# awgn_channel

### Layout detail, awgn_channel

Bar = 5 um. Region (75, 110) to (95, 130) um. Cells in gray, sequential cells in the stronger gray; small squares are vias.
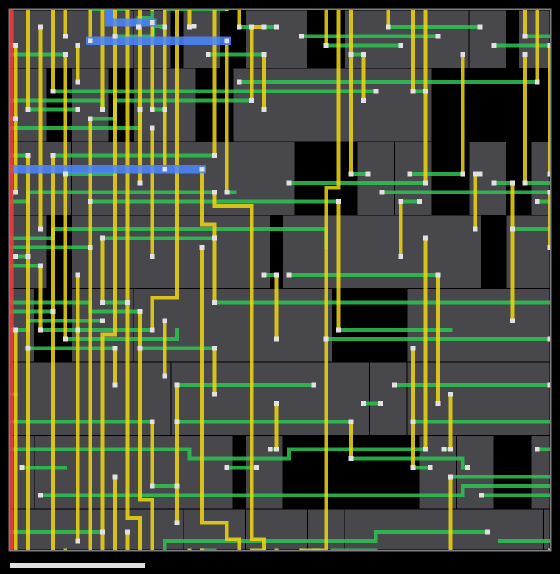

<file path="src/rtl/awgn_channel.sv">
// AWGN channel stage: scales external Gaussian noise by a frame-committed
// sigma and adds it to an I/Q symbol stream with saturation (3-cycle latency).
module awgn_channel #(
    parameter int          NBT_SIG   = 8,
    parameter int          NBF_SIG   = 7,
    parameter int          NBT_GNG   = 16,
    parameter int          NBF_GNG   = 11,
    parameter int          NBT_SIGMA = 8,
    parameter int          NBF_SIGMA = 7,
    parameter logic [NBT_SIGMA-1:0] SIGMA_RST = 8'h1c,
    parameter int          NB_CNT    = 16
) (
    input  logic                 clk,
    input  logic                 i_reset,
    input  logic                 i_valid,
    input  logic                 i_sof,
    input  logic [NBT_SIG-1:0]   i_sig_I,
    input  logic [NBT_SIG-1:0]   i_sig_Q,
    input  logic                 i_gng_valid,
    input  logic [NBT_GNG-1:0]   i_gng_I,
    input  logic [NBT_GNG-1:0]   i_gng_Q,
    input  logic [NBT_SIGMA-1:0] i_sigma,
    input  logic                 i_sigma_load,
    input  logic                 i_bypass,
    input  logic                 i_clr_cnt,
    output logic                 o_valid,
    output logic                 o_sof,
    output logic [NBT_SIG-1:0]   o_sig_I,
    output logic [NBT_SIG-1:0]   o_sig_Q,
    output logic [NBT_SIGMA-1:0] o_sigma_active,
    output logic [NB_CNT-1:0]    o_sat_cnt
);

    localparam int SH  = NBF_GNG + NBF_SIGMA - NBF_SIG;
    localparam int NBP = NBT_GNG + NBT_SIGMA;
    localparam int NBW = NBP - SH;
    localparam int NBS = ((NBW > NBT_SIG) ? NBW : NBT_SIG) + 1;

    localparam logic [NBT_SIG-1:0] MAXV = {1'b0, {(NBT_SIG-1){1'b1}}};
    localparam logic [NBT_SIG-1:0] MINV = {1'b1, {(NBT_SIG-1){1'b0}}};

    // sigma control
    logic [NBT_SIGMA-1:0] shadow_q, shadow_d;
    logic [NBT_SIGMA-1:0] active_q, active_d;
    logic                 commit;

    // stage 1
    logic                 s1_v_q, s1_sof_q;
    logic [NBT_SIG-1:0]   s1_sigI_q, s1_sigQ_q;
    logic [NBT_GNG-1:0]   s1_nI_q, s1_nQ_q;
    logic [NBT_SIGMA-1:0] s1_sigma_q;
    logic [NBT_GNG-1:0]   s1_nI_d, s1_nQ_d;

    // stage 2
    logic                 s2_v_q, s2_sof_q;
    logic [NBT_SIG-1:0]   s2_sigI_q, s2_sigQ_q;
    logic [NBW-1:0]       s2_nI_q, s2_nQ_q;
    logic [NBP-1:0]       prodI, prodQ;

    // stage 3
    logic                 s3_v_q, s3_sof_q;
    logic [NBT_SIG-1:0]   s3_I_q, s3_Q_q;
    logic [NBT_SIG-1:0]   s3_I_d, s3_Q_d;
    logic [NBS-1:0]       sumI, sumQ;
    logic                 satI, satQ, cnt_inc;
    logic [NB_CNT-1:0]    cnt_q, cnt_d;

    logic                 unused_lsb;

    assign commit = i_valid & i_sof;

    always_comb begin
        shadow_d = shadow_q;
        active_d = active_q;
        if (commit) begin
            active_d = shadow_q;
        end
        if (i_sigma_load) begin
            shadow_d = i_sigma;
        end
    end

    always_comb begin
        s1_nI_d = '0;
        s1_nQ_d = '0;
        if (i_gng_valid && !i_bypass) begin
            s1_nI_d = i_gng_I;
            s1_nQ_d = i_gng_Q;
        end
    end

    // both operands sign-extended to product width, low NBP bits exact
    assign prodI = {{NBT_SIGMA{s1_nI_q[NBT_GNG-1]}}, s1_nI_q}
                 * {{NBT_GNG{s1_sigma_q[NBT_SIGMA-1]}}, s1_sigma_q};
    assign prodQ = {{NBT_SIGMA{s1_nQ_q[NBT_GNG-1]}}, s1_nQ_q}
                 * {{NBT_GNG{s1_sigma_q[NBT_SIGMA-1]}}, s1_sigma_q};

    // dropping the low SH bits of a two's complement value is a floor
    assign unused_lsb = ^{prodI[SH-1:0], prodQ[SH-1:0]};

    assign sumI = {{(NBS-NBT_SIG){s2_sigI_q[NBT_SIG-1]}}, s2_sigI_q}
                + {{(NBS-NBW){s2_nI_q[NBW-1]}}, s2_nI_q};
    assign sumQ = {{(NBS-NBT_SIG){s2_sigQ_q[NBT_SIG-1]}}, s2_sigQ_q}
                + {{(NBS-NBW){s2_nQ_q[NBW-1]}}, s2_nQ_q};

    function automatic logic [NBT_SIG:0] saturate(input logic [NBS-1:0] s);
        logic [NBS-NBT_SIG:0] top;
        top = s[NBS-1:NBT_SIG-1];
        if ((&top) || !(|top)) begin
            return {1'b0, s[NBT_SIG-1:0]};
        end
        return {1'b1, (s[NBS-1] ? MINV : MAXV)};
    endfunction

    always_comb begin
        {satI, s3_I_d} = saturate(sumI);
        {satQ, s3_Q_d} = saturate(sumQ);
    end

    assign cnt_inc = s2_v_q & (satI | satQ);

    always_comb begin
        cnt_d = cnt_q;
        if (i_clr_cnt) begin
            cnt_d = '0;
        end else if (cnt_inc && !(&cnt_q)) begin
            cnt_d = cnt_q + 1'b1;
        end
    end

    always_ff @(posedge clk or negedge i_reset) begin
        if (!i_reset) begin
            shadow_q <= SIGMA_RST;
            active_q <= SIGMA_RST;
        end else begin
            shadow_q <= shadow_d;
            active_q <= active_d;
        end
    end

    always_ff @(posedge clk or negedge i_reset) begin
        if (!i_reset) begin
            s1_v_q     <= 1'b0;
            s1_sof_q   <= 1'b0;
            s1_sigI_q  <= '0;
            s1_sigQ_q  <= '0;
            s1_nI_q    <= '0;
            s1_nQ_q    <= '0;
            s1_sigma_q <= '0;
        end else begin
            s1_v_q     <= i_valid;
            s1_sof_q   <= commit;
            s1_sigI_q  <= i_sig_I;
            s1_sigQ_q  <= i_sig_Q;
            s1_nI_q    <= s1_nI_d;
            s1_nQ_q    <= s1_nQ_d;
            s1_sigma_q <= active_d;
        end
    end

    always_ff @(posedge clk or negedge i_reset) begin
        if (!i_reset) begin
            s2_v_q    <= 1'b0;
            s2_sof_q  <= 1'b0;
            s2_sigI_q <= '0;
            s2_sigQ_q <= '0;
            s2_nI_q   <= '0;
            s2_nQ_q   <= '0;
        end else begin
            s2_v_q    <= s1_v_q;
            s2_sof_q  <= s1_sof_q;
            s2_sigI_q <= s1_sigI_q;
            s2_sigQ_q <= s1_sigQ_q;
            s2_nI_q   <= prodI[NBP-1:SH];
            s2_nQ_q   <= prodQ[NBP-1:SH];
        end
    end

    always_ff @(posedge clk or negedge i_reset) begin
        if (!i_reset) begin
            s3_v_q   <= 1'b0;
            s3_sof_q <= 1'b0;
            s3_I_q   <= '0;
            s3_Q_q   <= '0;
            cnt_q    <= '0;
        end else begin
            s3_v_q   <= s2_v_q;
            s3_sof_q <= s2_sof_q;
            s3_I_q   <= s3_I_d;
            s3_Q_q   <= s3_Q_d;
            cnt_q    <= cnt_d;
        end
    end

    assign o_valid        = s3_v_q;
    assign o_sof          = s3_sof_q;
    assign o_sig_I        = s3_I_q;
    assign o_sig_Q        = s3_Q_q;
    assign o_sigma_active = active_q;
    assign o_sat_cnt      = cnt_q;

endmodule

</file>
<file path="config.mk">
export PLATFORM = sky130hd
export DESIGN_NAME = awgn_channel
export DESIGN_NICKNAME = d
export VERILOG_FILES = /design/src/rtl/awgn_channel.sv
export SDC_FILE = /design/constraint.sdc
export NUM_CORES = 1
export LEC_CHECK = 0
export CORE_MARGIN = 4
export CORE_UTILIZATION = 55
export DETAILED_ROUTE_END_ITERATION = 10
export PLACE_DENSITY = 0.78
export REMOVE_ABC_BUFFERS = 1
export SKIP_CTS_REPAIR_TIMING = 1
export SLEW_MARGIN = 20
export SYNTH_ARGS = -nofsm -noshare
export SYNTH_HDL_FRONTEND = slang
export SYNTH_SLANG_ARGS = --single-unit
</file>
<file path="constraint.sdc">
create_clock -name clk -period 5 [get_ports clk]
set_input_delay 1 -clock clk [delete_from_list [all_inputs] [get_ports clk]]
set_output_delay 1 -clock clk [all_outputs]
set_load 0.05 [all_outputs]
</file>
# pulse_stretch_queue

### config.mk
export PLATFORM = sky130hd
export DESIGN_NAME = pulse_stretch_queue
export DESIGN_NICKNAME = d
export VERILOG_FILES = /design/src/rtl/pulse_stretch_queue_pkg.sv /design/src/rtl/pulse_stretch_queue_counter.sv /design/src/rtl/pulse_stretch_queue.sv
export SDC_FILE = /design/constraint.sdc
export NUM_CORES = 1
export LEC_CHECK = 0
export ABC_AREA = 1
export CORE_ASPECT_RATIO = 1.2
export CORE_MARGIN = 10
export CORE_UTILIZATION = 50
export DETAILED_ROUTE_END_ITERATION = 10
export PLACE_DENSITY_LB_ADDON = 0.12
export REMOVE_ABC_BUFFERS = 1
export SETUP_SLACK_MARGIN = 0.05
export SLEW_MARGIN = 20
export SYNTH_ARGS = -nofsm -noshare
export SYNTH_HDL_FRONTEND = slang
export SYNTH_HIERARCHICAL = 1
export SYNTH_SLANG_ARGS = --single-unit
export TNS_END_PERCENT = 5
### constraint.sdc
create_clock -name slow_clock -period 5.8 [get_ports slow_clock]
set_clock_uncertainty 0.1 [all_clocks]
set_input_delay 1.45 -clock slow_clock [delete_from_list [all_inputs] [get_ports slow_clock]]
set_output_delay 1.45 -clock slow_clock [all_outputs]
set_load 0.02 [all_outputs]
### src/rtl/pulse_stretch_queue_pkg.sv
// Shared types, default timings and width helpers for the pulse stretch queue.
// No logic; compile-time only.
// Imported by the top and the queue counter.
package pulse_stretch_queue_pkg;

   // Stretcher FSM states; level is high only in ST_HIGH
   typedef enum logic [1:0] {
      ST_IDLE = 2'd0,
      ST_HIGH = 2'd1,
      ST_GAP  = 2'd2
   } state_e;

   // Default timings for the LED indicator path (slow_clock cycles)
   localparam int unsigned LED_HIGH_CYCLES = 200;
   localparam int unsigned LED_GAP_CYCLES  = 100;
   localparam int unsigned LED_PEND_MAX    = 7;

   // Bits needed to hold values 0 .. n-1, never less than one bit
   function automatic int unsigned cnt_width(input int unsigned n);
      if (n <= 2) begin
         return 1;
      end
      return $clog2(n);
   endfunction

   function automatic int unsigned max_u(input int unsigned a, input int unsigned b);
      return (a > b) ? a : b;
   endfunction

endpackage

### src/rtl/pulse_stretch_queue_counter.sv
// Saturating up/down counter of queued pulses with a sticky overflow flag.
// Latency: count and overflow update one cycle after inc/dec/clr.
// No backpressure: an increment at MAX is dropped and flagged instead.
module pulse_queue_counter
   import pulse_stretch_queue_pkg::*;
#(
   parameter int unsigned MAX = LED_PEND_MAX,
   parameter int unsigned W   = cnt_width(LED_PEND_MAX + 1)
) (
   input  logic         clk,
   input  logic         rst_n,
   input  logic         clr,
   input  logic         inc,
   input  logic         dec,
   output logic [W-1:0] count,
   output logic         overflow
);

   localparam logic [W-1:0] MAX_V = W'(MAX);

   logic [W-1:0] count_q, count_d;
   logic         ovf_q, ovf_d;

   // Next count: inc+dec together is one-in-one-out, so it can never saturate
   always_comb begin
      count_d = count_q;
      ovf_d   = ovf_q;
      if (clr) begin
         count_d = '0;
         ovf_d   = 1'b0;
      end else if (inc && dec) begin
         if (count_q == '0) begin
            count_d = count_q + 1'b1;
         end
      end else if (inc) begin
         if (count_q == MAX_V) begin
            ovf_d = 1'b1;
         end else begin
            count_d = count_q + 1'b1;
         end
      end else if (dec) begin
         if (count_q != '0) begin
            count_d = count_q - 1'b1;
         end
      end
   end

   // Count and sticky flag registers with synchronous active-low reset
   always_ff @(posedge clk) begin
      if (!rst_n) begin
         count_q <= '0;
         ovf_q   <= 1'b0;
      end else begin
         count_q <= count_d;
         ovf_q   <= ovf_d;
      end
   end

   assign count    = count_q;
   assign overflow = ovf_q;

endmodule

### src/rtl/pulse_stretch_queue.sv
// Turns single-cycle pulses into fixed HIGH windows separated by fixed LOW gaps, queueing extras.
// Latency: level rises one cycle after a pulse accepted in IDLE; queued pulses replay after each gap.
// No backpressure: pulses beyond PEND_MAX are dropped and flagged on the sticky overflow output.
module pulse_stretch_queue
   import pulse_stretch_queue_pkg::*;
#(
   parameter int unsigned HIGH_CYCLES = LED_HIGH_CYCLES,
   parameter int unsigned GAP_CYCLES  = LED_GAP_CYCLES,
   parameter int unsigned PEND_MAX    = LED_PEND_MAX,
   localparam int unsigned PW         = cnt_width(PEND_MAX + 1)
) (
   input  logic          slow_clock,
   input  logic          rst_n,
   input  logic          pulse,
   input  logic          clear,
   output logic          level,
   output logic          busy,
   output logic [PW-1:0] pending,
   output logic          overflow
);

   localparam int unsigned CW = cnt_width(max_u(HIGH_CYCLES, GAP_CYCLES));
   localparam logic [CW-1:0] HIGH_LOAD = CW'(HIGH_CYCLES - 1);
   localparam logic [CW-1:0] GAP_LOAD  = CW'(GAP_CYCLES - 1);

   state_e        state_q, state_d;
   logic [CW-1:0] cnt_q, cnt_d;
   logic          level_q, busy_q;
   logic          q_inc, q_dec;
   logic [PW-1:0] pend;

   // Next state, timer and queue requests; a pulse at gap end is replayed directly or swaps with the queue head
   always_comb begin
      state_d = state_q;
      cnt_d   = cnt_q;
      q_inc   = 1'b0;
      q_dec   = 1'b0;
      if (clear) begin
         state_d = ST_IDLE;
         cnt_d   = '0;
      end else begin
         case (state_q)
            ST_IDLE: begin
               if (pulse) begin
                  state_d = ST_HIGH;
                  cnt_d   = HIGH_LOAD;
               end
            end
            ST_HIGH: begin
               q_inc = pulse;
               if (cnt_q != '0) begin
                  cnt_d = cnt_q - 1'b1;
               end else begin
                  state_d = ST_GAP;
                  cnt_d   = GAP_LOAD;
               end
            end
            ST_GAP: begin
               if (cnt_q != '0) begin
                  q_inc = pulse;
                  cnt_d = cnt_q - 1'b1;
               end else if (pend != '0) begin
                  state_d = ST_HIGH;
                  cnt_d   = HIGH_LOAD;
                  q_dec   = 1'b1;
                  q_inc   = pulse;
               end else if (pulse) begin
                  state_d = ST_HIGH;
                  cnt_d   = HIGH_LOAD;
               end else begin
                  state_d = ST_IDLE;
                  cnt_d   = '0;
               end
            end
            default: begin
               state_d = ST_IDLE;
               cnt_d   = '0;
            end
         endcase
      end
   end

   // FSM register with outputs decoded from the next state so they are registered
   always_ff @(posedge slow_clock) begin
      if (!rst_n) begin
         state_q <= ST_IDLE;
         cnt_q   <= '0;
         level_q <= 1'b0;
         busy_q  <= 1'b0;
      end else begin
         state_q <= state_d;
         cnt_q   <= cnt_d;
         level_q <= (state_d == ST_HIGH);
         busy_q  <= (state_d != ST_IDLE);
      end
   end

   pulse_queue_counter #(
      .MAX (PEND_MAX),
      .W   (PW)
   ) u_queue (
      .clk      (slow_clock),
      .rst_n    (rst_n),
      .clr      (clear),
      .inc      (q_inc),
      .dec      (q_dec),
      .count    (pend),
      .overflow (overflow)
   );

   assign level   = level_q;
   assign busy    = busy_q;
   assign pending = pend;

endmodule

# div_unit

**src/rtl/div_unit_pkg.sv**
```systemverilog
// Shared types for the multi-cycle divider: FSM state encoding and default width.
// No logic, no latency, no flow control; imported by div_unit and its step datapath.
// Backpressure: not applicable.
package div_unit_pkg;

  localparam int DIV_WIDTH = 32;
  localparam int DIV_CNT_W = $clog2(DIV_WIDTH);

  typedef enum logic [1:0] {
    DIV_IDLE = 2'd0,
    DIV_BUSY = 2'd1,
    DIV_DONE = 2'd2
  } divState_t;

endpackage

```
**src/rtl/div_unit_step.sv**
```systemverilog
// One restoring-division iteration: shift in the next dividend bit, trial-subtract the divisor.
// Latency: purely combinational, zero cycles.
// Backpressure: none, the owning FSM decides when to register the outputs.
module div_unit_step #(
  parameter int WIDTH = 32
) (
  input  logic [WIDTH-1:0] remIn,
  input  logic [WIDTH-1:0] quoIn,
  input  logic [WIDTH-1:0] divisor,
  output logic [WIDTH-1:0] remOut,
  output logic [WIDTH-1:0] quoOut
);

  logic [WIDTH:0] shifted;
  logic [WIDTH:0] diff;

  // Partial remainder stays below the divisor, so WIDTH+1 bits hold the sign of the trial.
  assign shifted = {remIn, quoIn[WIDTH-1]};
  assign diff    = shifted - {1'b0, divisor};

  assign remOut = diff[WIDTH] ? shifted[WIDTH-1:0] : diff[WIDTH-1:0];
  assign quoOut = {quoIn[WIDTH-2:0], ~diff[WIDTH]};

endmodule

```
**src/rtl/div_unit.sv**
```systemverilog
// MIPS DIV/DIVU engine in E: radix-2 restoring divide; optional DIV_EARLY_OUT_EN skips trivial cases.
// Latency: 1 IDLE + WIDTH BUSY cycles (1 cycle on early-out), results held in DONE.
// Backpressure: stall_divE freezes the pipe until DONE; mem_stall holds DONE and its results.
module div_unit
  import div_unit_pkg::*;
#(
  parameter int WIDTH = DIV_WIDTH
) (
  input  logic             clk,
  input  logic             resetn,
  input  logic             divE,
  input  logic             signedE,
  input  logic [WIDTH-1:0] srcaE,
  input  logic [WIDTH-1:0] srcbE,
  input  logic             flushE,
  input  logic             mem_stall,
  output logic             stall_divE,
  output logic [WIDTH-1:0] div_hiE,
  output logic [WIDTH-1:0] div_loE,
  output logic             div_doneE
);

  localparam int CntW = $clog2(WIDTH);

  divState_t        state, stateNext;
  logic [CntW-1:0]  count;
  logic [WIDTH-1:0] remR, quoR, divisorR;
  logic [WIDTH-1:0] remStep, quoStep;
  logic [WIDTH-1:0] absA, absB;
  logic             quoNegR, remNegR, zeroDivR;
  logic             start, lastStep, earlyOut;

  assign absA = (signedE && srcaE[WIDTH-1]) ? -srcaE : srcaE;
  assign absB = (signedE && srcbE[WIDTH-1]) ? -srcbE : srcbE;

`ifdef DIV_EARLY_OUT_EN
  assign earlyOut = (absB == '0) || (absA < absB);
`else
  assign earlyOut = 1'b0;
`endif

  assign start    = (state == DIV_IDLE) && divE && !flushE;
  assign lastStep = (state == DIV_BUSY) && divE && !flushE && (count == CntW'(WIDTH - 1));

  div_unit_step #(.WIDTH(WIDTH)) uStep (
    .remIn   (remR),
    .quoIn   (quoR),
    .divisor (divisorR),
    .remOut  (remStep),
    .quoOut  (quoStep)
  );

  always_ff @(posedge clk or negedge resetn) begin
    if (!resetn) begin
      state <= DIV_IDLE;
    end else begin
      state <= stateNext;
    end
  end

  always_comb begin
    stateNext = state;
    if (flushE) begin
      stateNext = DIV_IDLE;
    end else begin
      unique case (state)
        DIV_IDLE: if (divE) stateNext = earlyOut ? DIV_DONE : DIV_BUSY;
        DIV_BUSY: begin
          if (!divE)         stateNext = DIV_IDLE;
          else if (lastStep) stateNext = DIV_DONE;
        end
        DIV_DONE: if (!mem_stall) stateNext = DIV_IDLE;
        default:  stateNext = DIV_IDLE;
      endcase
    end
  end

  // A flushed DONE must not reach the HI/LO write path.
  always_comb begin
    stall_divE = 1'b0;
    div_doneE  = 1'b0;
    if (resetn) begin
      stall_divE = divE && !flushE && (state != DIV_DONE);
      div_doneE  = (state == DIV_DONE) && !flushE;
    end
  end

  always_ff @(posedge clk or negedge resetn) begin
    if (!resetn) begin
      count    <= '0;
      remR     <= '0;
      quoR     <= '0;
      divisorR <= '0;
      quoNegR  <= 1'b0;
      remNegR  <= 1'b0;
      zeroDivR <= 1'b0;
      div_hiE  <= '0;
      div_loE  <= '0;
    end else if (start) begin
      count    <= '0;
      remR     <= '0;
      quoR     <= absA;
      divisorR <= absB;
      quoNegR  <= signedE && (srcaE[WIDTH-1] ^ srcbE[WIDTH-1]);
      remNegR  <= signedE && srcaE[WIDTH-1];
      zeroDivR <= (srcbE == '0);
      if (earlyOut) begin
        div_hiE <= srcaE;
        div_loE <= (srcbE == '0) ? '1 : '0;
      end
    end else if (state == DIV_BUSY) begin
      count <= count + CntW'(1);
      remR  <= remStep;
      quoR  <= quoStep;
      if (lastStep) begin
        // Divide-by-zero quotient is all ones regardless of operand signs.
        div_loE <= zeroDivR ? '1 : (quoNegR ? -quoStep : quoStep);
        div_hiE <= remNegR ? -remStep : remStep;
      end
    end
  end

endmodule

```
**config.mk**
```make
export PLATFORM = sky130hd
export DESIGN_NAME = div_unit
export DESIGN_NICKNAME = d
export VERILOG_FILES = /design/src/rtl/div_unit_pkg.sv /design/src/rtl/div_unit_step.sv /design/src/rtl/div_unit.sv
export SDC_FILE = /design/constraint.sdc
export NUM_CORES = 1
export LEC_CHECK = 0
export CORE_MARGIN = 3
export CORE_UTILIZATION = 45
export DETAILED_ROUTE_END_ITERATION = 10
export PLACE_DENSITY = 0.68
export SLEW_MARGIN = 10
export SYNTH_ARGS = -nofsm -noshare
export SYNTH_HDL_FRONTEND = slang
export SYNTH_HIERARCHICAL = 1
export SYNTH_SLANG_ARGS = --single-unit
```
**constraint.sdc**
```tcl
create_clock -name clk -period 8.12 [get_ports clk]
set_input_delay 1.624 -clock clk [delete_from_list [all_inputs] [get_ports clk]]
set_output_delay 1.624 -clock clk [all_outputs]
set_load 0.02 [all_outputs]
```
# rom_sample_player_flat

===== src/rtl/rom_sample_player_if.sv =====
// Bundle of the config, trigger, ROM and mix-output signals of rom_sample_player.
// master = controller/ROM side, slave = the player.
interface rom_sample_player_if #(
  parameter int CHANNELS = 4,
  parameter int ADDR_W   = 8,
  parameter int DATA_W   = 8,
  parameter int OUT_W    = 16
);
  localparam int CH_W = (CHANNELS > 1) ? $clog2(CHANNELS) : 1;

  logic                cfg_we;
  logic [CH_W-1:0]     cfg_ch;
  logic [1:0]          cfg_sel;
  logic [15:0]         cfg_wdata;
  logic [CHANNELS-1:0] trig;
  logic [CHANNELS-1:0] busy;
  logic [ADDR_W-1:0]   rom_addr;
  logic [DATA_W-1:0]   rom_data;
  logic [OUT_W-1:0]    sample_out;
  logic                sample_valid;

  modport master (
    output cfg_we, cfg_ch, cfg_sel, cfg_wdata, trig, rom_data,
    input  busy, rom_addr, sample_out, sample_valid
  );

  modport slave (
    input  cfg_we, cfg_ch, cfg_sel, cfg_wdata, trig, rom_data,
    output busy, rom_addr, sample_out, sample_valid
  );
endinterface


===== src/rtl/rom_sample_player.sv =====
// Time-multiplexed wavetable player: CHANNELS voices share one sync-read ROM, mixed once per frame.
// Define ROM_SAMPLE_PLAYER_VOLUME_EN to build the per-voice 4-bit volume multipliers.
module rom_sample_player #(
  parameter int CHANNELS = 4,
  parameter int ADDR_W   = 8,
  parameter int DATA_W   = 8,
  parameter int FRAC_W   = 8,
  parameter int TICK_DIV = 64,
  parameter int OUT_W    = 16
) (
  input logic clk,
  input logic rst,
  rom_sample_player_if.slave bus
);
  localparam int CH_W  = (CHANNELS > 1) ? $clog2(CHANNELS) : 1;
  localparam int POS_W = ADDR_W + FRAC_W;
  localparam int EXT_W = ((POS_W > 16) ? POS_W : 16) + 1;
  localparam int CTR_W = (TICK_DIV > 1) ? $clog2(TICK_DIV) : 1;
`ifdef ROM_SAMPLE_PLAYER_VOLUME_EN
  localparam int MIX_W = DATA_W + 4 + $clog2(CHANNELS);
`else
  localparam int MIX_W = DATA_W + $clog2(CHANNELS);
`endif

  typedef enum logic [1:0] {IDLE, FETCH, DRAIN} state_t;

  state_t              state_q, state_d;
  logic [CH_W-1:0]     ch_q, ch_d;
  logic                drain_q, drain_d;
  logic [CTR_W-1:0]    ctr_q, ctr_d;
  logic                fetch_en, fetch_last;
  logic [ADDR_W-1:0]   pos_int [CHANNELS];
  logic [CHANNELS-1:0] busy_vec;
  logic [ADDR_W-1:0]   rom_addr_q;
  logic                p1_vld_q, p1_last_q, p1_busy_q;
  logic                p2_vld_q, p2_last_q, p2_busy_q;
  logic [MIX_W-1:0]    acc_q, contrib;
  logic [OUT_W-1:0]    sample_out_q;
  logic                sample_valid_q;
`ifdef ROM_SAMPLE_PLAYER_VOLUME_EN
  logic [3:0]          vol_arr [CHANNELS];
  logic [3:0]          p1_vol_q, p2_vol_q;
  logic [DATA_W+3:0]   prod;
`endif

  assign ctr_d      = (ctr_q == CTR_W'(TICK_DIV - 1)) ? '0 : ctr_q + CTR_W'(1);
  assign fetch_last = (ch_q == CH_W'(CHANNELS - 1));

  always_comb begin
    state_d  = state_q;
    ch_d     = ch_q;
    drain_d  = drain_q;
    fetch_en = 1'b0;
    case (state_q)
      IDLE: if (ctr_q == '0) begin
        state_d = FETCH;
        ch_d    = '0;
      end
      FETCH: begin
        fetch_en = 1'b1;
        if (fetch_last) begin
          state_d = DRAIN;
          drain_d = 1'b0;
        end else begin
          ch_d = ch_q + CH_W'(1);
        end
      end
      DRAIN: begin
        if (drain_q) state_d = IDLE;
        drain_d = 1'b1;
      end
      default: state_d = IDLE;
    endcase
  end

  for (genvar gi = 0; gi < CHANNELS; gi++) begin : g_voice
    logic [ADDR_W-1:0] start_q, end_q;
    logic [15:0]       step_q;
    logic              en_q, loop_q, busy_q;
    logic [POS_W-1:0]  pos_q;
    logic              wr, fetch_me, overrun;
    logic [EXT_W-1:0]  sum;
`ifdef ROM_SAMPLE_PLAYER_VOLUME_EN
    logic [3:0]        vol_q;
    assign vol_arr[gi] = vol_q;
`endif

    assign wr       = bus.cfg_we && (bus.cfg_ch == CH_W'(gi));
    assign fetch_me = fetch_en && (ch_q == CH_W'(gi));
    assign sum      = EXT_W'(pos_q) + EXT_W'(step_q);
    // Overrun is either a wrap of the phase register or stepping past the window end.
    assign overrun  = (|sum[EXT_W-1:POS_W]) || (sum[POS_W-1:FRAC_W] > end_q);

    always_ff @(posedge clk or posedge rst) begin
      if (rst) begin
        start_q <= '0;
        end_q   <= '0;
        step_q  <= '0;
        en_q    <= 1'b0;
        loop_q  <= 1'b0;
        busy_q  <= 1'b0;
        pos_q   <= '0;
`ifdef ROM_SAMPLE_PLAYER_VOLUME_EN
        vol_q   <= '0;
`endif
      end else begin
        if (wr) begin
          case (bus.cfg_sel)
            2'd0:    start_q <= bus.cfg_wdata[ADDR_W-1:0];
            2'd1:    end_q   <= bus.cfg_wdata[ADDR_W-1:0];
            2'd2:    step_q  <= bus.cfg_wdata;
            default: begin
              en_q   <= bus.cfg_wdata[0];
              loop_q <= bus.cfg_wdata[1];
`ifdef ROM_SAMPLE_PLAYER_VOLUME_EN
              vol_q  <= bus.cfg_wdata[7:4];
`endif
              if (!bus.cfg_wdata[0]) busy_q <= 1'b0;
            end
          endcase
        end
        if (fetch_me && busy_q) begin
          if (!overrun)    pos_q  <= sum[POS_W-1:0];
          else if (loop_q) pos_q  <= {start_q, {FRAC_W{1'b0}}};
          else             busy_q <= 1'b0;
        end
        // Placed last so a trigger overrides any advance or stop in the same cycle.
        if (bus.trig[gi] && en_q) begin
          pos_q  <= {start_q, {FRAC_W{1'b0}}};
          busy_q <= 1'b1;
        end
      end
    end

    assign pos_int[gi]  = pos_q[POS_W-1:FRAC_W];
    assign busy_vec[gi] = busy_q;
  end

`ifdef ROM_SAMPLE_PLAYER_VOLUME_EN
  assign prod    = {4'b0, bus.rom_data} * {{DATA_W{1'b0}}, p2_vol_q};
  assign contrib = p2_busy_q ? MIX_W'(prod) : '0;
`else
  assign contrib = p2_busy_q ? MIX_W'(bus.rom_data) : '0;
`endif

  always_ff @(posedge clk or posedge rst) begin
    if (rst) begin
      state_q        <= IDLE;
      ch_q           <= '0;
      drain_q        <= 1'b0;
      ctr_q          <= '0;
      rom_addr_q     <= '0;
      p1_vld_q       <= 1'b0;
      p1_last_q      <= 1'b0;
      p1_busy_q      <= 1'b0;
      p2_vld_q       <= 1'b0;
      p2_last_q      <= 1'b0;
      p2_busy_q      <= 1'b0;
      acc_q          <= '0;
      sample_out_q   <= '0;
      sample_valid_q <= 1'b0;
`ifdef ROM_SAMPLE_PLAYER_VOLUME_EN
      p1_vol_q       <= '0;
      p2_vol_q       <= '0;
`endif
    end else begin
      state_q        <= state_d;
      ch_q           <= ch_d;
      drain_q        <= drain_d;
      ctr_q          <= ctr_d;
      sample_valid_q <= 1'b0;
      if (fetch_en) rom_addr_q <= pos_int[ch_q];
      // Busy/volume are captured at fetch and ride along with the 2-cycle ROM latency.
      p1_vld_q  <= fetch_en;
      p1_last_q <= fetch_last;
      p1_busy_q <= busy_vec[ch_q];
      p2_vld_q  <= p1_vld_q;
      p2_last_q <= p1_last_q;
      p2_busy_q <= p1_busy_q;
`ifdef ROM_SAMPLE_PLAYER_VOLUME_EN
      p1_vol_q  <= vol_arr[ch_q];
      p2_vol_q  <= p1_vol_q;
`endif
      if (p2_vld_q) begin
        if (p2_last_q) begin
          acc_q          <= '0;
          sample_out_q   <= OUT_W'(acc_q + contrib);
          sample_valid_q <= 1'b1;
        end else begin
          acc_q <= acc_q + contrib;
        end
      end
    end
  end

  assign bus.busy         = busy_vec;
  assign bus.rom_addr     = rom_addr_q;
  assign bus.sample_out   = sample_out_q;
  assign bus.sample_valid = sample_valid_q;
endmodule


===== src/flat_wrapper.sv =====
// flat-port wrapper written by rule: the top's interface ports become plain ports
module rom_sample_player_flat 
#(
  parameter int CHANNELS = 4,
  parameter int ADDR_W   = 8,
  parameter int DATA_W   = 8,
  parameter int FRAC_W   = 8,
  parameter int TICK_DIV = 64,
  parameter int OUT_W    = 16
)
  (clk, rst, bus_cfg_we, bus_cfg_ch, bus_cfg_sel, bus_cfg_wdata, bus_trig, bus_rom_data, bus_busy, bus_rom_addr, bus_sample_out, bus_sample_valid);
  rom_sample_player_if #(.CHANNELS(CHANNELS), .ADDR_W(ADDR_W), .DATA_W(DATA_W), .OUT_W(OUT_W)) bus_i ();
  input logic clk;
  input logic rst;
  input wire logic [$bits(bus_i.cfg_we)-1:0] bus_cfg_we;
  input wire logic [$bits(bus_i.cfg_ch)-1:0] bus_cfg_ch;
  input wire logic [$bits(bus_i.cfg_sel)-1:0] bus_cfg_sel;
  input wire logic [$bits(bus_i.cfg_wdata)-1:0] bus_cfg_wdata;
  input wire logic [$bits(bus_i.trig)-1:0] bus_trig;
  input wire logic [$bits(bus_i.rom_data)-1:0] bus_rom_data;
  output wire logic [$bits(bus_i.busy)-1:0] bus_busy;
  output wire logic [$bits(bus_i.rom_addr)-1:0] bus_rom_addr;
  output wire logic [$bits(bus_i.sample_out)-1:0] bus_sample_out;
  output wire logic [$bits(bus_i.sample_valid)-1:0] bus_sample_valid;
  assign bus_i.cfg_we = bus_cfg_we;
  assign bus_i.cfg_ch = bus_cfg_ch;
  assign bus_i.cfg_sel = bus_cfg_sel;
  assign bus_i.cfg_wdata = bus_cfg_wdata;
  assign bus_i.trig = bus_trig;
  assign bus_i.rom_data = bus_rom_data;
  assign bus_busy = bus_i.busy;
  assign bus_rom_addr = bus_i.rom_addr;
  assign bus_sample_out = bus_i.sample_out;
  assign bus_sample_valid = bus_i.sample_valid;
  rom_sample_player #(.CHANNELS(CHANNELS), .ADDR_W(ADDR_W), .DATA_W(DATA_W), .FRAC_W(FRAC_W), .TICK_DIV(TICK_DIV), .OUT_W(OUT_W)) u_core (.clk(clk), .rst(rst), .bus(bus_i));
endmodule

===== config.mk =====
export PLATFORM = sky130hd
export DESIGN_NAME = rom_sample_player_flat
export DESIGN_NICKNAME = d
export VERILOG_FILES = /design/src/rtl/rom_sample_player_if.sv /design/src/rtl/rom_sample_player.sv /design/src/flat_wrapper.sv
export SDC_FILE = /design/constraint.sdc
export NUM_CORES = 1
export LEC_CHECK = 0
export CORE_UTILIZATION = 60
export CTS_CLUSTER_DIAMETER = 60
export DETAILED_ROUTE_END_ITERATION = 16
export PLACE_DENSITY = 0.77
export REMOVE_ABC_BUFFERS = 1
export SYNTH_ARGS = -nofsm -noshare
export SYNTH_HDL_FRONTEND = slang
export SYNTH_SLANG_ARGS = --single-unit

===== constraint.sdc =====
create_clock -name clk -period 11.6 [get_ports clk]
set_input_delay 2.32 -clock clk [delete_from_list [all_inputs] [get_ports clk]]
set_output_delay 2.32 -clock clk [all_outputs]
set_load 0.01 [all_outputs]

### Layout detail, rom_sample_player_flat

Bar = 5 um. Region (68, 100) to (88, 120) um. Cells in gray, sequential cells in the stronger gray; small squares are vias.
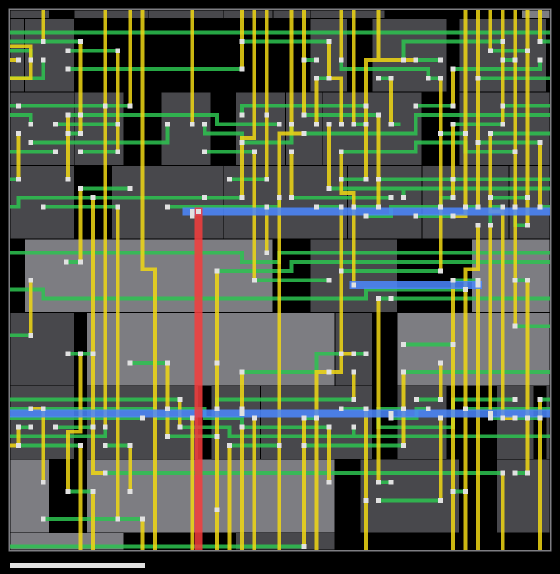
layer	color
met2	yellow
met3	blue
met4	red
met1	green
netlist names of flops here include	`u_core.g_voice.pos_q` (2)
sequential cells in the window	4
cells with their middle in the window	30
most frequent	a21oi_1 (4), mux2_2 (4), dfrtp_1 (4)

### Track usage over the die, rom_sample_player_flat

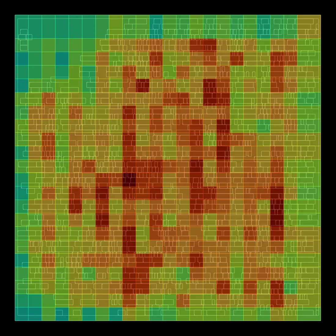
wire length per cell: 19.61 um
met3 Use GR: 4.268%

==> out/metrics.yaml, rom_sample_player_flat <==
crit_start: "u_core.g_voice[1].pos_q[0]"
crit_cells: 19
finalCriticalPeriod_ns: 4.755
cts_buffer_depth: 3
cts_resized: 0
slowest_delay_ns: 0.68
critPathMaxFanout: 16
drc: 0
status: "completed"
grt_pass1_wl_mm: 56.20
fmax_mhz: 210.3
cp-endpoint: "u_core.g_voice[1].pos_q[8]"
seq_power_share_pct: 29.5
xor_area_share_pct: 3.344
gp_congestion: 0.8961
post_cts_buffers: 0
finalHoldViolCount: 0
top_regs: "u_core.g_voice.pos_q: 64 flops, u_core.g_voice.step_q: 64 flops"
vias_per_cell: 6.049
start_kind: "register"
gr-usage-met2_pct: 48.49
endpoint_kind: "register"
setup_viol: 0
[rom_sample_player_flat: layout make-up]
class | count | area (sq um)
Timing Repair Buffer | 71 | 678.2
Multi-Input combinational cell | 979 | 7531
Fill cell | 1809 | 7282
Tap cell | 319 | 399.1
Sequential cell | 251 | 6281
Inverter | 90 | 345.3
Clock buffer | 36 | 802.0
Clock inverter | 17 | 224.0
[rom_sample_player_flat: stage by stage]
stage	hold slack, ns	instance area (sq um)
after floorplan	0.3312	14130
final	0.3489	16260
after global routing	0.3585	16260
after detailed placement	0.3347	15230
after CTS	0.3487	16260
after global placement	0.3340	15230
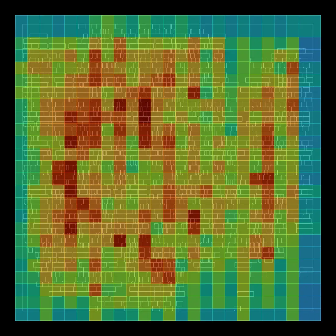
*Track usage over the die, awgn_channel*
gr usage total: 21.45%
met3 Use GR: 3.720%
met1 Track Usage GR: 28.79%
busiest grt layer: met2
Final Util: 65.21%

### Register map, names as in the netlist, awgn_channel

Bar = 50 um. Other sequential cells in the stronger gray, the rest of the logic in the fainter gray.
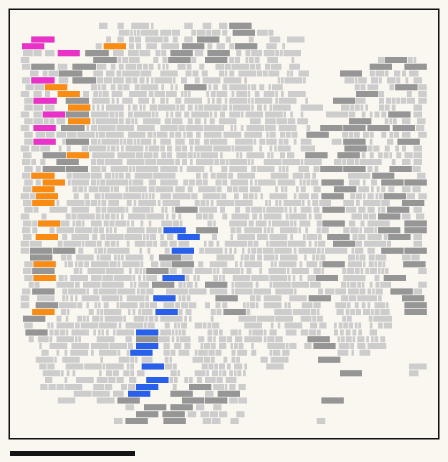
netlist name	color	flops
`s2_nI_q`	blue	13
`s1_nI_q`	orange	16
`shadow_q`	magenta	8
not colored	110
seq pwr: 1.57 mW
Seq/total area: 21.76%

Notes on 'Layout detail' of awgn_channel above:
layer	color
met1	green
met4	red
met2	yellow
met3	blue
cells with their middle in the window	33
sequential cells in the window	0
most frequent	fa_1 (12), inv_1 (11), and2_1 (5)

==> out/metrics.yaml, awgn_channel <==
fmax_mhz: 205.8
n_all_inverters: 251
status: "completed"
nets: 1963
clock_cell_area_share_pct: 3.438
p_leak_nw: 8.367
power_switching_mw: 2.820
drive_above_1_share_pct: 9.530
yosys.area.top_type_share_pct: 27.98
maxPowerGroup: "combinational logic"
wl_met3_mm: 1.537
setup_slack_ns: 0.1398
ys_warn_count: 0
setup_viol: 0
tapCellCount: 335
ctsHtreeMaxLevel: 4
r2r_start: "o_sigma_active[7]"
post-dp-hpwl_mm: 23.61
required_ns: 5.32
yosys.area_share.simple_pct: 17.41
boundaryPins: 106
reg2reg_slack_ns: 0.14
tightest_slew_ns: 0.8686
gp_congestion: 0.8712
comb_area_share_pct: 58.15
cp.arrival_ns: 5.18
[awgn_channel: cells in the final DEF (no fill, tap or decap), types with 9 or more instances in the layout]
master,instances
a21o_1,10
clkbuf_16,17
mux2_2,15
ha_1,111
xor2_1,16
clkdlybuf4s50_1,104
inv_1,248
nand3_1,9
nor3_1,19
and3_1,14
nor2b_1,9
or3_1,9
o21ai_0,35
buf_4,42
xnor2_1,31
o21a_1,13
and2_1,201
nand2_1,91
a21oi_1,39
dfrtp_1,132
nand2b_1,14
nor2_1,56
nand4_1,9
fa_1,203
dfrtp_2,9
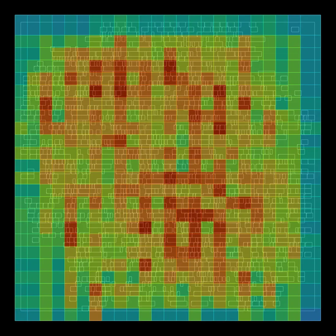
*Track usage over the die, div_unit*
met1 Track Usage GR: 35.86%
met2 Usage GRT: 31.66%
met3 Use GR: 3.461%

### Metal layers overlaid, div_unit

Bar = 50 um.
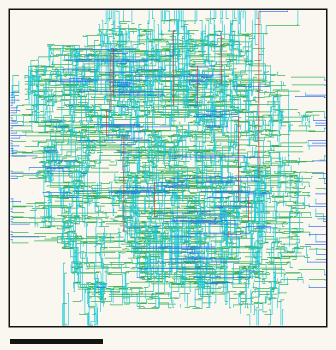
layer	color	wire length
met1	green	16100 um
met2	cyan	13400 um
met4	red	376 um
met3	blue	2220 um

==> out/metrics.yaml, div_unit <==
critPathMaxFanout: 26
required_ns: 8.40
status: "completed"
pg_clk_mw: 0.831
grt_pass1_wl_mm: 52.92
grt_max_degree: 113
highest-signal-layer: "met4"
signal_buffers: 150
xor_area_share_pct: 9.636
utilization_pct: 53.25
clock_cell_area_share_pct: 4.187
post-dp-hpwl_mm: 23.76
antenna_found_initial: 0
flop_cell: "dfrtp_1"
ys_warn_count: 6
warnings: 28
p_sw_share_pct: 46.13
finalClockPeriodUsage_pct: 64.40
## div_unit: worst paths after layout
path / end / cells past startpoint / slack (ns)
worst max register to register: div_hiE[27] / 18 / 2.89
worst max-delay path: div_hiE[27] / 18 / 2.89
max in group asynchronous: div_loE[18] / 2 / 5.77
min in group asynchronous: div_loE[5] / 1 / 1.14
worst min-delay path: div_hiE[4] / 2 / 0.48
worst min register to register: div_hiE[4] / 2 / 0.48
## div_unit: registers in the layout (all words and copies together), names as in the netlist
signal    flops
div_loE      32
zeroDivR      1
remNegR       1
count         5
state         2
div_hiE      32
quoR         32
quoNegR       1
remR         32
divisorR     32
### Track usage over the die, pulse_stretch_queue

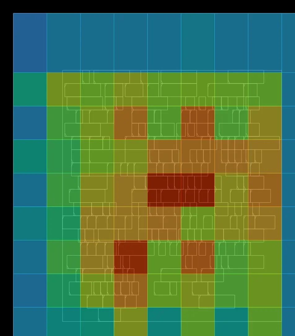
met3 Use GR: 2.853%
busiest grt layer: met2

### Register map, names as in the netlist, pulse_stretch_queue

Bar = 20 um. Other sequential cells in the stronger gray, the rest of the logic in the fainter gray.
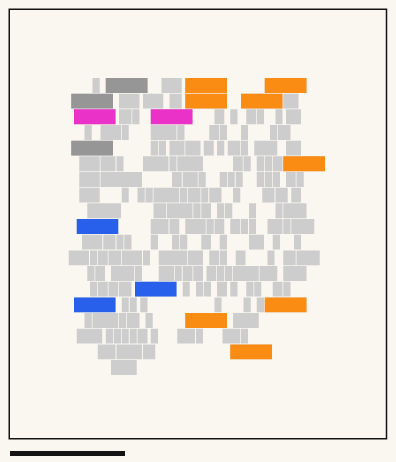
netlist name	color	flops
`state_q`	magenta	2
`cnt_q`	orange	8
`u_queue/count`	blue	3
not colored	3
Seq/total area: 23.04%
Final Util: 59.67%

==> out/metrics.yaml, pulse_stretch_queue <==
ff_count: 16
cts_resized: 0
comb_power_share_pct: 26.7
core-area_sq_mm: 0.002330
status: "completed"
root_buffer: "clkbuf_4"
clk_latency_ns: 0.29
ys_sh_adder_pct: 10.18
whs_ns: 0.3747
clock_buffers: 4
fin_area_sq_mm: 0.001390
p_leak_nw: 0.6449
nFillCells: 232
holdPathEnd: "u_queue/overflow"
maxPowerGroup: "sequential cells"
pulse_stretch_queue: registers in the layout (all words and copies together) (netlist names):
register	flops
u_queue/count	3
state_q	2
cnt_q	8
busy	1
level	1
u_queue/overflow	1
pulse_stretch_queue: placed cells by master (no fill, tap or decap), types with 6 or more instances in the layout:
cell type / count
nand2_1: 47
nor2_1: 12
inv_1: 19
dfxtp_1: 16
a21oi_1: 10
inv_2: 6
nand2_2: 9
clkdlybuf4s50_1: 9
ha_1: 10
nand3_1: 14
pulse_stretch_queue: worst max-delay path: cells and delay by family:
family / cells / cell delay, ns
simple gates: 7 / 1.01
buf+inv: 2 / 0.67

==> screenshots <==
Selected gate families.
Plate I
Bar = 20 um.
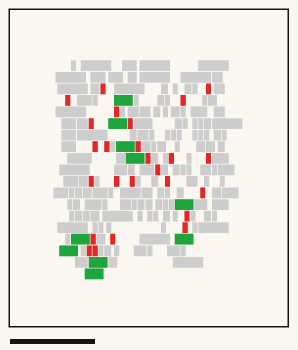
Plate II
Bar = 50 um.
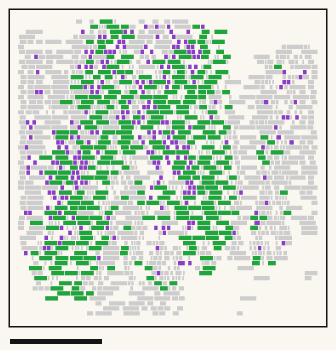
Plate III
Bar = 50 um.
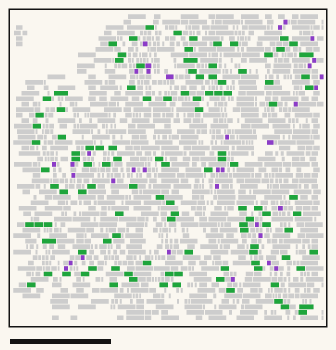
Plate IV
Bar = 50 um.
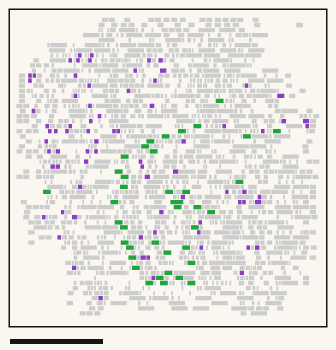
Plate IV comes from div_unit.
Plate II comes from awgn_channel.
Plate I comes from pulse_stretch_queue.
Plate III comes from rom_sample_player_flat.
The one with the smallest die is Plate I.
The one with the fewest cells is Plate I.


# tx_arbiter

### Track usage over the die, tx_arbiter

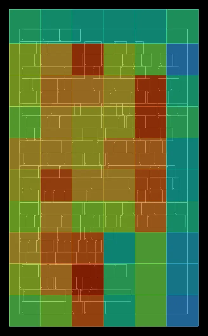

### config.mk
export PLATFORM = sky130hd
export DESIGN_NAME = tx_arbiter
export DESIGN_NICKNAME = d
export VERILOG_FILES = /design/src/rtl/uart_pkg.sv /design/src/rtl/rr_select.sv /design/src/rtl/tx_arbiter.sv
export SDC_FILE = /design/constraint.sdc
export NUM_CORES = 1
export LEC_CHECK = 0
export ABC_AREA = 0
export CORE_ASPECT_RATIO = 1.75
export CORE_MARGIN = 2
export CORE_UTILIZATION = 62
export CTS_CLUSTER_DIAMETER = 60
export DETAILED_ROUTE_END_ITERATION = 8
export DONT_BUFFER_PORTS = 1
export PLACE_DENSITY = 0.84
export SYNTH_ARGS = -nofsm -noshare
export SYNTH_HDL_FRONTEND = slang
export SYNTH_SLANG_ARGS = --single-unit
### constraint.sdc
create_clock -name clk -period 7.4 [get_ports clk]
set_input_delay 1.11 -clock clk [delete_from_list [all_inputs] [get_ports clk]]
set_output_delay 1.11 -clock clk [all_outputs]
set_load 0.005 [all_outputs]
### src/rtl/uart_pkg.sv
// Shared definitions for the UART transmit path: arbiter state type and the
// tag nibble that marks a header word.
package uart_pkg;

    typedef enum logic [1:0] {
        ARB,
        ISSUE,
        WAIT_LOW,
        WAIT_HIGH
    } tx_arb_state_t;

    localparam logic [3:0] TX_ARB_HDR_TAG = 4'hA;

endpackage

### src/rtl/rr_select.sv
// Round-robin selector: picks the first set bit of the valid vector at or
// after the pointer, wrapping from NUM_REQ-1 back to 0.
module rr_select #(
    parameter int NUM_REQ = 4,
    parameter int IDW     = $clog2(NUM_REQ)
) (
    input  logic [NUM_REQ-1:0] valid_i,
    input  logic [IDW-1:0]     ptr_i,
    output logic               any_o,
    output logic [NUM_REQ-1:0] grant_o,
    output logic [IDW-1:0]     idx_o
);

    logic [IDW-1:0] cand;

    // The first hit wins; later candidates are ignored once any_o is set.
    always_comb begin
        any_o   = 1'b0;
        grant_o = '0;
        idx_o   = '0;
        cand    = '0;
        for (int k = 0; k < NUM_REQ; k++) begin
            cand = IDW'((int'(ptr_i) + k) % NUM_REQ);
            if (!any_o && valid_i[cand]) begin
                any_o         = 1'b1;
                grant_o[cand] = 1'b1;
                idx_o         = cand;
            end
        end
    end

endmodule

### src/rtl/tx_arbiter.sv
// Round-robin arbiter sharing one UART transmitter among NUM_REQ requesters.
// Define TX_ARB_HEADER_EN to prefix every granted word with a header word.
module tx_arbiter
    import uart_pkg::*;
#(
    parameter int NUM_REQ   = 4,
    parameter int WORD_SIZE = 8,
    parameter int IDW       = $clog2(NUM_REQ)
) (
    input  logic                          clk,
    input  logic                          rst,
    input  logic [NUM_REQ-1:0]            req_valid,
    input  logic [NUM_REQ*WORD_SIZE-1:0]  req_data,
    output logic [NUM_REQ-1:0]            req_ready,
    input  logic                          tx_ready,
    output logic                          send_valid,
    output logic [WORD_SIZE-1:0]          data_bits,
    output logic                          busy,
    output logic [IDW-1:0]                grant_id
);

    tx_arb_state_t        state_q, state_d;
    logic [IDW-1:0]       ptr_q, ptr_d;
    logic [IDW-1:0]       grant_q, grant_d;
    logic [WORD_SIZE-1:0] data_q, data_d;
`ifdef TX_ARB_HEADER_EN
    logic                 hdr_q, hdr_d;
    logic [WORD_SIZE-1:0] payload_q, payload_d;
`endif

    logic                 sel_any;
    logic [NUM_REQ-1:0]   sel_grant;
    logic [IDW-1:0]       sel_idx;
    logic [WORD_SIZE-1:0] sel_word;

    rr_select #(
        .NUM_REQ (NUM_REQ),
        .IDW     (IDW)
    ) u_rr_select (
        .valid_i (req_valid),
        .ptr_i   (ptr_q),
        .any_o   (sel_any),
        .grant_o (sel_grant),
        .idx_o   (sel_idx)
    );

    assign sel_word = req_data[int'(sel_idx)*WORD_SIZE +: WORD_SIZE];

    always_ff @(posedge clk or posedge rst) begin
        if (rst) begin
            state_q   <= ARB;
            ptr_q     <= '0;
            grant_q   <= '0;
            data_q    <= '0;
`ifdef TX_ARB_HEADER_EN
            hdr_q     <= 1'b0;
            payload_q <= '0;
`endif
        end else begin
            state_q   <= state_d;
            ptr_q     <= ptr_d;
            grant_q   <= grant_d;
            data_q    <= data_d;
`ifdef TX_ARB_HEADER_EN
            hdr_q     <= hdr_d;
            payload_q <= payload_d;
`endif
        end
    end

    // req_ready is combinational so the requester sees the accept in the
    // same cycle the grant is decided; reset masks it while state is ARB.
    always_comb begin
        state_d    = state_q;
        ptr_d      = ptr_q;
        grant_d    = grant_q;
        data_d     = data_q;
        req_ready  = '0;
        send_valid = 1'b0;
`ifdef TX_ARB_HEADER_EN
        hdr_d      = hdr_q;
        payload_d  = payload_q;
`endif
        unique case (state_q)
            ARB: begin
                if (tx_ready && sel_any && !rst) begin
                    req_ready = sel_grant;
                    grant_d   = sel_idx;
`ifdef TX_ARB_HEADER_EN
                    data_d    = {TX_ARB_HDR_TAG, (WORD_SIZE-4)'(sel_idx)};
                    payload_d = sel_word;
                    hdr_d     = 1'b1;
`else
                    data_d    = sel_word;
`endif
                    state_d   = ISSUE;
                end
            end
            ISSUE: begin
                send_valid = 1'b1;
                state_d    = WAIT_LOW;
            end
            WAIT_LOW: begin
                if (!tx_ready) state_d = WAIT_HIGH;
            end
            WAIT_HIGH: begin
                if (tx_ready) begin
`ifdef TX_ARB_HEADER_EN
                    if (hdr_q) begin
                        hdr_d   = 1'b0;
                        data_d  = payload_q;
                        state_d = ISSUE;
                    end else begin
                        ptr_d   = (grant_q == IDW'(NUM_REQ-1)) ? '0 : grant_q + 1'b1;
                        state_d = ARB;
                    end
`else
                    ptr_d   = (grant_q == IDW'(NUM_REQ-1)) ? '0 : grant_q + 1'b1;
                    state_d = ARB;
`endif
                end
            end
            default: state_d = ARB;
        endcase
    end

    assign data_bits = data_q;
    assign grant_id  = grant_q;
    assign busy      = (state_q != ARB);

endmodule

# uart_transmitter

### config.mk
export PLATFORM = sky130hd
export DESIGN_NAME = uart_transmitter
export DESIGN_NICKNAME = d
export VERILOG_FILES = /design/src/rtl/uart_transmitter.sv
export SDC_FILE = /design/constraint.sdc
export NUM_CORES = 1
export LEC_CHECK = 0
export ABC_AREA = 0
export CAP_MARGIN = 30
export CORE_MARGIN = 2
export CORE_UTILIZATION = 51
export CTS_CLUSTER_DIAMETER = 80
export DETAILED_ROUTE_END_ITERATION = 12
export PLACE_DENSITY = 0.83
export SYNTH_ARGS = -nofsm -noshare
export SYNTH_HDL_FRONTEND = slang
export SYNTH_SLANG_ARGS = --single-unit
### constraint.sdc
create_clock -name clk -period 2 [get_ports clk]
set_input_delay 0.3 -clock clk [delete_from_list [all_inputs] [get_ports clk]]
set_output_delay 0.3 -clock clk [all_outputs]
set_load 0.005 [all_outputs]
### src/rtl/uart_transmitter.sv
// 8N1 serializer: accepts one byte over valid/ready and shifts it out LSB first, SYMBOL_EDGE_TIME clocks per bit.
// serial_out falls one edge after the accepting edge; data_in_ready is low while a frame is in flight.
module uart_transmitter #(
   parameter int CLOCK_FREQ = 125_000_000,
   parameter int BAUD_RATE  = 115_200
) (
   input  logic       clk,
   input  logic       rst,
   input  logic [7:0] data_in,
   input  logic       data_in_valid,
   output logic       data_in_ready,
   output logic       serial_out
);

   localparam int SYMBOL_EDGE_TIME = CLOCK_FREQ / BAUD_RATE;
   localparam int CNT_W            = (SYMBOL_EDGE_TIME > 1) ? $clog2(SYMBOL_EDGE_TIME) : 1;
   localparam logic [CNT_W-1:0] CNT_LAST = CNT_W'(SYMBOL_EDGE_TIME - 1);

   typedef enum logic [1:0] {
      IDLE  = 2'd0,
      START = 2'd1,
      DATA  = 2'd2,
      STOP  = 2'd3
   } state_t;

   state_t           r_state;
   state_t           w_state_nxt;
   logic [CNT_W-1:0] r_cnt;
   logic [CNT_W-1:0] w_cnt_nxt;
   logic [2:0]       r_bit_idx;
   logic [2:0]       w_bit_idx_nxt;
   logic [7:0]       r_shift;
   logic [7:0]       w_shift_nxt;
   logic             r_serial_out;
   logic             w_serial_nxt;
   logic             r_ready;
   logic             w_ready_nxt;
   logic             w_fire;
   logic             w_sym_end;

   assign w_fire    = data_in_valid && r_ready;
   assign w_sym_end = (r_cnt == CNT_LAST);

   always_ff @(posedge clk or negedge rst) begin
      if (!rst) begin
         r_state      <= IDLE;
         r_cnt        <= '0;
         r_bit_idx    <= '0;
         r_shift      <= '0;
         r_serial_out <= 1'b1;
         r_ready      <= 1'b1;
      end else begin
         r_state      <= w_state_nxt;
         r_cnt        <= w_cnt_nxt;
         r_bit_idx    <= w_bit_idx_nxt;
         r_shift      <= w_shift_nxt;
         r_serial_out <= w_serial_nxt;
         r_ready      <= w_ready_nxt;
      end
   end

   always_comb begin
      w_state_nxt   = r_state;
      w_cnt_nxt     = r_cnt;
      w_bit_idx_nxt = r_bit_idx;
      w_shift_nxt   = r_shift;
      w_serial_nxt  = 1'b1;

      case (r_state)
         IDLE: begin
            w_cnt_nxt = '0;
            if (w_fire) begin
               w_state_nxt = START;
               w_shift_nxt = data_in;
            end
         end
         START: begin
            if (w_sym_end) begin
               w_state_nxt   = DATA;
               w_bit_idx_nxt = 3'd0;
               w_cnt_nxt     = '0;
            end else begin
               w_cnt_nxt = r_cnt + 1'b1;
            end
         end
         DATA: begin
            if (w_sym_end) begin
               w_cnt_nxt = '0;
               if (r_bit_idx == 3'd7) begin
                  w_state_nxt = STOP;
               end else begin
                  w_bit_idx_nxt = r_bit_idx + 3'd1;
               end
            end else begin
               w_cnt_nxt = r_cnt + 1'b1;
            end
         end
         STOP: begin
            // Ready is only high in the last stop cycle, so a fire here always lands on the boundary.
            if (w_sym_end) begin
               w_cnt_nxt = '0;
               if (w_fire) begin
                  w_state_nxt = START;
                  w_shift_nxt = data_in;
               end else begin
                  w_state_nxt = IDLE;
               end
            end else begin
               w_cnt_nxt = r_cnt + 1'b1;
            end
         end
         default: begin
            w_state_nxt = IDLE;
            w_cnt_nxt   = '0;
         end
      endcase

      // Ready rises for the final stop cycle so a waiting byte is taken on the stop boundary edge,
      // keeping back-to-back frames gap-free.
      w_ready_nxt = (w_state_nxt == IDLE) || ((w_state_nxt == STOP) && (w_cnt_nxt == CNT_LAST));

      case (r_state)
         START:   w_serial_nxt = 1'b0;
         DATA:    w_serial_nxt = r_shift[r_bit_idx];
         default: w_serial_nxt = 1'b1;
      endcase
   end

   assign serial_out    = r_serial_out;
   assign data_in_ready = r_ready;

endmodule

# cache_control_nway

$ cat config.mk
export PLATFORM = sky130hd
export DESIGN_NAME = cache_control_nway
export DESIGN_NICKNAME = d
export VERILOG_FILES = /design/src/rtl/cache_control_nway.sv
export SDC_FILE = /design/constraint.sdc
export NUM_CORES = 1
export LEC_CHECK = 0
export CAP_MARGIN = 5
export CORE_MARGIN = 1
export CORE_UTILIZATION = 50
export CTS_CLUSTER_SIZE = 40
export DETAILED_ROUTE_END_ITERATION = 7
export DONT_BUFFER_PORTS = 1
export PLACE_DENSITY_LB_ADDON = 0.15
export SYNTH_ARGS = -nofsm -noshare
export SYNTH_HDL_FRONTEND = slang
export SYNTH_SLANG_ARGS = --single-unit
$ cat constraint.sdc
create_clock -name clk -period 3 [get_ports clk]
set_input_delay 0.6 -clock clk [delete_from_list [all_inputs] [get_ports clk]]
set_output_delay 0.6 -clock clk [all_outputs]
set_load 0.05 [all_outputs]
$ cat src/rtl/cache_control_nway.sv
// N-way set-associative cache controller: hit/miss sequencing, tree-PLRU replacement,
// dirty writeback, whole-cache flush and saturating performance counters.
module cache_control_nway #(
  parameter int NUM_WAYS = 4,
  parameter int NUM_SETS = 16,
  parameter int CNT_W    = 32,
  localparam int SW = $clog2(NUM_SETS),
  localparam int WW = $clog2(NUM_WAYS),
  localparam int PW = NUM_WAYS - 1
) (
  input  logic                clk,
  input  logic                rst,
  input  logic                mem_read,
  input  logic                mem_write,
  output logic                mem_resp,
  input  logic [NUM_WAYS-1:0] hit_vec,
  input  logic [NUM_WAYS-1:0] valid_vec,
  input  logic [NUM_WAYS-1:0] dirty_vec,
  input  logic [PW-1:0]       plru_in,
  output logic [PW-1:0]       plru_out,
  output logic                load_plru,
  output logic [NUM_WAYS-1:0] way_sel,
  output logic                load_tag,
  output logic                load_valid,
  output logic                load_dirty,
  output logic                dirty_in,
  output logic                write_byte,
  output logic                write_all,
  output logic [1:0]          addr_sel,
  output logic                pmem_read,
  output logic                pmem_write,
  input  logic                pmem_resp,
  input  logic                flush_req,
  output logic                flush_done,
  output logic [SW-1:0]       flush_set,
  output logic [CNT_W-1:0]    num_access,
  output logic [CNT_W-1:0]    num_misses,
  output logic [CNT_W-1:0]    num_writebacks
);

  typedef enum logic [2:0] {CHECK, WB, FILL, FL_SCAN, FL_WB} state_t;

  state_t              state, state_next;
  logic [WW-1:0]       victim, victim_next;
  logic [WW-1:0]       miss_victim, plru_victim, hit_idx, flush_way;
  logic [NUM_WAYS-1:0] victim_oh;
  logic [PW-1:0]       plru_upd;
  logic                req_valid, victim_dirty;
  logic                fs_clear, fs_inc, inc_miss, inc_wb;

  assign req_valid    = mem_read ^ mem_write;
  assign victim_oh    = NUM_WAYS'(1) << victim;
  assign victim_dirty = valid_vec[miss_victim] & dirty_vec[miss_victim];

  // Descending scans so the lowest-index candidate is the last one written.
  always_comb begin
    hit_idx     = '0;
    flush_way   = '0;
    miss_victim = plru_victim;
    for (int i = NUM_WAYS - 1; i >= 0; i--) begin
      if (hit_vec[i]) hit_idx = WW'(i);
      if (valid_vec[i] & dirty_vec[i]) flush_way = WW'(i);
      if (!valid_vec[i]) miss_victim = WW'(i);
    end
  end

  always_comb begin
    int node;
    logic [PW-1:0] bits;
    node = 0;
    bits = '0;
    for (int l = 0; l < WW; l++) begin
      bits = plru_in >> node;
      node = 2 * node + 1 + int'(bits[0]);
    end
    plru_victim = WW'(node - PW);
  end

  // Each node on the accessed way's path is pointed at the opposite half.
  always_comb begin
    int node;
    logic [WW-1:0] wsh;
    logic dir;
    plru_upd = plru_in;
    node     = 0;
    wsh      = '0;
    dir      = 1'b0;
    for (int l = 0; l < WW; l++) begin
      wsh = hit_idx >> (WW - 1 - l);
      dir = wsh[0];
      if (dir) plru_upd = plru_upd & ~(PW'(1) << node);
      else     plru_upd = plru_upd | (PW'(1) << node);
      node = 2 * node + 1 + int'(dir);
    end
  end

  always_comb begin
    state_next  = state;
    victim_next = victim;
    fs_clear    = 1'b0;
    fs_inc      = 1'b0;
    inc_miss    = 1'b0;
    inc_wb      = 1'b0;
    mem_resp    = 1'b0;
    load_plru   = 1'b0;
    plru_out    = '0;
    way_sel     = '0;
    load_tag    = 1'b0;
    load_valid  = 1'b0;
    load_dirty  = 1'b0;
    dirty_in    = 1'b0;
    write_byte  = 1'b0;
    write_all   = 1'b0;
    addr_sel    = 2'd0;
    pmem_read   = 1'b0;
    pmem_write  = 1'b0;
    flush_done  = 1'b0;
    if (rst) begin
      unique case (state)
        CHECK: begin
          if (req_valid) begin
            if (|hit_vec) begin
              mem_resp  = 1'b1;
              way_sel   = hit_vec;
              load_plru = 1'b1;
              plru_out  = plru_upd;
              if (mem_write) begin
                write_byte = 1'b1;
                load_dirty = 1'b1;
                dirty_in   = 1'b1;
              end
            end else begin
              victim_next = miss_victim;
              inc_miss    = 1'b1;
              state_next  = victim_dirty ? WB : FILL;
            end
          end else if (flush_req) begin
            fs_clear   = 1'b1;
            state_next = FL_SCAN;
          end
        end
        WB: begin
          pmem_write = 1'b1;
          addr_sel   = 2'd2;
          way_sel    = victim_oh;
          if (pmem_resp) begin
            load_dirty = 1'b1;
            inc_wb     = 1'b1;
            state_next = FILL;
          end
        end
        FILL: begin
          pmem_read  = 1'b1;
          addr_sel   = 2'd1;
          way_sel    = victim_oh;
          write_all  = 1'b1;
          load_tag   = 1'b1;
          load_valid = 1'b1;
          load_dirty = 1'b1;
          if (pmem_resp) state_next = CHECK;
        end
        FL_SCAN: begin
          addr_sel = 2'd3;
          if (|(valid_vec & dirty_vec)) begin
            victim_next = flush_way;
            state_next  = FL_WB;
          end else if (flush_set == SW'(NUM_SETS - 1)) begin
            flush_done = 1'b1;
            state_next = CHECK;
          end else begin
            fs_inc = 1'b1;
          end
        end
        FL_WB: begin
          pmem_write = 1'b1;
          addr_sel   = 2'd3;
          way_sel    = victim_oh;
          if (pmem_resp) begin
            load_dirty = 1'b1;
            inc_wb     = 1'b1;
            state_next = FL_SCAN;
          end
        end
        default: state_next = CHECK;
      endcase
    end
  end

  // Counters stick at all-ones rather than wrapping.
  always_ff @(posedge clk or negedge rst) begin
    if (!rst) begin
      state          <= CHECK;
      victim         <= '0;
      flush_set      <= '0;
      num_access     <= '0;
      num_misses     <= '0;
      num_writebacks <= '0;
    end else begin
      state  <= state_next;
      victim <= victim_next;
      if (fs_clear)    flush_set <= '0;
      else if (fs_inc) flush_set <= flush_set + 1'b1;
      if (mem_resp && num_access != '1)   num_access     <= num_access + 1'b1;
      if (inc_miss && num_misses != '1)   num_misses     <= num_misses + 1'b1;
      if (inc_wb && num_writebacks != '1) num_writebacks <= num_writebacks + 1'b1;
    end
  end

endmodule

# timer_counter

File: config.mk
export PLATFORM = sky130hd
export DESIGN_NAME = timer_counter
export DESIGN_NICKNAME = d
export VERILOG_FILES = /design/src/rtl/tc_pkg.sv /design/src/rtl/timer_counter.sv
export SDC_FILE = /design/constraint.sdc
export NUM_CORES = 1
export LEC_CHECK = 0
export ABC_CLOCK_PERIOD_IN_PS = 2200
export CORE_AREA = 2 2 115 139
export CTS_BUF_LIST = sky130_fd_sc_hd__clkbuf_8
export CTS_CLUSTER_SIZE = 25
export DETAILED_ROUTE_END_ITERATION = 10
export DIE_AREA = 0 0 117 141
export GPL_TIMING_DRIVEN = 1
export PLACE_DENSITY_LB_ADDON = 0.2
export SLEW_MARGIN = 25
export SYNTH_ARGS = -nofsm -noshare
export SYNTH_HDL_FRONTEND = slang
export SYNTH_SLANG_ARGS = --single-unit
File: constraint.sdc
create_clock -name clk -period 2.2 [get_ports clk]
set_input_delay 0.33 -clock clk [delete_from_list [all_inputs] [get_ports clk]]
set_output_delay 0.33 -clock clk [all_outputs]
set_load 0.05 [all_outputs]
File: src/rtl/tc_pkg.sv
// Shared definitions for the memory-mapped timer: FSM states, register offsets and CTRL layout.
package tc_pkg;

    typedef enum logic [1:0] {
        StIdle = 2'd0,
        StLoad = 2'd1,
        StCnt  = 2'd2,
        StInt  = 2'd3
    } tc_state_e;

    localparam logic [1:0] CTRL_OFS   = 2'd0;
    localparam logic [1:0] PRESET_OFS = 2'd1;
    localparam logic [1:0] COUNT_OFS  = 2'd2;

    localparam int unsigned CTRL_EN      = 0;
    localparam int unsigned CTRL_MODE_LO = 1;
    localparam int unsigned CTRL_MODE_HI = 2;
    localparam int unsigned CTRL_IM      = 3;

    localparam logic [1:0] MODE_ONESHOT = 2'b00;
    localparam logic [1:0] MODE_RELOAD  = 2'b01;

    // Field order matches the CTRL bit positions above (im=3, mode=2:1, en=0).
    typedef struct packed {
        logic       im;
        logic [1:0] mode;
        logic       en;
    } ctrl_t;

endpackage

File: src/rtl/timer_counter.sv
// Memory-mapped down-counting timer with one-shot / auto-reload modes and a maskable irq.
module timer_counter
    import tc_pkg::*;
#(
    parameter logic [31:0] BASE_ADDR = 32'h0000_7F00,
    parameter int unsigned CNT_WIDTH = 32  // must not exceed 32
) (
    input  logic        clk,
    input  logic        reset,
    input  logic [31:0] addr,
    input  logic        we,
    input  logic [31:0] wdata,
    output logic [31:0] rdata,
    output logic        irq
);

    tc_state_e            state_q, state_d;
    ctrl_t                ctrl_q, ctrl_d;
    logic [CNT_WIDTH-1:0] preset_q, preset_d;
    logic [CNT_WIDTH-1:0] count_q, count_d;
    logic                 pend_q, pend_d;
    logic                 irq_q, irq_d;

    localparam logic [CNT_WIDTH-1:0] CntOne = {{(CNT_WIDTH-1){1'b0}}, 1'b1};

    logic hit, wr_ctrl, wr_preset;
    logic unused_addr;

    assign unused_addr = ^addr[1:0];
    assign hit         = (addr[31:4] == BASE_ADDR[31:4]) && (addr[3:2] != 2'b11);
    assign wr_ctrl     = we && hit && (addr[3:2] == CTRL_OFS);
    assign wr_preset   = we && hit && (addr[3:2] == PRESET_OFS);

    always_comb begin
        state_d  = state_q;
        ctrl_d   = ctrl_q;
        preset_d = preset_q;
        count_d  = count_q;
        pend_d   = pend_q;

        unique case (state_q)
            StIdle: begin
                if (ctrl_q.en) state_d = StLoad;
            end
            StLoad: begin
                count_d = preset_q;
                state_d = StCnt;
            end
            StCnt: begin
                if (!ctrl_q.en) begin
                    state_d = StIdle;
                end else if (count_q > CntOne) begin
                    count_d = count_q - CntOne;
                end else begin
                    // Covers PRESET=0 too: saturate at zero rather than wrap.
                    count_d = '0;
                    pend_d  = 1'b1;
                    state_d = StInt;
                end
            end
            StInt: begin
                if (ctrl_q.mode == MODE_RELOAD) begin
                    pend_d  = 1'b0;
                    state_d = StLoad;
                end else begin
                    ctrl_d.en = 1'b0;
                    state_d   = StIdle;
                end
            end
            default: state_d = StIdle;
        endcase

        // Bus writes are applied last so they override the FSM's EN clear and irq_pend set.
        if (wr_ctrl) begin
            ctrl_d = ctrl_t'(wdata[3:0]);
            pend_d = 1'b0;
        end
        if (wr_preset) preset_d = wdata[CNT_WIDTH-1:0];

        irq_d = ctrl_d.im & pend_d;
    end

    always_ff @(posedge clk or posedge reset) begin
        if (reset) begin
            state_q  <= StIdle;
            ctrl_q   <= '0;
            preset_q <= '0;
            count_q  <= '0;
            pend_q   <= 1'b0;
            irq_q    <= 1'b0;
        end else begin
            state_q  <= state_d;
            ctrl_q   <= ctrl_d;
            preset_q <= preset_d;
            count_q  <= count_d;
            pend_q   <= pend_d;
            irq_q    <= irq_d;
        end
    end

    always_comb begin
        rdata = '0;
        if (hit) begin
            unique case (addr[3:2])
                CTRL_OFS:   rdata[3:0]           = ctrl_q;
                PRESET_OFS: rdata[CNT_WIDTH-1:0] = preset_q;
                COUNT_OFS:  rdata[CNT_WIDTH-1:0] = count_q;
                default:    rdata                = '0;
            endcase
        end
    end

    assign irq = irq_q;

endmodule

### Register map, names as in the netlist, uart_transmitter

Bar = 20 um. Other sequential cells in the stronger gray, the rest of the logic in the fainter gray.
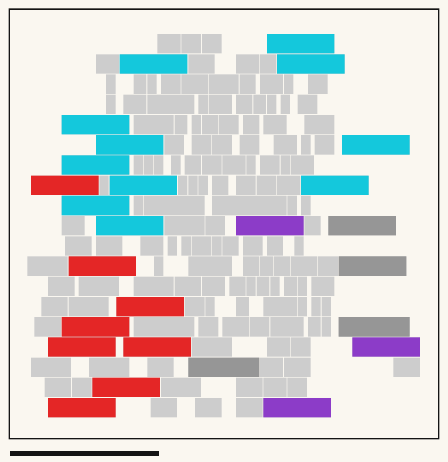
netlist name	color	flops
`r_bit_idx`	purple	3
`r_shift`	red	8
`r_cnt`	cyan	11
not colored	4

==> out/metrics.yaml, uart_transmitter <==
fp.dieH_um: 57.58
vias: 1169
antenna_found_initial: 0
ys_types: 39
r2r_start: "r_cnt[0]"
finalCriticalPeriod_ns: 1.967
drv_slew: 0
warnings: 28
post-dp-hpwl_mm: 2.268
yosys.area.top_type_share_pct: 41.03
top_regs: "r_cnt: 11 flops, r_shift: 8 flops, r_bit_idx: 3 flops"
top_register: "r_cnt"
finalClockPeriodUsage_pct: 98.36
numCtsBuffers: 3
clock_buffers: 4
tapCellCount: 31
grt.overflow.total: 0
tritoncts: "yes"
area_delta_synth_final_pct: 21.20
rsz0062_at_grt: "true"
status: "completed"
crit_start: "r_cnt[0]"
largest_cell_class: "combinational gates"
grt_util_all_layers_pct: 20.29
buffer_area_share_pct: 13.54
nets: 178
uart_transmitter: routing by layer:
metal	vias up	part of all wire (%)	global-route usage, %
li1	539	-	-
met1	570	43	26.95
met2	41	49	32.63
met3	19	4.1	2.268
met4	0	4.1	10.63
met5	-	0	0
uart_transmitter: what timing repair did:
item | CTS | global route
setup buffers | 0 | 2
endpoints found under the setup margin | 8 | 9
pin swaps | 0 | 2
gates resized | 1 | 12
uart_transmitter: where the power goes:
part	total, mW	internal [mW]	switching [mW]
registers	0.807	0.677	0.130
clock network	0.247	0.0785	0.169
logic	0.673	0.383	0.290
total	1.73	1.14	0.588
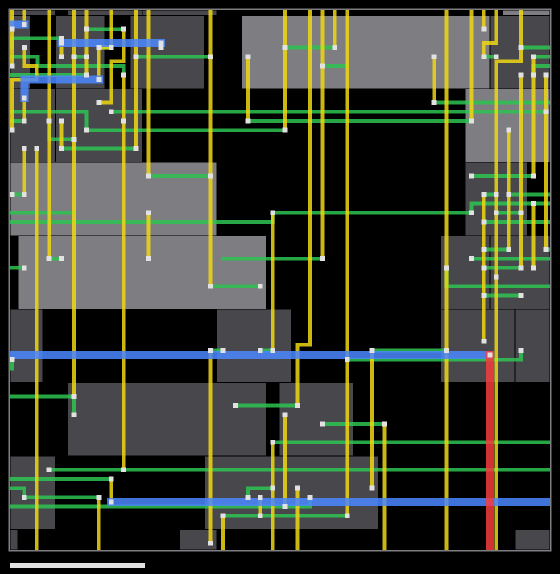
*Layout detail, timer_counter*
Bar = 5 um. Region (48, 89) to (68, 109) um. Cells in gray, sequential cells in the stronger gray; small squares are vias.
layer	color
met2	yellow
met3	blue
met4	red
met1	green
most frequent	buf_4 (4), dfrtp_1 (3), a32oi_1 (2)
sequential cells in the window	3
cells with their middle in the window	17
netlist names of flops here include	`count_q` (3)

==> out/metrics.yaml, timer_counter <==
pwr-share-clk_pct: 46.4
critPathMaxFanout: 5
dpl_worst_slack_ns: -0.5838
grt_util_all_layers_pct: 18.16
setup_slack_ns: -0.08300
setup_viol: 15
crit_buf_inv: 4
path_cells: "clkdlybuf4s15_1 -> nor4_2 -> nand4_1 -> nor4_4 -> nand2_4 -> buf_6 -> buf_12 -> nor2_4 -> buf_12"
ff_count: 72
fp.dieH_um: 141
start_kind: "input pin"
port_buffers: 97
grt_max_degree: 73
p_sw_share_pct: 22.53
violations: "setup timing"
status: "finished, violations left"
slowest_delay_ns: 0.37
synth.avg_cell_area_sq_um: 10.22
fin_area_sq_mm: 0.006963
==> timer_counter: flip-flops by register name, summed over array words and instances (netlist names) <==
| register | count |
|---|---|
| count_q | 32 |
| preset_q | 32 |
| ctrl_q | 4 |
| state_q | 2 |
| irq | 1 |
| pend_q | 1 |
==> timer_counter: metal layers <==
layer	GRT usage, %	share of wire [%]	up-vias	wire length (um)
met5	0	0	-	0
met4	6.006	1.7	0	244
met3	3.869	5.0	20	717
met2	30.06	51	134	7275
met1	23.44	42	2073	6046
li1	-	-	1981	-
### Layout detail, cache_control_nway

Bar = 5 um. Region (44, 65) to (64, 85) um. Cells in gray, sequential cells in the stronger gray; small squares are vias.
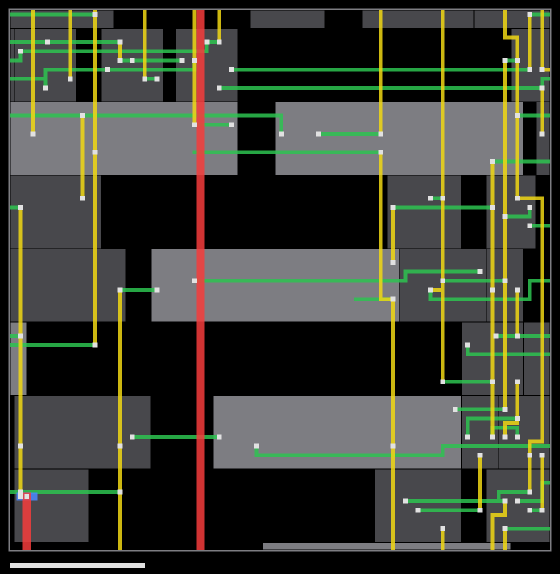
layer	color
met4	red
met1	green
met3	blue
met2	yellow
netlist names of flops here include	`num_writebacks` (4)
cells with their middle in the window	21
sequential cells in the window	4
most frequent	dfrtp_1 (4), xnor2_1 (3), clkbuf_8 (3)

==> out/metrics.yaml, cache_control_nway <==
largest_cell_class: "combinational gates"
irDropWorstVdd_uv: 419.1
setup_tns_ns: 0
endpoint_kind: "primary output"
routed-wl-met2_mm: 5.950
status: "finished, violations left"
tightest_slew_ns: 0.6552
comb_area_sq_mm: 0.002828
synth_area_leader_cell: "dfrtp_1"
cts_resized: 0
violations: "hold timing"
gr-usage-met1_pct: 29.96
ys_warn_count: 0
fp-utilization_pct: 51.23
fp.dieH_um: 107.4
whs_ns: -0.08831
nFillCells: 952
finalHoldViolCount: 105
setup_viol: 0
async_flop_share_pct: 100.0
gp_congestion: 0.8249
seq_share_pct: 40.66
edf_count: 0
flop_cell: "dfrtp_1"
synth_nets: 562
p_int_mw: 2.209
## cache_control_nway: cells by family (layout without fill, tap and decap cells)
| group | Yosys count | in the layout | share of synthesized area (%) |
|---|---|---|---|
| simple gates | 258 | 258 | 26.72 |
| flops | 105 | 105 | 47.31 |
| xor+xnor | 95 | 95 | 14.98 |
| compound gates | 37 | 37 | 5.114 |
| buf+inv | 25 | 104 | 2.523 |
| mux | 13 | 13 | 2.455 |
| fa+ha+maj | 4 | 4 | 0.9011 |
### Selected gate families, tx_arbiter

Bar = 10 um.
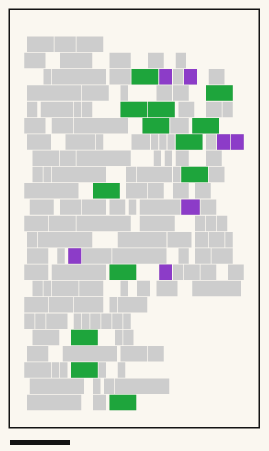
family	color	cells
adder and majority cells	green	13
AND and OR gates	purple	7
Comb/total area: 68.73%
most frequent logic cell in the layout: dfrtp_1
fin cells: 175

Notes on 'Track usage over the die' of tx_arbiter above:
met1 Track Usage GR: 26.45%
Final Util: 65.87%
gr usage total: 25.08%
busiest grt layer: met2

==> out/metrics.yaml, tx_arbiter <==
wl_met3_um: 232
lay_top_cells: "14 x dfrtp_1, 13 x nor2_1, 13 x ha_1"
cts_buffer_depth: 2
warnings: 36
cp_slowest_cell: "dfrtp_1"
fp-utilization_pct: 66.30
ys_area_sq_mm: 0.001526
vias: 1186
setup_tns_ns: 0
largest_cell_class: "combinational gates"
ys_sh_adder_pct: 10.66
drive_above_1_share_pct: 22.00
topCellsByArea: "dfrtp_1 23%, ha_1 11%, mux2i_1 7.2%"
reg2reg_slack_ns: 3.68
status: "completed"
cpLargestDelayFamily: "simple AND/OR/NAND/NOR gates"
required_ns: 6.29
## tx_arbiter: worst register-to-register path, stage by stage (launching register included)
cell       delay (ns)
dfrtp_1          0.83
inv_2            0.20
ha_1             0.46
or3b_1           0.41
a2111oi_0        0.38
nand2b_1         0.26
o21a_1           0.40
and2_1           0.50
a211oi_2         0.14
## tx_arbiter: logic make-up after synthesis
group,count (synthesis)
multiplexers,24
XOR/XNOR,1
AND/OR/NAND/NOR,49
adder cells (fa/ha/maj),13
buffers and inverters,20
flip-flops,14
AND-OR/OR-AND,36

# update_dispatcher_flat

### Metal layers overlaid, update_dispatcher_flat

Bar = 50 um.
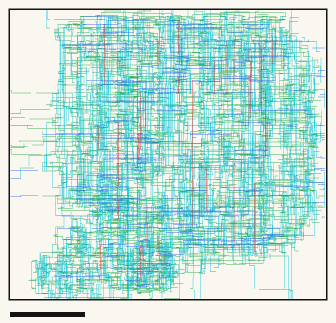

`src/rtl/update_dispatcher_if.sv`:
```
// rtl/update_dispatcher_if.sv - update stream and container run handshake bundle
interface update_dispatcher_if #(
  parameter int PRED_WIDTH   = 7,
  parameter int WEIGHT_WIDTH = 15
);
  logic                  upd_valid;
  logic                  upd_ready;
  logic [PRED_WIDTH:0]   upd_src;
  logic [PRED_WIDTH:0]   upd_dst;
  logic [WEIGHT_WIDTH:0] upd_e;
  logic [PRED_WIDTH:0]   u_src;
  logic [PRED_WIDTH:0]   u_dst;
  logic [WEIGHT_WIDTH:0] u_e;
  logic                  container_reset;
  logic                  container_done;

  // master is the environment: host-side producer plus the container
  modport master (
    output upd_valid, upd_src, upd_dst, upd_e, container_done,
    input  upd_ready, u_src, u_dst, u_e, container_reset
  );

  modport slave (
    input  upd_valid, upd_src, upd_dst, upd_e, container_done,
    output upd_ready, u_src, u_dst, u_e, container_reset
  );
endinterface

```
`src/rtl/update_dispatcher.sv`:
```
// rtl/update_dispatcher.sv - buffers edge updates and launches them one at a time into the container
module update_dispatcher #(
  parameter int DEPTH        = 16,
  parameter int TIMEOUT      = 65535,
  parameter int PRED_WIDTH   = 7,
  parameter int WEIGHT_WIDTH = 15
) (
  input  logic                    clk,
  input  logic                    reset,
  update_dispatcher_if.slave      bus,
  input  logic                    err_clr,
  output logic                    busy,
  output logic [$clog2(DEPTH):0]  pending,
  output logic [15:0]             runs_done,
  output logic                    timeout_err
);
  localparam int AW  = $clog2(DEPTH);
  localparam int FW  = 2 * (PRED_WIDTH + 1) + WEIGHT_WIDTH + 1;
  localparam int WDW = $clog2(TIMEOUT + 1);

  typedef enum logic [1:0] {
    ST_IDLE,
    ST_LAUNCH,
    ST_WAIT
  } state_t;

  state_t         state_q, state_d;
  logic [FW-1:0]  mem [DEPTH];
  logic [AW-1:0]  wr_ptr, rd_ptr;
  logic [AW:0]    count_q;
  logic [WDW-1:0] wd_q, wd_d;
  logic [FW-1:0]  head;
  logic           push, pop, run_ok, run_abort;

  assign bus.upd_ready = (count_q != (AW+1)'(DEPTH));
  assign push          = bus.upd_valid && bus.upd_ready;
  assign head          = mem[rd_ptr];
  assign pending       = count_q;
  assign busy          = (state_q != ST_IDLE);

  // Storage has no reset: pointers and count alone decide what is valid
  always_ff @(posedge clk) begin
    if (push) begin
      mem[wr_ptr] <= {bus.upd_src, bus.upd_dst, bus.upd_e};
    end
  end

  always_ff @(posedge clk) begin
    if (reset) begin
      wr_ptr  <= '0;
      rd_ptr  <= '0;
      count_q <= '0;
    end else begin
      if (push) begin
        wr_ptr <= wr_ptr + AW'(1);
      end
      if (pop) begin
        rd_ptr <= rd_ptr + AW'(1);
      end
      case ({push, pop})
        2'b10:   count_q <= count_q + (AW+1)'(1);
        2'b01:   count_q <= count_q - (AW+1)'(1);
        default: count_q <= count_q;
      endcase
    end
  end

  always_comb begin
    state_d   = state_q;
    wd_d      = wd_q;
    pop       = 1'b0;
    run_ok    = 1'b0;
    run_abort = 1'b0;
    case (state_q)
      ST_IDLE: begin
        if (count_q != '0) begin
          pop     = 1'b1;
          state_d = ST_LAUNCH;
        end
      end
      ST_LAUNCH: begin
        wd_d    = '0;
        state_d = ST_WAIT;
      end
      ST_WAIT: begin
        // done is only trusted here; in LAUNCH it may still be left over from the last run
        if (bus.container_done) begin
          run_ok  = 1'b1;
          state_d = ST_IDLE;
        end else if (wd_q == WDW'(TIMEOUT)) begin
          run_abort = 1'b1;
          state_d   = ST_IDLE;
        end else begin
          wd_d = wd_q + WDW'(1);
        end
      end
      default: state_d = ST_IDLE;
    endcase
  end

  always_ff @(posedge clk) begin
    if (reset) begin
      state_q             <= ST_IDLE;
      wd_q                <= '0;
      bus.u_src           <= '0;
      bus.u_dst           <= '0;
      bus.u_e             <= '0;
      bus.container_reset <= 1'b0;
      runs_done           <= '0;
      timeout_err         <= 1'b0;
    end else begin
      state_q             <= state_d;
      wd_q                <= wd_d;
      bus.container_reset <= (state_d == ST_LAUNCH);
      if (pop) begin
        {bus.u_src, bus.u_dst, bus.u_e} <= head;
      end
      if (run_ok) begin
        runs_done <= runs_done + 16'd1;
      end
      if (run_abort) begin
        timeout_err <= 1'b1;
      end else if (err_clr) begin
        timeout_err <= 1'b0;
      end
    end
  end
endmodule

```
`src/flat_wrapper.sv`:
```
// flat-port wrapper written by rule: the top's interface ports become plain ports
module update_dispatcher_flat 
#(
  parameter int DEPTH        = 16,
  parameter int TIMEOUT      = 65535,
  parameter int PRED_WIDTH   = 7,
  parameter int WEIGHT_WIDTH = 15
)
  (clk, reset, err_clr, busy, pending, runs_done, timeout_err, bus_upd_valid, bus_upd_src, bus_upd_dst, bus_upd_e, bus_container_done, bus_upd_ready, bus_u_src, bus_u_dst, bus_u_e, bus_container_reset);
  update_dispatcher_if #(.PRED_WIDTH(PRED_WIDTH), .WEIGHT_WIDTH(WEIGHT_WIDTH)) bus_i ();
  input  logic clk;
  input  logic reset;
  input  logic err_clr;
  output logic busy;
  output logic [$clog2(DEPTH):0] pending;
  output logic [15:0] runs_done;
  output logic timeout_err;
  input wire logic [$bits(bus_i.upd_valid)-1:0] bus_upd_valid;
  input wire logic [$bits(bus_i.upd_src)-1:0] bus_upd_src;
  input wire logic [$bits(bus_i.upd_dst)-1:0] bus_upd_dst;
  input wire logic [$bits(bus_i.upd_e)-1:0] bus_upd_e;
  input wire logic [$bits(bus_i.container_done)-1:0] bus_container_done;
  output wire logic [$bits(bus_i.upd_ready)-1:0] bus_upd_ready;
  output wire logic [$bits(bus_i.u_src)-1:0] bus_u_src;
  output wire logic [$bits(bus_i.u_dst)-1:0] bus_u_dst;
  output wire logic [$bits(bus_i.u_e)-1:0] bus_u_e;
  output wire logic [$bits(bus_i.container_reset)-1:0] bus_container_reset;
  assign bus_i.upd_valid = bus_upd_valid;
  assign bus_i.upd_src = bus_upd_src;
  assign bus_i.upd_dst = bus_upd_dst;
  assign bus_i.upd_e = bus_upd_e;
  assign bus_i.container_done = bus_container_done;
  assign bus_upd_ready = bus_i.upd_ready;
  assign bus_u_src = bus_i.u_src;
  assign bus_u_dst = bus_i.u_dst;
  assign bus_u_e = bus_i.u_e;
  assign bus_container_reset = bus_i.container_reset;
  update_dispatcher #(.DEPTH(DEPTH), .TIMEOUT(TIMEOUT), .PRED_WIDTH(PRED_WIDTH), .WEIGHT_WIDTH(WEIGHT_WIDTH)) u_core (.clk(clk), .reset(reset), .bus(bus_i), .err_clr(err_clr), .busy(busy), .pending(pending), .runs_done(runs_done), .timeout_err(timeout_err));
endmodule
```
`config.mk`:
```
export PLATFORM = sky130hd
export DESIGN_NAME = update_dispatcher_flat
export DESIGN_NICKNAME = d
export VERILOG_FILES = /design/src/rtl/update_dispatcher_if.sv /design/src/rtl/update_dispatcher.sv /design/src/flat_wrapper.sv
export SDC_FILE = /design/constraint.sdc
export NUM_CORES = 1
export LEC_CHECK = 0
export CORE_AREA = 2 2 209 191
export DETAILED_ROUTE_END_ITERATION = 10
export DIE_AREA = 0 0 211 193
export PLACE_DENSITY = 0.88
export REMOVE_ABC_BUFFERS = 1
export SYNTH_ARGS = -nofsm -noshare
export SYNTH_HDL_FRONTEND = slang
export SYNTH_SLANG_ARGS = --single-unit
```
`constraint.sdc`:
```
create_clock -name clk -period 7.3 [get_ports clk]
set_clock_uncertainty 0.05 [all_clocks]
set_input_delay 1.46 -clock clk [delete_from_list [all_inputs] [get_ports clk]]
set_output_delay 1.46 -clock clk [all_outputs]
set_load 0.02 [all_outputs]
```
# regfile_wb_arbiter

<file path="config.mk">
export PLATFORM = sky130hd
export DESIGN_NAME = regfile_wb_arbiter
export DESIGN_NICKNAME = d
export VERILOG_FILES = /design/src/rtl/regfile_wb_pkg.sv /design/src/rtl/regfile_wb_arbiter_fifo.sv /design/src/rtl/regfile_wb_arbiter.sv
export SDC_FILE = /design/constraint.sdc
export NUM_CORES = 1
export LEC_CHECK = 0
export ABC_AREA = 1
export CORE_MARGIN = 8
export CORE_UTILIZATION = 49
export DETAILED_ROUTE_END_ITERATION = 8
export MAX_ROUTING_LAYER = met4
export PLACE_DENSITY = 0.77
export SYNTH_ARGS = -nofsm -noshare
export SYNTH_HDL_FRONTEND = slang
export SYNTH_SLANG_ARGS = --single-unit
</file>
<file path="constraint.sdc">
create_clock -name i_clk -period 2.2 [get_ports i_clk]
set_clock_uncertainty 0.05 [all_clocks]
set_input_delay 0.66 -clock i_clk [delete_from_list [all_inputs] [get_ports i_clk]]
set_output_delay 0.66 -clock i_clk [all_outputs]
set_load 0.03 [all_outputs]
</file>
<file path="src/rtl/regfile_wb_pkg.sv">
// regfile_wb_pkg
// Shared widths, the writeback request record and a small decode helper for
// the register-file write-port arbiter and its per-requester FIFOs.
package regfile_wb_pkg;

  localparam int REG_ADDR_W = 5;
  localparam int REG_DATA_W = 32;
  localparam int NUM_REGS   = 32;

  typedef struct packed {
    logic [REG_ADDR_W-1:0] addr;
    logic [REG_DATA_W-1:0] data;
  } wb_req_t;

  // One-hot decode of a register index, used to build the pending mask.
  function automatic logic [NUM_REGS-1:0] reg_onehot(input logic [REG_ADDR_W-1:0] a);
    reg_onehot    = '0;
    reg_onehot[a] = 1'b1;
  endfunction

endpackage

</file>
<file path="src/rtl/regfile_wb_arbiter_fifo.sv">
// wb_fifo
// Small circular FIFO holding writeback requests for one producer.
// Each slot carries its own valid bit so the scoreboard can see exactly which
// destination registers are still buffered.
//
// Ports:
//   i_clk, i_rst        clock, synchronous active-high reset (flushes all slots)
//   i_push, i_push_req  enqueue a request (ignored while full)
//   i_pop               dequeue the head (ignored while empty)
//   o_full, o_empty     occupancy flags, from registered state
//   o_head              request at the read pointer
//   o_entry_valid       per-slot valid bits
//   o_entry_addr        per-slot destination register
module wb_fifo
  import regfile_wb_pkg::*;
#(
  parameter int DEPTH = 2
) (
  input  logic                                 i_clk,
  input  logic                                 i_rst,
  input  logic                                 i_push,
  input  wb_req_t                              i_push_req,
  input  logic                                 i_pop,
  output logic                                 o_full,
  output logic                                 o_empty,
  output wb_req_t                              o_head,
  output logic [DEPTH-1:0]                     o_entry_valid,
  output logic [DEPTH-1:0][REG_ADDR_W-1:0]     o_entry_addr
);

  localparam int PTR_W = (DEPTH > 1) ? $clog2(DEPTH) : 1;

  wb_req_t            mem_q [DEPTH];
  logic [DEPTH-1:0]   valid_q;
  logic [PTR_W-1:0]   wr_ptr_q;
  logic [PTR_W-1:0]   rd_ptr_q;
  logic               do_push;
  logic               do_pop;

  assign o_full  = &valid_q;
  assign o_empty = ~|valid_q;
  assign do_push = i_push & ~o_full;
  assign do_pop  = i_pop & ~o_empty;
  assign o_head  = mem_q[rd_ptr_q];
  assign o_entry_valid = valid_q;

  always_comb begin
    for (int i = 0; i < DEPTH; i++) begin
      o_entry_addr[i] = mem_q[i].addr;
    end
  end

  // Pointers wrap naturally because DEPTH is a power of two. When not full,
  // the write slot differs from the read slot, so push and pop never collide.
  always_ff @(posedge i_clk) begin
    if (i_rst) begin
      valid_q  <= '0;
      wr_ptr_q <= '0;
      rd_ptr_q <= '0;
    end else begin
      if (do_push) begin
        valid_q[wr_ptr_q] <= 1'b1;
        wr_ptr_q          <= wr_ptr_q + PTR_W'(1);
      end
      if (do_pop) begin
        valid_q[rd_ptr_q] <= 1'b0;
        rd_ptr_q          <= rd_ptr_q + PTR_W'(1);
      end
    end
  end

  // Payload storage needs no reset; slot validity is tracked separately.
  always_ff @(posedge i_clk) begin
    if (do_push) begin
      mem_q[wr_ptr_q] <= i_push_req;
    end
  end

endmodule

</file>
<file path="src/rtl/regfile_wb_arbiter.sv">
// regfile_wb_arbiter
// Write-port arbiter for the 32x32 register file. Two producers (port 0: ALU
// writeback, port 1: load/store writeback) each feed a wb_fifo; a round-robin
// arbiter pops one head per cycle into a registered output stage that drives
// the register-file write port. A pending-write mask marks every register
// with a write still buffered or in the output stage.
//
// Handshake: a request on port p is taken at a rising edge when
// i_reqp_valid & o_reqp_ready. Ready depends only on registered FIFO state
// (not full); a full FIFO refuses even if it pops in the same cycle.
// Requests to x0 are taken but discarded.
//
// Ports:
//   i_clk, i_rst                 clock, synchronous active-high reset
//   i_req{0,1}_valid/_addr/_data request from each producer
//   o_req{0,1}_ready             producer may issue
//   o_wr_addr/_data/_wren        register-file write port
//   o_pending                    bit k set while a write to xk is in flight
//   o_idle                       nothing buffered and no write in the output stage
//   o_grant_cnt0/1, o_conflict_cnt  statistics, present only when
//                                REGFILE_WB_ARB_STATS_EN is defined
module regfile_wb_arbiter
  import regfile_wb_pkg::*;
#(
  parameter int DEPTH = 2
) (
  input  logic                  i_clk,
  input  logic                  i_rst,
  input  logic                  i_req0_valid,
  output logic                  o_req0_ready,
  input  logic [REG_ADDR_W-1:0] i_req0_addr,
  input  logic [REG_DATA_W-1:0] i_req0_data,
  input  logic                  i_req1_valid,
  output logic                  o_req1_ready,
  input  logic [REG_ADDR_W-1:0] i_req1_addr,
  input  logic [REG_DATA_W-1:0] i_req1_data,
  output logic [REG_ADDR_W-1:0] o_wr_addr,
  output logic [REG_DATA_W-1:0] o_wr_data,
  output logic                  o_wr_wren,
  output logic [NUM_REGS-1:0]   o_pending,
  output logic                  o_idle
`ifdef REGFILE_WB_ARB_STATS_EN
  ,
  output logic [31:0]           o_grant_cnt0,
  output logic [31:0]           o_grant_cnt1,
  output logic [31:0]           o_conflict_cnt
`endif
);

  logic                              full0, full1, empty0, empty1;
  logic                              push0, push1;
  wb_req_t                           head0, head1;
  logic [DEPTH-1:0]                  ev0, ev1;
  logic [DEPTH-1:0][REG_ADDR_W-1:0]  ea0, ea1;

  logic    grant0, grant1, contested;
  logic    rr_q, rr_d;
  logic    wren_q, wren_d;
  wb_req_t wr_q, wr_d;

  assign o_req0_ready = ~full0;
  assign o_req1_ready = ~full1;
  // x0 writes are acknowledged but never stored.
  assign push0 = i_req0_valid & o_req0_ready & (i_req0_addr != '0);
  assign push1 = i_req1_valid & o_req1_ready & (i_req1_addr != '0);

  wb_fifo #(.DEPTH(DEPTH)) u_fifo0 (
    .i_clk(i_clk), .i_rst(i_rst),
    .i_push(push0), .i_push_req('{addr: i_req0_addr, data: i_req0_data}),
    .i_pop(grant0),
    .o_full(full0), .o_empty(empty0), .o_head(head0),
    .o_entry_valid(ev0), .o_entry_addr(ea0)
  );

  wb_fifo #(.DEPTH(DEPTH)) u_fifo1 (
    .i_clk(i_clk), .i_rst(i_rst),
    .i_push(push1), .i_push_req('{addr: i_req1_addr, data: i_req1_data}),
    .i_pop(grant1),
    .o_full(full1), .o_empty(empty1), .o_head(head1),
    .o_entry_valid(ev1), .o_entry_addr(ea1)
  );

  // rr_q names the port that wins the next contested cycle; it only moves
  // when both heads compete, so an uncontested grant does not cost a turn.
  always_comb begin
    contested = ~empty0 & ~empty1;
    grant0    = ~empty0 & (empty1 | ~rr_q);
    grant1    = ~empty1 & (empty0 | rr_q);
    rr_d      = contested ? ~rr_q : rr_q;
    wren_d    = grant0 | grant1;
    wr_d      = wr_q;
    if (grant0) begin
      wr_d = head0;
    end else if (grant1) begin
      wr_d = head1;
    end
  end

  always_ff @(posedge i_clk) begin
    if (i_rst) begin
      rr_q   <= 1'b0;
      wren_q <= 1'b0;
      wr_q   <= '0;
    end else begin
      rr_q   <= rr_d;
      wren_q <= wren_d;
      wr_q   <= wr_d;
    end
  end

  assign o_wr_addr = wr_q.addr;
  assign o_wr_data = wr_q.data;
  assign o_wr_wren = wren_q;
  assign o_idle    = empty0 & empty1 & ~wren_q;

  always_comb begin
    o_pending = '0;
    for (int i = 0; i < DEPTH; i++) begin
      if (ev0[i]) o_pending = o_pending | reg_onehot(ea0[i]);
      if (ev1[i]) o_pending = o_pending | reg_onehot(ea1[i]);
    end
    if (wren_q) o_pending = o_pending | reg_onehot(wr_q.addr);
    o_pending[0] = 1'b0;
  end

`ifdef REGFILE_WB_ARB_STATS_EN
  logic [31:0] gcnt0_q, gcnt1_q, ccnt_q;

  always_ff @(posedge i_clk) begin
    if (i_rst) begin
      gcnt0_q <= '0;
      gcnt1_q <= '0;
      ccnt_q  <= '0;
    end else begin
      if (grant0)    gcnt0_q <= gcnt0_q + 32'd1;
      if (grant1)    gcnt1_q <= gcnt1_q + 32'd1;
      if (contested) ccnt_q  <= ccnt_q + 32'd1;
    end
  end

  assign o_grant_cnt0   = gcnt0_q;
  assign o_grant_cnt1   = gcnt1_q;
  assign o_conflict_cnt = ccnt_q;
`endif

endmodule

</file>
# fb_sram_arbiter

`config.mk`:
```
export PLATFORM = sky130hd
export DESIGN_NAME = fb_sram_arbiter
export DESIGN_NICKNAME = d
export VERILOG_FILES = /design/src/rtl/fb_sram_arbiter_pkg.sv /design/src/rtl/fb_wbuf_fifo.sv /design/src/rtl/fb_sram_arbiter.sv
export SDC_FILE = /design/constraint.sdc
export NUM_CORES = 1
export LEC_CHECK = 0
export ABC_AREA = 0
export CORE_MARGIN = 2
export CORE_UTILIZATION = 61
export DETAILED_ROUTE_END_ITERATION = 6
export DONT_BUFFER_PORTS = 1
export GPL_TIMING_DRIVEN = 0
export PLACE_DENSITY = 0.73
export REMOVE_ABC_BUFFERS = 1
export SYNTH_ARGS = -nofsm -noshare
export SYNTH_HDL_FRONTEND = slang
export SYNTH_SLANG_ARGS = --single-unit
export TNS_END_PERCENT = 30
```
`constraint.sdc`:
```
create_clock -name I_CLK -period 6.1 [get_ports I_CLK]
set_input_delay 1.83 -clock I_CLK [delete_from_list [all_inputs] [get_ports I_CLK]]
set_output_delay 1.83 -clock I_CLK [all_outputs]
set_load 0.02 [all_outputs]
```
`src/rtl/fb_sram_arbiter_pkg.sv`:
```
// Shared widths and slot encoding for the frame-buffer SRAM arbiter.
package fb_sram_arbiter_pkg;

  localparam int unsigned FB_ADDR_W_DEF  = 18;
  localparam int unsigned FB_DATA_W_DEF  = 16;
  localparam int unsigned WBUF_DEPTH_DEF = 4;
  localparam int unsigned STALL_CNT_W    = 16;

  // One SRAM slot per cycle; enum order mirrors the grant priority.
  typedef enum logic [1:0] {
    SLOT_IDLE    = 2'd0,
    SLOT_DISP_RD = 2'd1,
    SLOT_GPU_RD  = 2'd2,
    SLOT_WR      = 2'd3
  } slot_e;

endpackage

```
`src/rtl/fb_wbuf_fifo.sv`:
```
// Posted-write buffer: synchronous FIFO of {addr, data} entries, power-of-two depth.
module fb_wbuf_fifo #(
  parameter int unsigned WIDTH = 34,
  parameter int unsigned DEPTH = 4
) (
  input  logic             I_CLK,
  input  logic             I_RST_N,
  input  logic             push,
  input  logic [WIDTH-1:0] push_data,
  input  logic             pop,
  output logic             full,
  output logic             empty,
  output logic [WIDTH-1:0] head
);

  localparam int unsigned PTR_W = $clog2(DEPTH);
  localparam int unsigned CNT_W = PTR_W + 1;

  logic [WIDTH-1:0] mem [DEPTH];
  logic [PTR_W-1:0] wr_ptr;
  logic [PTR_W-1:0] rd_ptr;
  logic [CNT_W-1:0] count;
  logic             do_push;
  logic             do_pop;

  assign full    = (count == CNT_W'(DEPTH));
  assign empty   = (count == '0);
  assign do_push = push && !full;
  assign do_pop  = pop && !empty;
  assign head    = mem[rd_ptr];

  // Pointers wrap naturally because DEPTH is a power of two.
  always_ff @(posedge I_CLK or negedge I_RST_N) begin
    if (!I_RST_N) begin
      wr_ptr <= '0;
      rd_ptr <= '0;
      count  <= '0;
    end else begin
      if (do_push) wr_ptr <= wr_ptr + PTR_W'(1);
      if (do_pop)  rd_ptr <= rd_ptr + PTR_W'(1);
      case ({do_push, do_pop})
        2'b10:   count <= count + CNT_W'(1);
        2'b01:   count <= count - CNT_W'(1);
        default: count <= count;
      endcase
    end
  end

  always_ff @(posedge I_CLK) begin
    if (do_push) mem[wr_ptr] <= push_data;
  end

endmodule

```
`src/rtl/fb_sram_arbiter.sv`:
```
// Frame-buffer SRAM port arbiter: display reads > GPU read > posted-write drain.
// Optional stall-cycle counter enabled by defining FB_ARB_PERF_EN.
module fb_sram_arbiter
  import fb_sram_arbiter_pkg::*;
#(
  parameter int unsigned FB_ADDR_W  = FB_ADDR_W_DEF,
  parameter int unsigned FB_DATA_W  = FB_DATA_W_DEF,
  parameter int unsigned WBUF_DEPTH = WBUF_DEPTH_DEF
) (
  input  logic                 I_CLK,
  input  logic                 I_RST_N,
  input  logic                 I_DISP_REQ,
  input  logic [FB_ADDR_W-1:0] I_DISP_ADDR,
  output logic [FB_DATA_W-1:0] O_DISP_RDATA,
  output logic                 O_DISP_RVALID,
  input  logic                 I_GPU_REQ,
  input  logic                 I_GPU_WE,
  input  logic [FB_ADDR_W-1:0] I_GPU_ADDR,
  input  logic [FB_DATA_W-1:0] I_GPU_WDATA,
  output logic                 O_GPU_READY,
  output logic [FB_DATA_W-1:0] O_GPU_RDATA,
  output logic                 O_GPU_RVALID,
  output logic                 O_GPUStallSignal,
  output logic [FB_ADDR_W-1:0] O_SRAM_ADDR,
  output logic [FB_DATA_W-1:0] O_SRAM_DQ,
  output logic                 O_SRAM_DQ_OE,
  output logic                 O_SRAM_WE_N,
  output logic                 O_SRAM_OE_N,
  input  logic [FB_DATA_W-1:0] I_SRAM_DQ
`ifdef FB_ARB_PERF_EN
  ,
  output logic [STALL_CNT_W-1:0] O_GPU_STALL_CYCLES
`endif
);

  localparam int unsigned ENTRY_W = FB_ADDR_W + FB_DATA_W;

  logic               wbuf_full;
  logic               wbuf_empty;
  logic               wbuf_push;
  logic               wbuf_pop;
  logic [ENTRY_W-1:0] wbuf_head;
  logic               rd_inflight;
  logic               gpu_rd_acc;
  logic               disp_pend;
  logic               gpu_pend;
  slot_e              slot_c;

  fb_wbuf_fifo #(
    .WIDTH (ENTRY_W),
    .DEPTH (WBUF_DEPTH)
  ) u_wbuf (
    .I_CLK     (I_CLK),
    .I_RST_N   (I_RST_N),
    .push      (wbuf_push),
    .push_data ({I_GPU_ADDR, I_GPU_WDATA}),
    .pop       (wbuf_pop),
    .full      (wbuf_full),
    .empty     (wbuf_empty),
    .head      (wbuf_head)
  );

  // Reads wait for an empty buffer, which is what keeps them coherent with posted writes.
  always_comb begin
    O_GPU_READY = 1'b0;
    if (I_GPU_WE) O_GPU_READY = !wbuf_full;
    else          O_GPU_READY = wbuf_empty && !rd_inflight && !I_DISP_REQ;
  end

  assign O_GPUStallSignal = I_GPU_REQ && !O_GPU_READY;
  assign wbuf_push        = I_GPU_REQ && I_GPU_WE && O_GPU_READY;
  assign gpu_rd_acc       = I_GPU_REQ && !I_GPU_WE && O_GPU_READY;

  // Slot grant for this cycle.
  always_comb begin
    slot_c = SLOT_IDLE;
    if (I_DISP_REQ)       slot_c = SLOT_DISP_RD;
    else if (gpu_rd_acc)  slot_c = SLOT_GPU_RD;
    else if (!wbuf_empty) slot_c = SLOT_WR;
  end

  assign wbuf_pop = (slot_c == SLOT_WR);

  // SRAM pin registers; the address and DQ hold through idle slots.
  always_ff @(posedge I_CLK or negedge I_RST_N) begin
    if (!I_RST_N) begin
      O_SRAM_ADDR  <= '0;
      O_SRAM_DQ    <= '0;
      O_SRAM_DQ_OE <= 1'b0;
      O_SRAM_WE_N  <= 1'b1;
      O_SRAM_OE_N  <= 1'b1;
      disp_pend    <= 1'b0;
      gpu_pend     <= 1'b0;
    end else begin
      O_SRAM_DQ_OE <= 1'b0;
      O_SRAM_WE_N  <= 1'b1;
      O_SRAM_OE_N  <= 1'b1;
      disp_pend    <= 1'b0;
      gpu_pend     <= 1'b0;
      unique case (slot_c)
        SLOT_DISP_RD: begin
          O_SRAM_ADDR <= I_DISP_ADDR;
          O_SRAM_OE_N <= 1'b0;
          disp_pend   <= 1'b1;
        end
        SLOT_GPU_RD: begin
          O_SRAM_ADDR <= I_GPU_ADDR;
          O_SRAM_OE_N <= 1'b0;
          gpu_pend    <= 1'b1;
        end
        SLOT_WR: begin
          O_SRAM_ADDR  <= wbuf_head[ENTRY_W-1 -: FB_ADDR_W];
          O_SRAM_DQ    <= wbuf_head[FB_DATA_W-1:0];
          O_SRAM_DQ_OE <= 1'b1;
          O_SRAM_WE_N  <= 1'b0;
        end
        default: ;
      endcase
    end
  end

  // Read return: sample DQ at the end of the pin cycle.
  always_ff @(posedge I_CLK or negedge I_RST_N) begin
    if (!I_RST_N) begin
      O_DISP_RDATA  <= '0;
      O_DISP_RVALID <= 1'b0;
      O_GPU_RDATA   <= '0;
      O_GPU_RVALID  <= 1'b0;
      rd_inflight   <= 1'b0;
    end else begin
      O_DISP_RVALID <= disp_pend;
      O_GPU_RVALID  <= gpu_pend;
      if (disp_pend) O_DISP_RDATA <= I_SRAM_DQ;
      if (gpu_pend)  O_GPU_RDATA  <= I_SRAM_DQ;
      if (gpu_rd_acc)        rd_inflight <= 1'b1;
      else if (O_GPU_RVALID) rd_inflight <= 1'b0;
    end
  end

`ifdef FB_ARB_PERF_EN
  logic [STALL_CNT_W-1:0] stall_cnt;

  always_ff @(posedge I_CLK or negedge I_RST_N) begin
    if (!I_RST_N) begin
      stall_cnt <= '0;
    end else if (O_GPUStallSignal && (stall_cnt != '1)) begin
      stall_cnt <= stall_cnt + STALL_CNT_W'(1);
    end
  end

  assign O_GPU_STALL_CYCLES = stall_cnt;
`endif

endmodule

```
### Selected gate families, update_dispatcher_flat

Bar = 50 um.
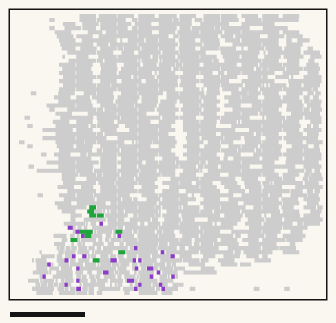
family	color	cells
adder and majority cells	green	11
AND and OR gates	purple	32
fin cells: 1814
Comb/total area: 21.82%
most frequent logic cell in the layout: edfxtp_1

About 'Metal layers overlaid' of update_dispatcher_flat:
layer	color	wire length
met1	green	19300 um
met4	red	1250 um
met2	cyan	26.9 mm
met3	blue	3830 um

==> out/metrics.yaml, update_dispatcher_flat <==
setup_slack_ns: 3.509
cp_slowest_cell: "clkdlybuf4s50_1"
clk_latency_ns: 0.60
cp-endpoint: "u_core.pending[4]"
post-dp-hpwl_mm: 27.05
start_kind: "input pin"
rows: 69
gr-usage-met2_pct: 44.72
ys_area_sq_mm: 0.02290
utilization_pct: 67.93
area_delta_synth_final_pct: 15.01
vias_per_cell: 6.580
finalClockPeriodUsage_pct: 51.94
p_leak_nw: 8.233
syn_inst: 1171
grt_util_all_layers_pct: 25.55
path_cells: "clkdlybuf4s50_1 -> a21boi_1 -> inv_1 -> ha_1 -> xor2_1 -> ha_1 -> o21a_1 -> o21a_1 -> o32ai_1 -> mux2_2"
status: "completed"
finalCriticalPeriod_ns: 3.791
ys_types: 54
edf_count: 512
hold-path-cell-count: 2
setup_tns_ns: 0
post_drt_wl_per_cell_um: 28.25
holdPathEnd: "u_core.wd_q[5]"
ys_sh_adder_pct: 0.6011
drc: 0
grt.overflow.total: 0
update_dispatcher_flat: area by class of cell:
cell class | instances | area share, %
Clock inverter | 27 | 1.425
Sequential cell | 593 | 64.59
Tap cell | 497 | 2.361
Clock buffer | 71 | 5.645
Multi-Input combinational cell | 506 | 21.82
Inverter | 10 | 0.1425
Timing Repair Buffer | 110 | 4.020
update_dispatcher_flat: power groups by stage:
stage               logic [mW]  registers, mW  clock network (mW)
finish                    1.52           4.01                2.98
global route              1.62           4.03                3.11
CTS                       1.54           4.01                3.00
detailed placement        1.49           4.08                   0
global placement          1.43           4.07                   0
floorplan                0.993           4.20                   0
### Metal layers overlaid, regfile_wb_arbiter

Bar = 50 um.
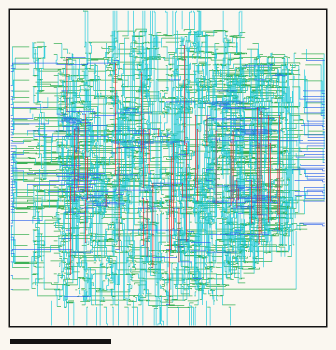
layer	color	wire length
met2	cyan	15500 um
met1	green	11600 um
met4	red	1330 um
met3	blue	1970 um

### Register map, names as in the netlist, regfile_wb_arbiter

Bar = 50 um. Other sequential cells in the stronger gray, the rest of the logic in the fainter gray.
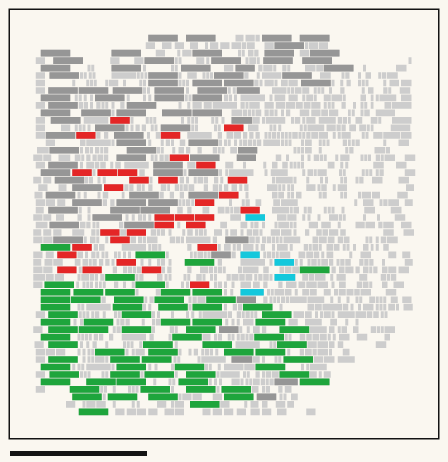
netlist name	color	flops
`o_wr_addr`	cyan	5
`o_wr_data`	red	32
`u_fifo0.mem_q`	green	74
not colored	86

==> out/metrics.yaml, regfile_wb_arbiter <==
status: "finished, violations left"
ys_area_sq_mm: 0.009572
ys_top_logic_family: "simple AND/OR/NAND/NOR gates"
drv_cap: 0
r2r_start: "u_fifo1.o_entry_valid[0]"
setup_slack_ns: -0.2771
setup_viol: 31
clk_pin_slew_ns: 0.07
largest_cell_class: "sequential cells"
cts_resized: 161
flop_cell: "edfxtp_1"
common_cells: "287 x nand2_1, 188 x nor2_1, 182 x nand3_1"
irDropWorstVdd_uv: 623.8
clock_buffers: 17
gp_congestion: 0.9506
drv_slew: 0
clock_cell_area_share_pct: 4.031
min_from: "o_wr_data[22]"
critical_path_class: "reg -> out"
yosys.area_share.aoi_pct: 1.908
crit_start: "u_fifo0.mem_q[1][36]"
violations: "setup timing"
## regfile_wb_arbiter: routing by layer
layer / track usage, % / up-vias / routed length [um]
met1: 28.47 / 4031 / 11620
met2: 43.26 / 426 / 15500
li1: - / 4183 / -
met5: - / - / 0
met4: 14.14 / 0 / 1334
met3: 3.518 / 87 / 1970
## regfile_wb_arbiter: cell families after synthesis
logic type | after synthesis
AND/OR/NAND/NOR | 715
buffers and inverters | 208
flip-flops | 197
AND-OR/OR-AND | 35
other | 1
### Track usage over the die, fb_sram_arbiter

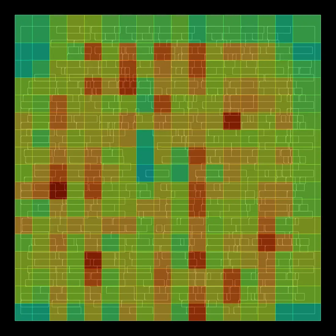
met1 Track Usage GR: 27.61%
met3 Use GR: 6.344%
busiest grt layer: met2
Final Util: 68.79%

==> out/metrics.yaml, fb_sram_arbiter <==
ctsHtreeMaxLevel: 1
cts_resized: 0
timing.slew.headroom_pct: 23.11
fp.dieH_um: 121.5
clk_latency_ns: 0.49
crit_buf_inv: 0
root_buffer: "clkbuf_16"
antenna_left: 0
setup_slack_ns: 1.725
pg_clk_mw: 1.24
setup_tns_ns: 0
ys_area_sq_mm: 0.008418
status: "completed"
whs_ns: 0.5066
start_kind: "input pin"
gp_congestion: 0.7312
-- fb_sram_arbiter: flip-flops by register name, indices dropped and copies added (netlist names), 2 cells and up --
register       flops
O_SRAM_DQ         16
O_DISP_RDATA      16
u_wbuf.wr_ptr      2
u_wbuf.mem       136
u_wbuf.rd_ptr      2
O_GPU_RDATA       16
u_wbuf.count       3
O_SRAM_ADDR       18
-- fb_sram_arbiter: layout make-up --
type	instances	area, sq um	share of cell area [%]
tap	176	220.2	2.398
sequential	217	6117	66.62
inverter	8	30.03	0.3270
multi-input combinational	220	2143	23.34
clock inverter	2	10.01	0.1090
clock buffer	38	661.9	7.208


==> gallery <==
Selected gate families.
image #1
Bar = 20 um.
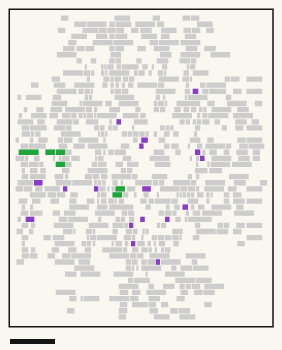
image #2
Bar = 20 um.
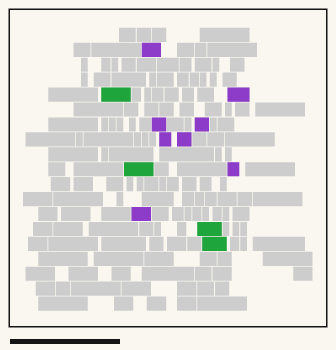
image #3
Bar = 20 um.
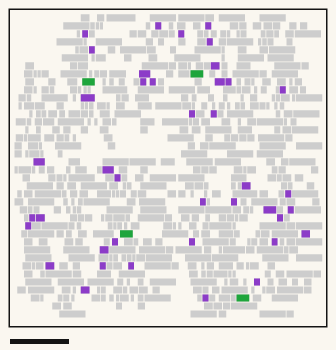
image #4
Bar = 20 um.
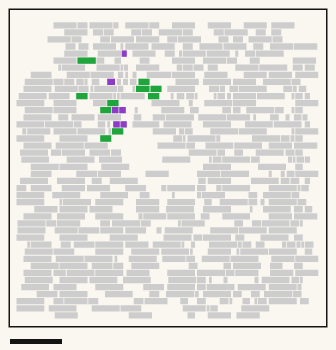
image #5
Bar = 50 um.
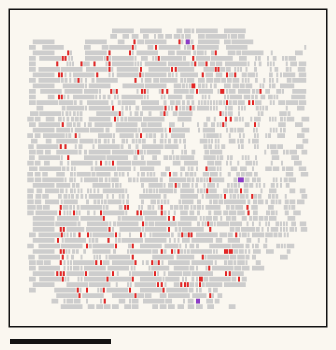
- timer_counter = image #1
- fb_sram_arbiter = image #4
- regfile_wb_arbiter = image #5
- cache_control_nway = image #3
- uart_transmitter = image #2
The one with the smallest die is image #2.


==> gallery <==
Metal layers overlaid.
picture 1
Bar = 50 um.
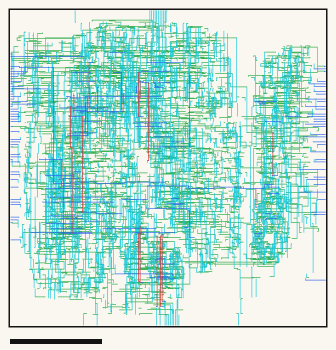
picture 2
Bar = 20 um.
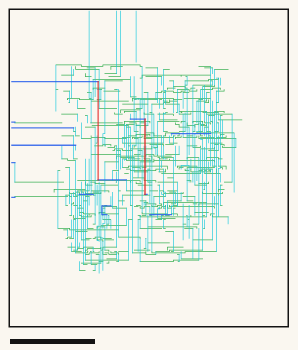
picture 3
Bar = 20 um.
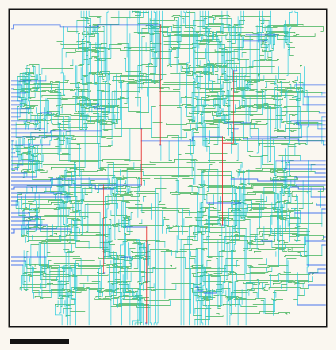
picture 4
Bar = 20 um.
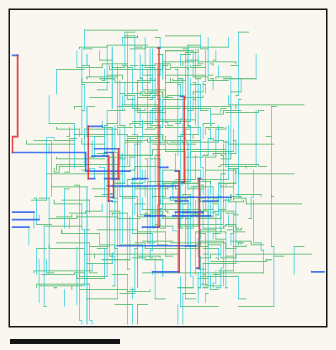
picture 5
Bar = 20 um.
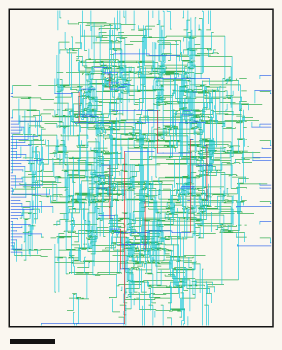
picture 6
Bar = 50 um.
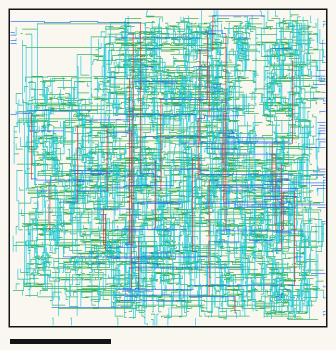
timer_counter -> picture 5
pulse_stretch_queue -> picture 2
cache_control_nway -> picture 3
uart_transmitter -> picture 4
rom_sample_player_flat -> picture 6
awgn_channel -> picture 1

Key to picture 6:
layer	color	wire length
met2	cyan	16400 um
met4	red	1230 um
met3	blue	1980 um
met1	green	15000 um

Power figures rest on the tool's default switching activity, not on a simulated workload.
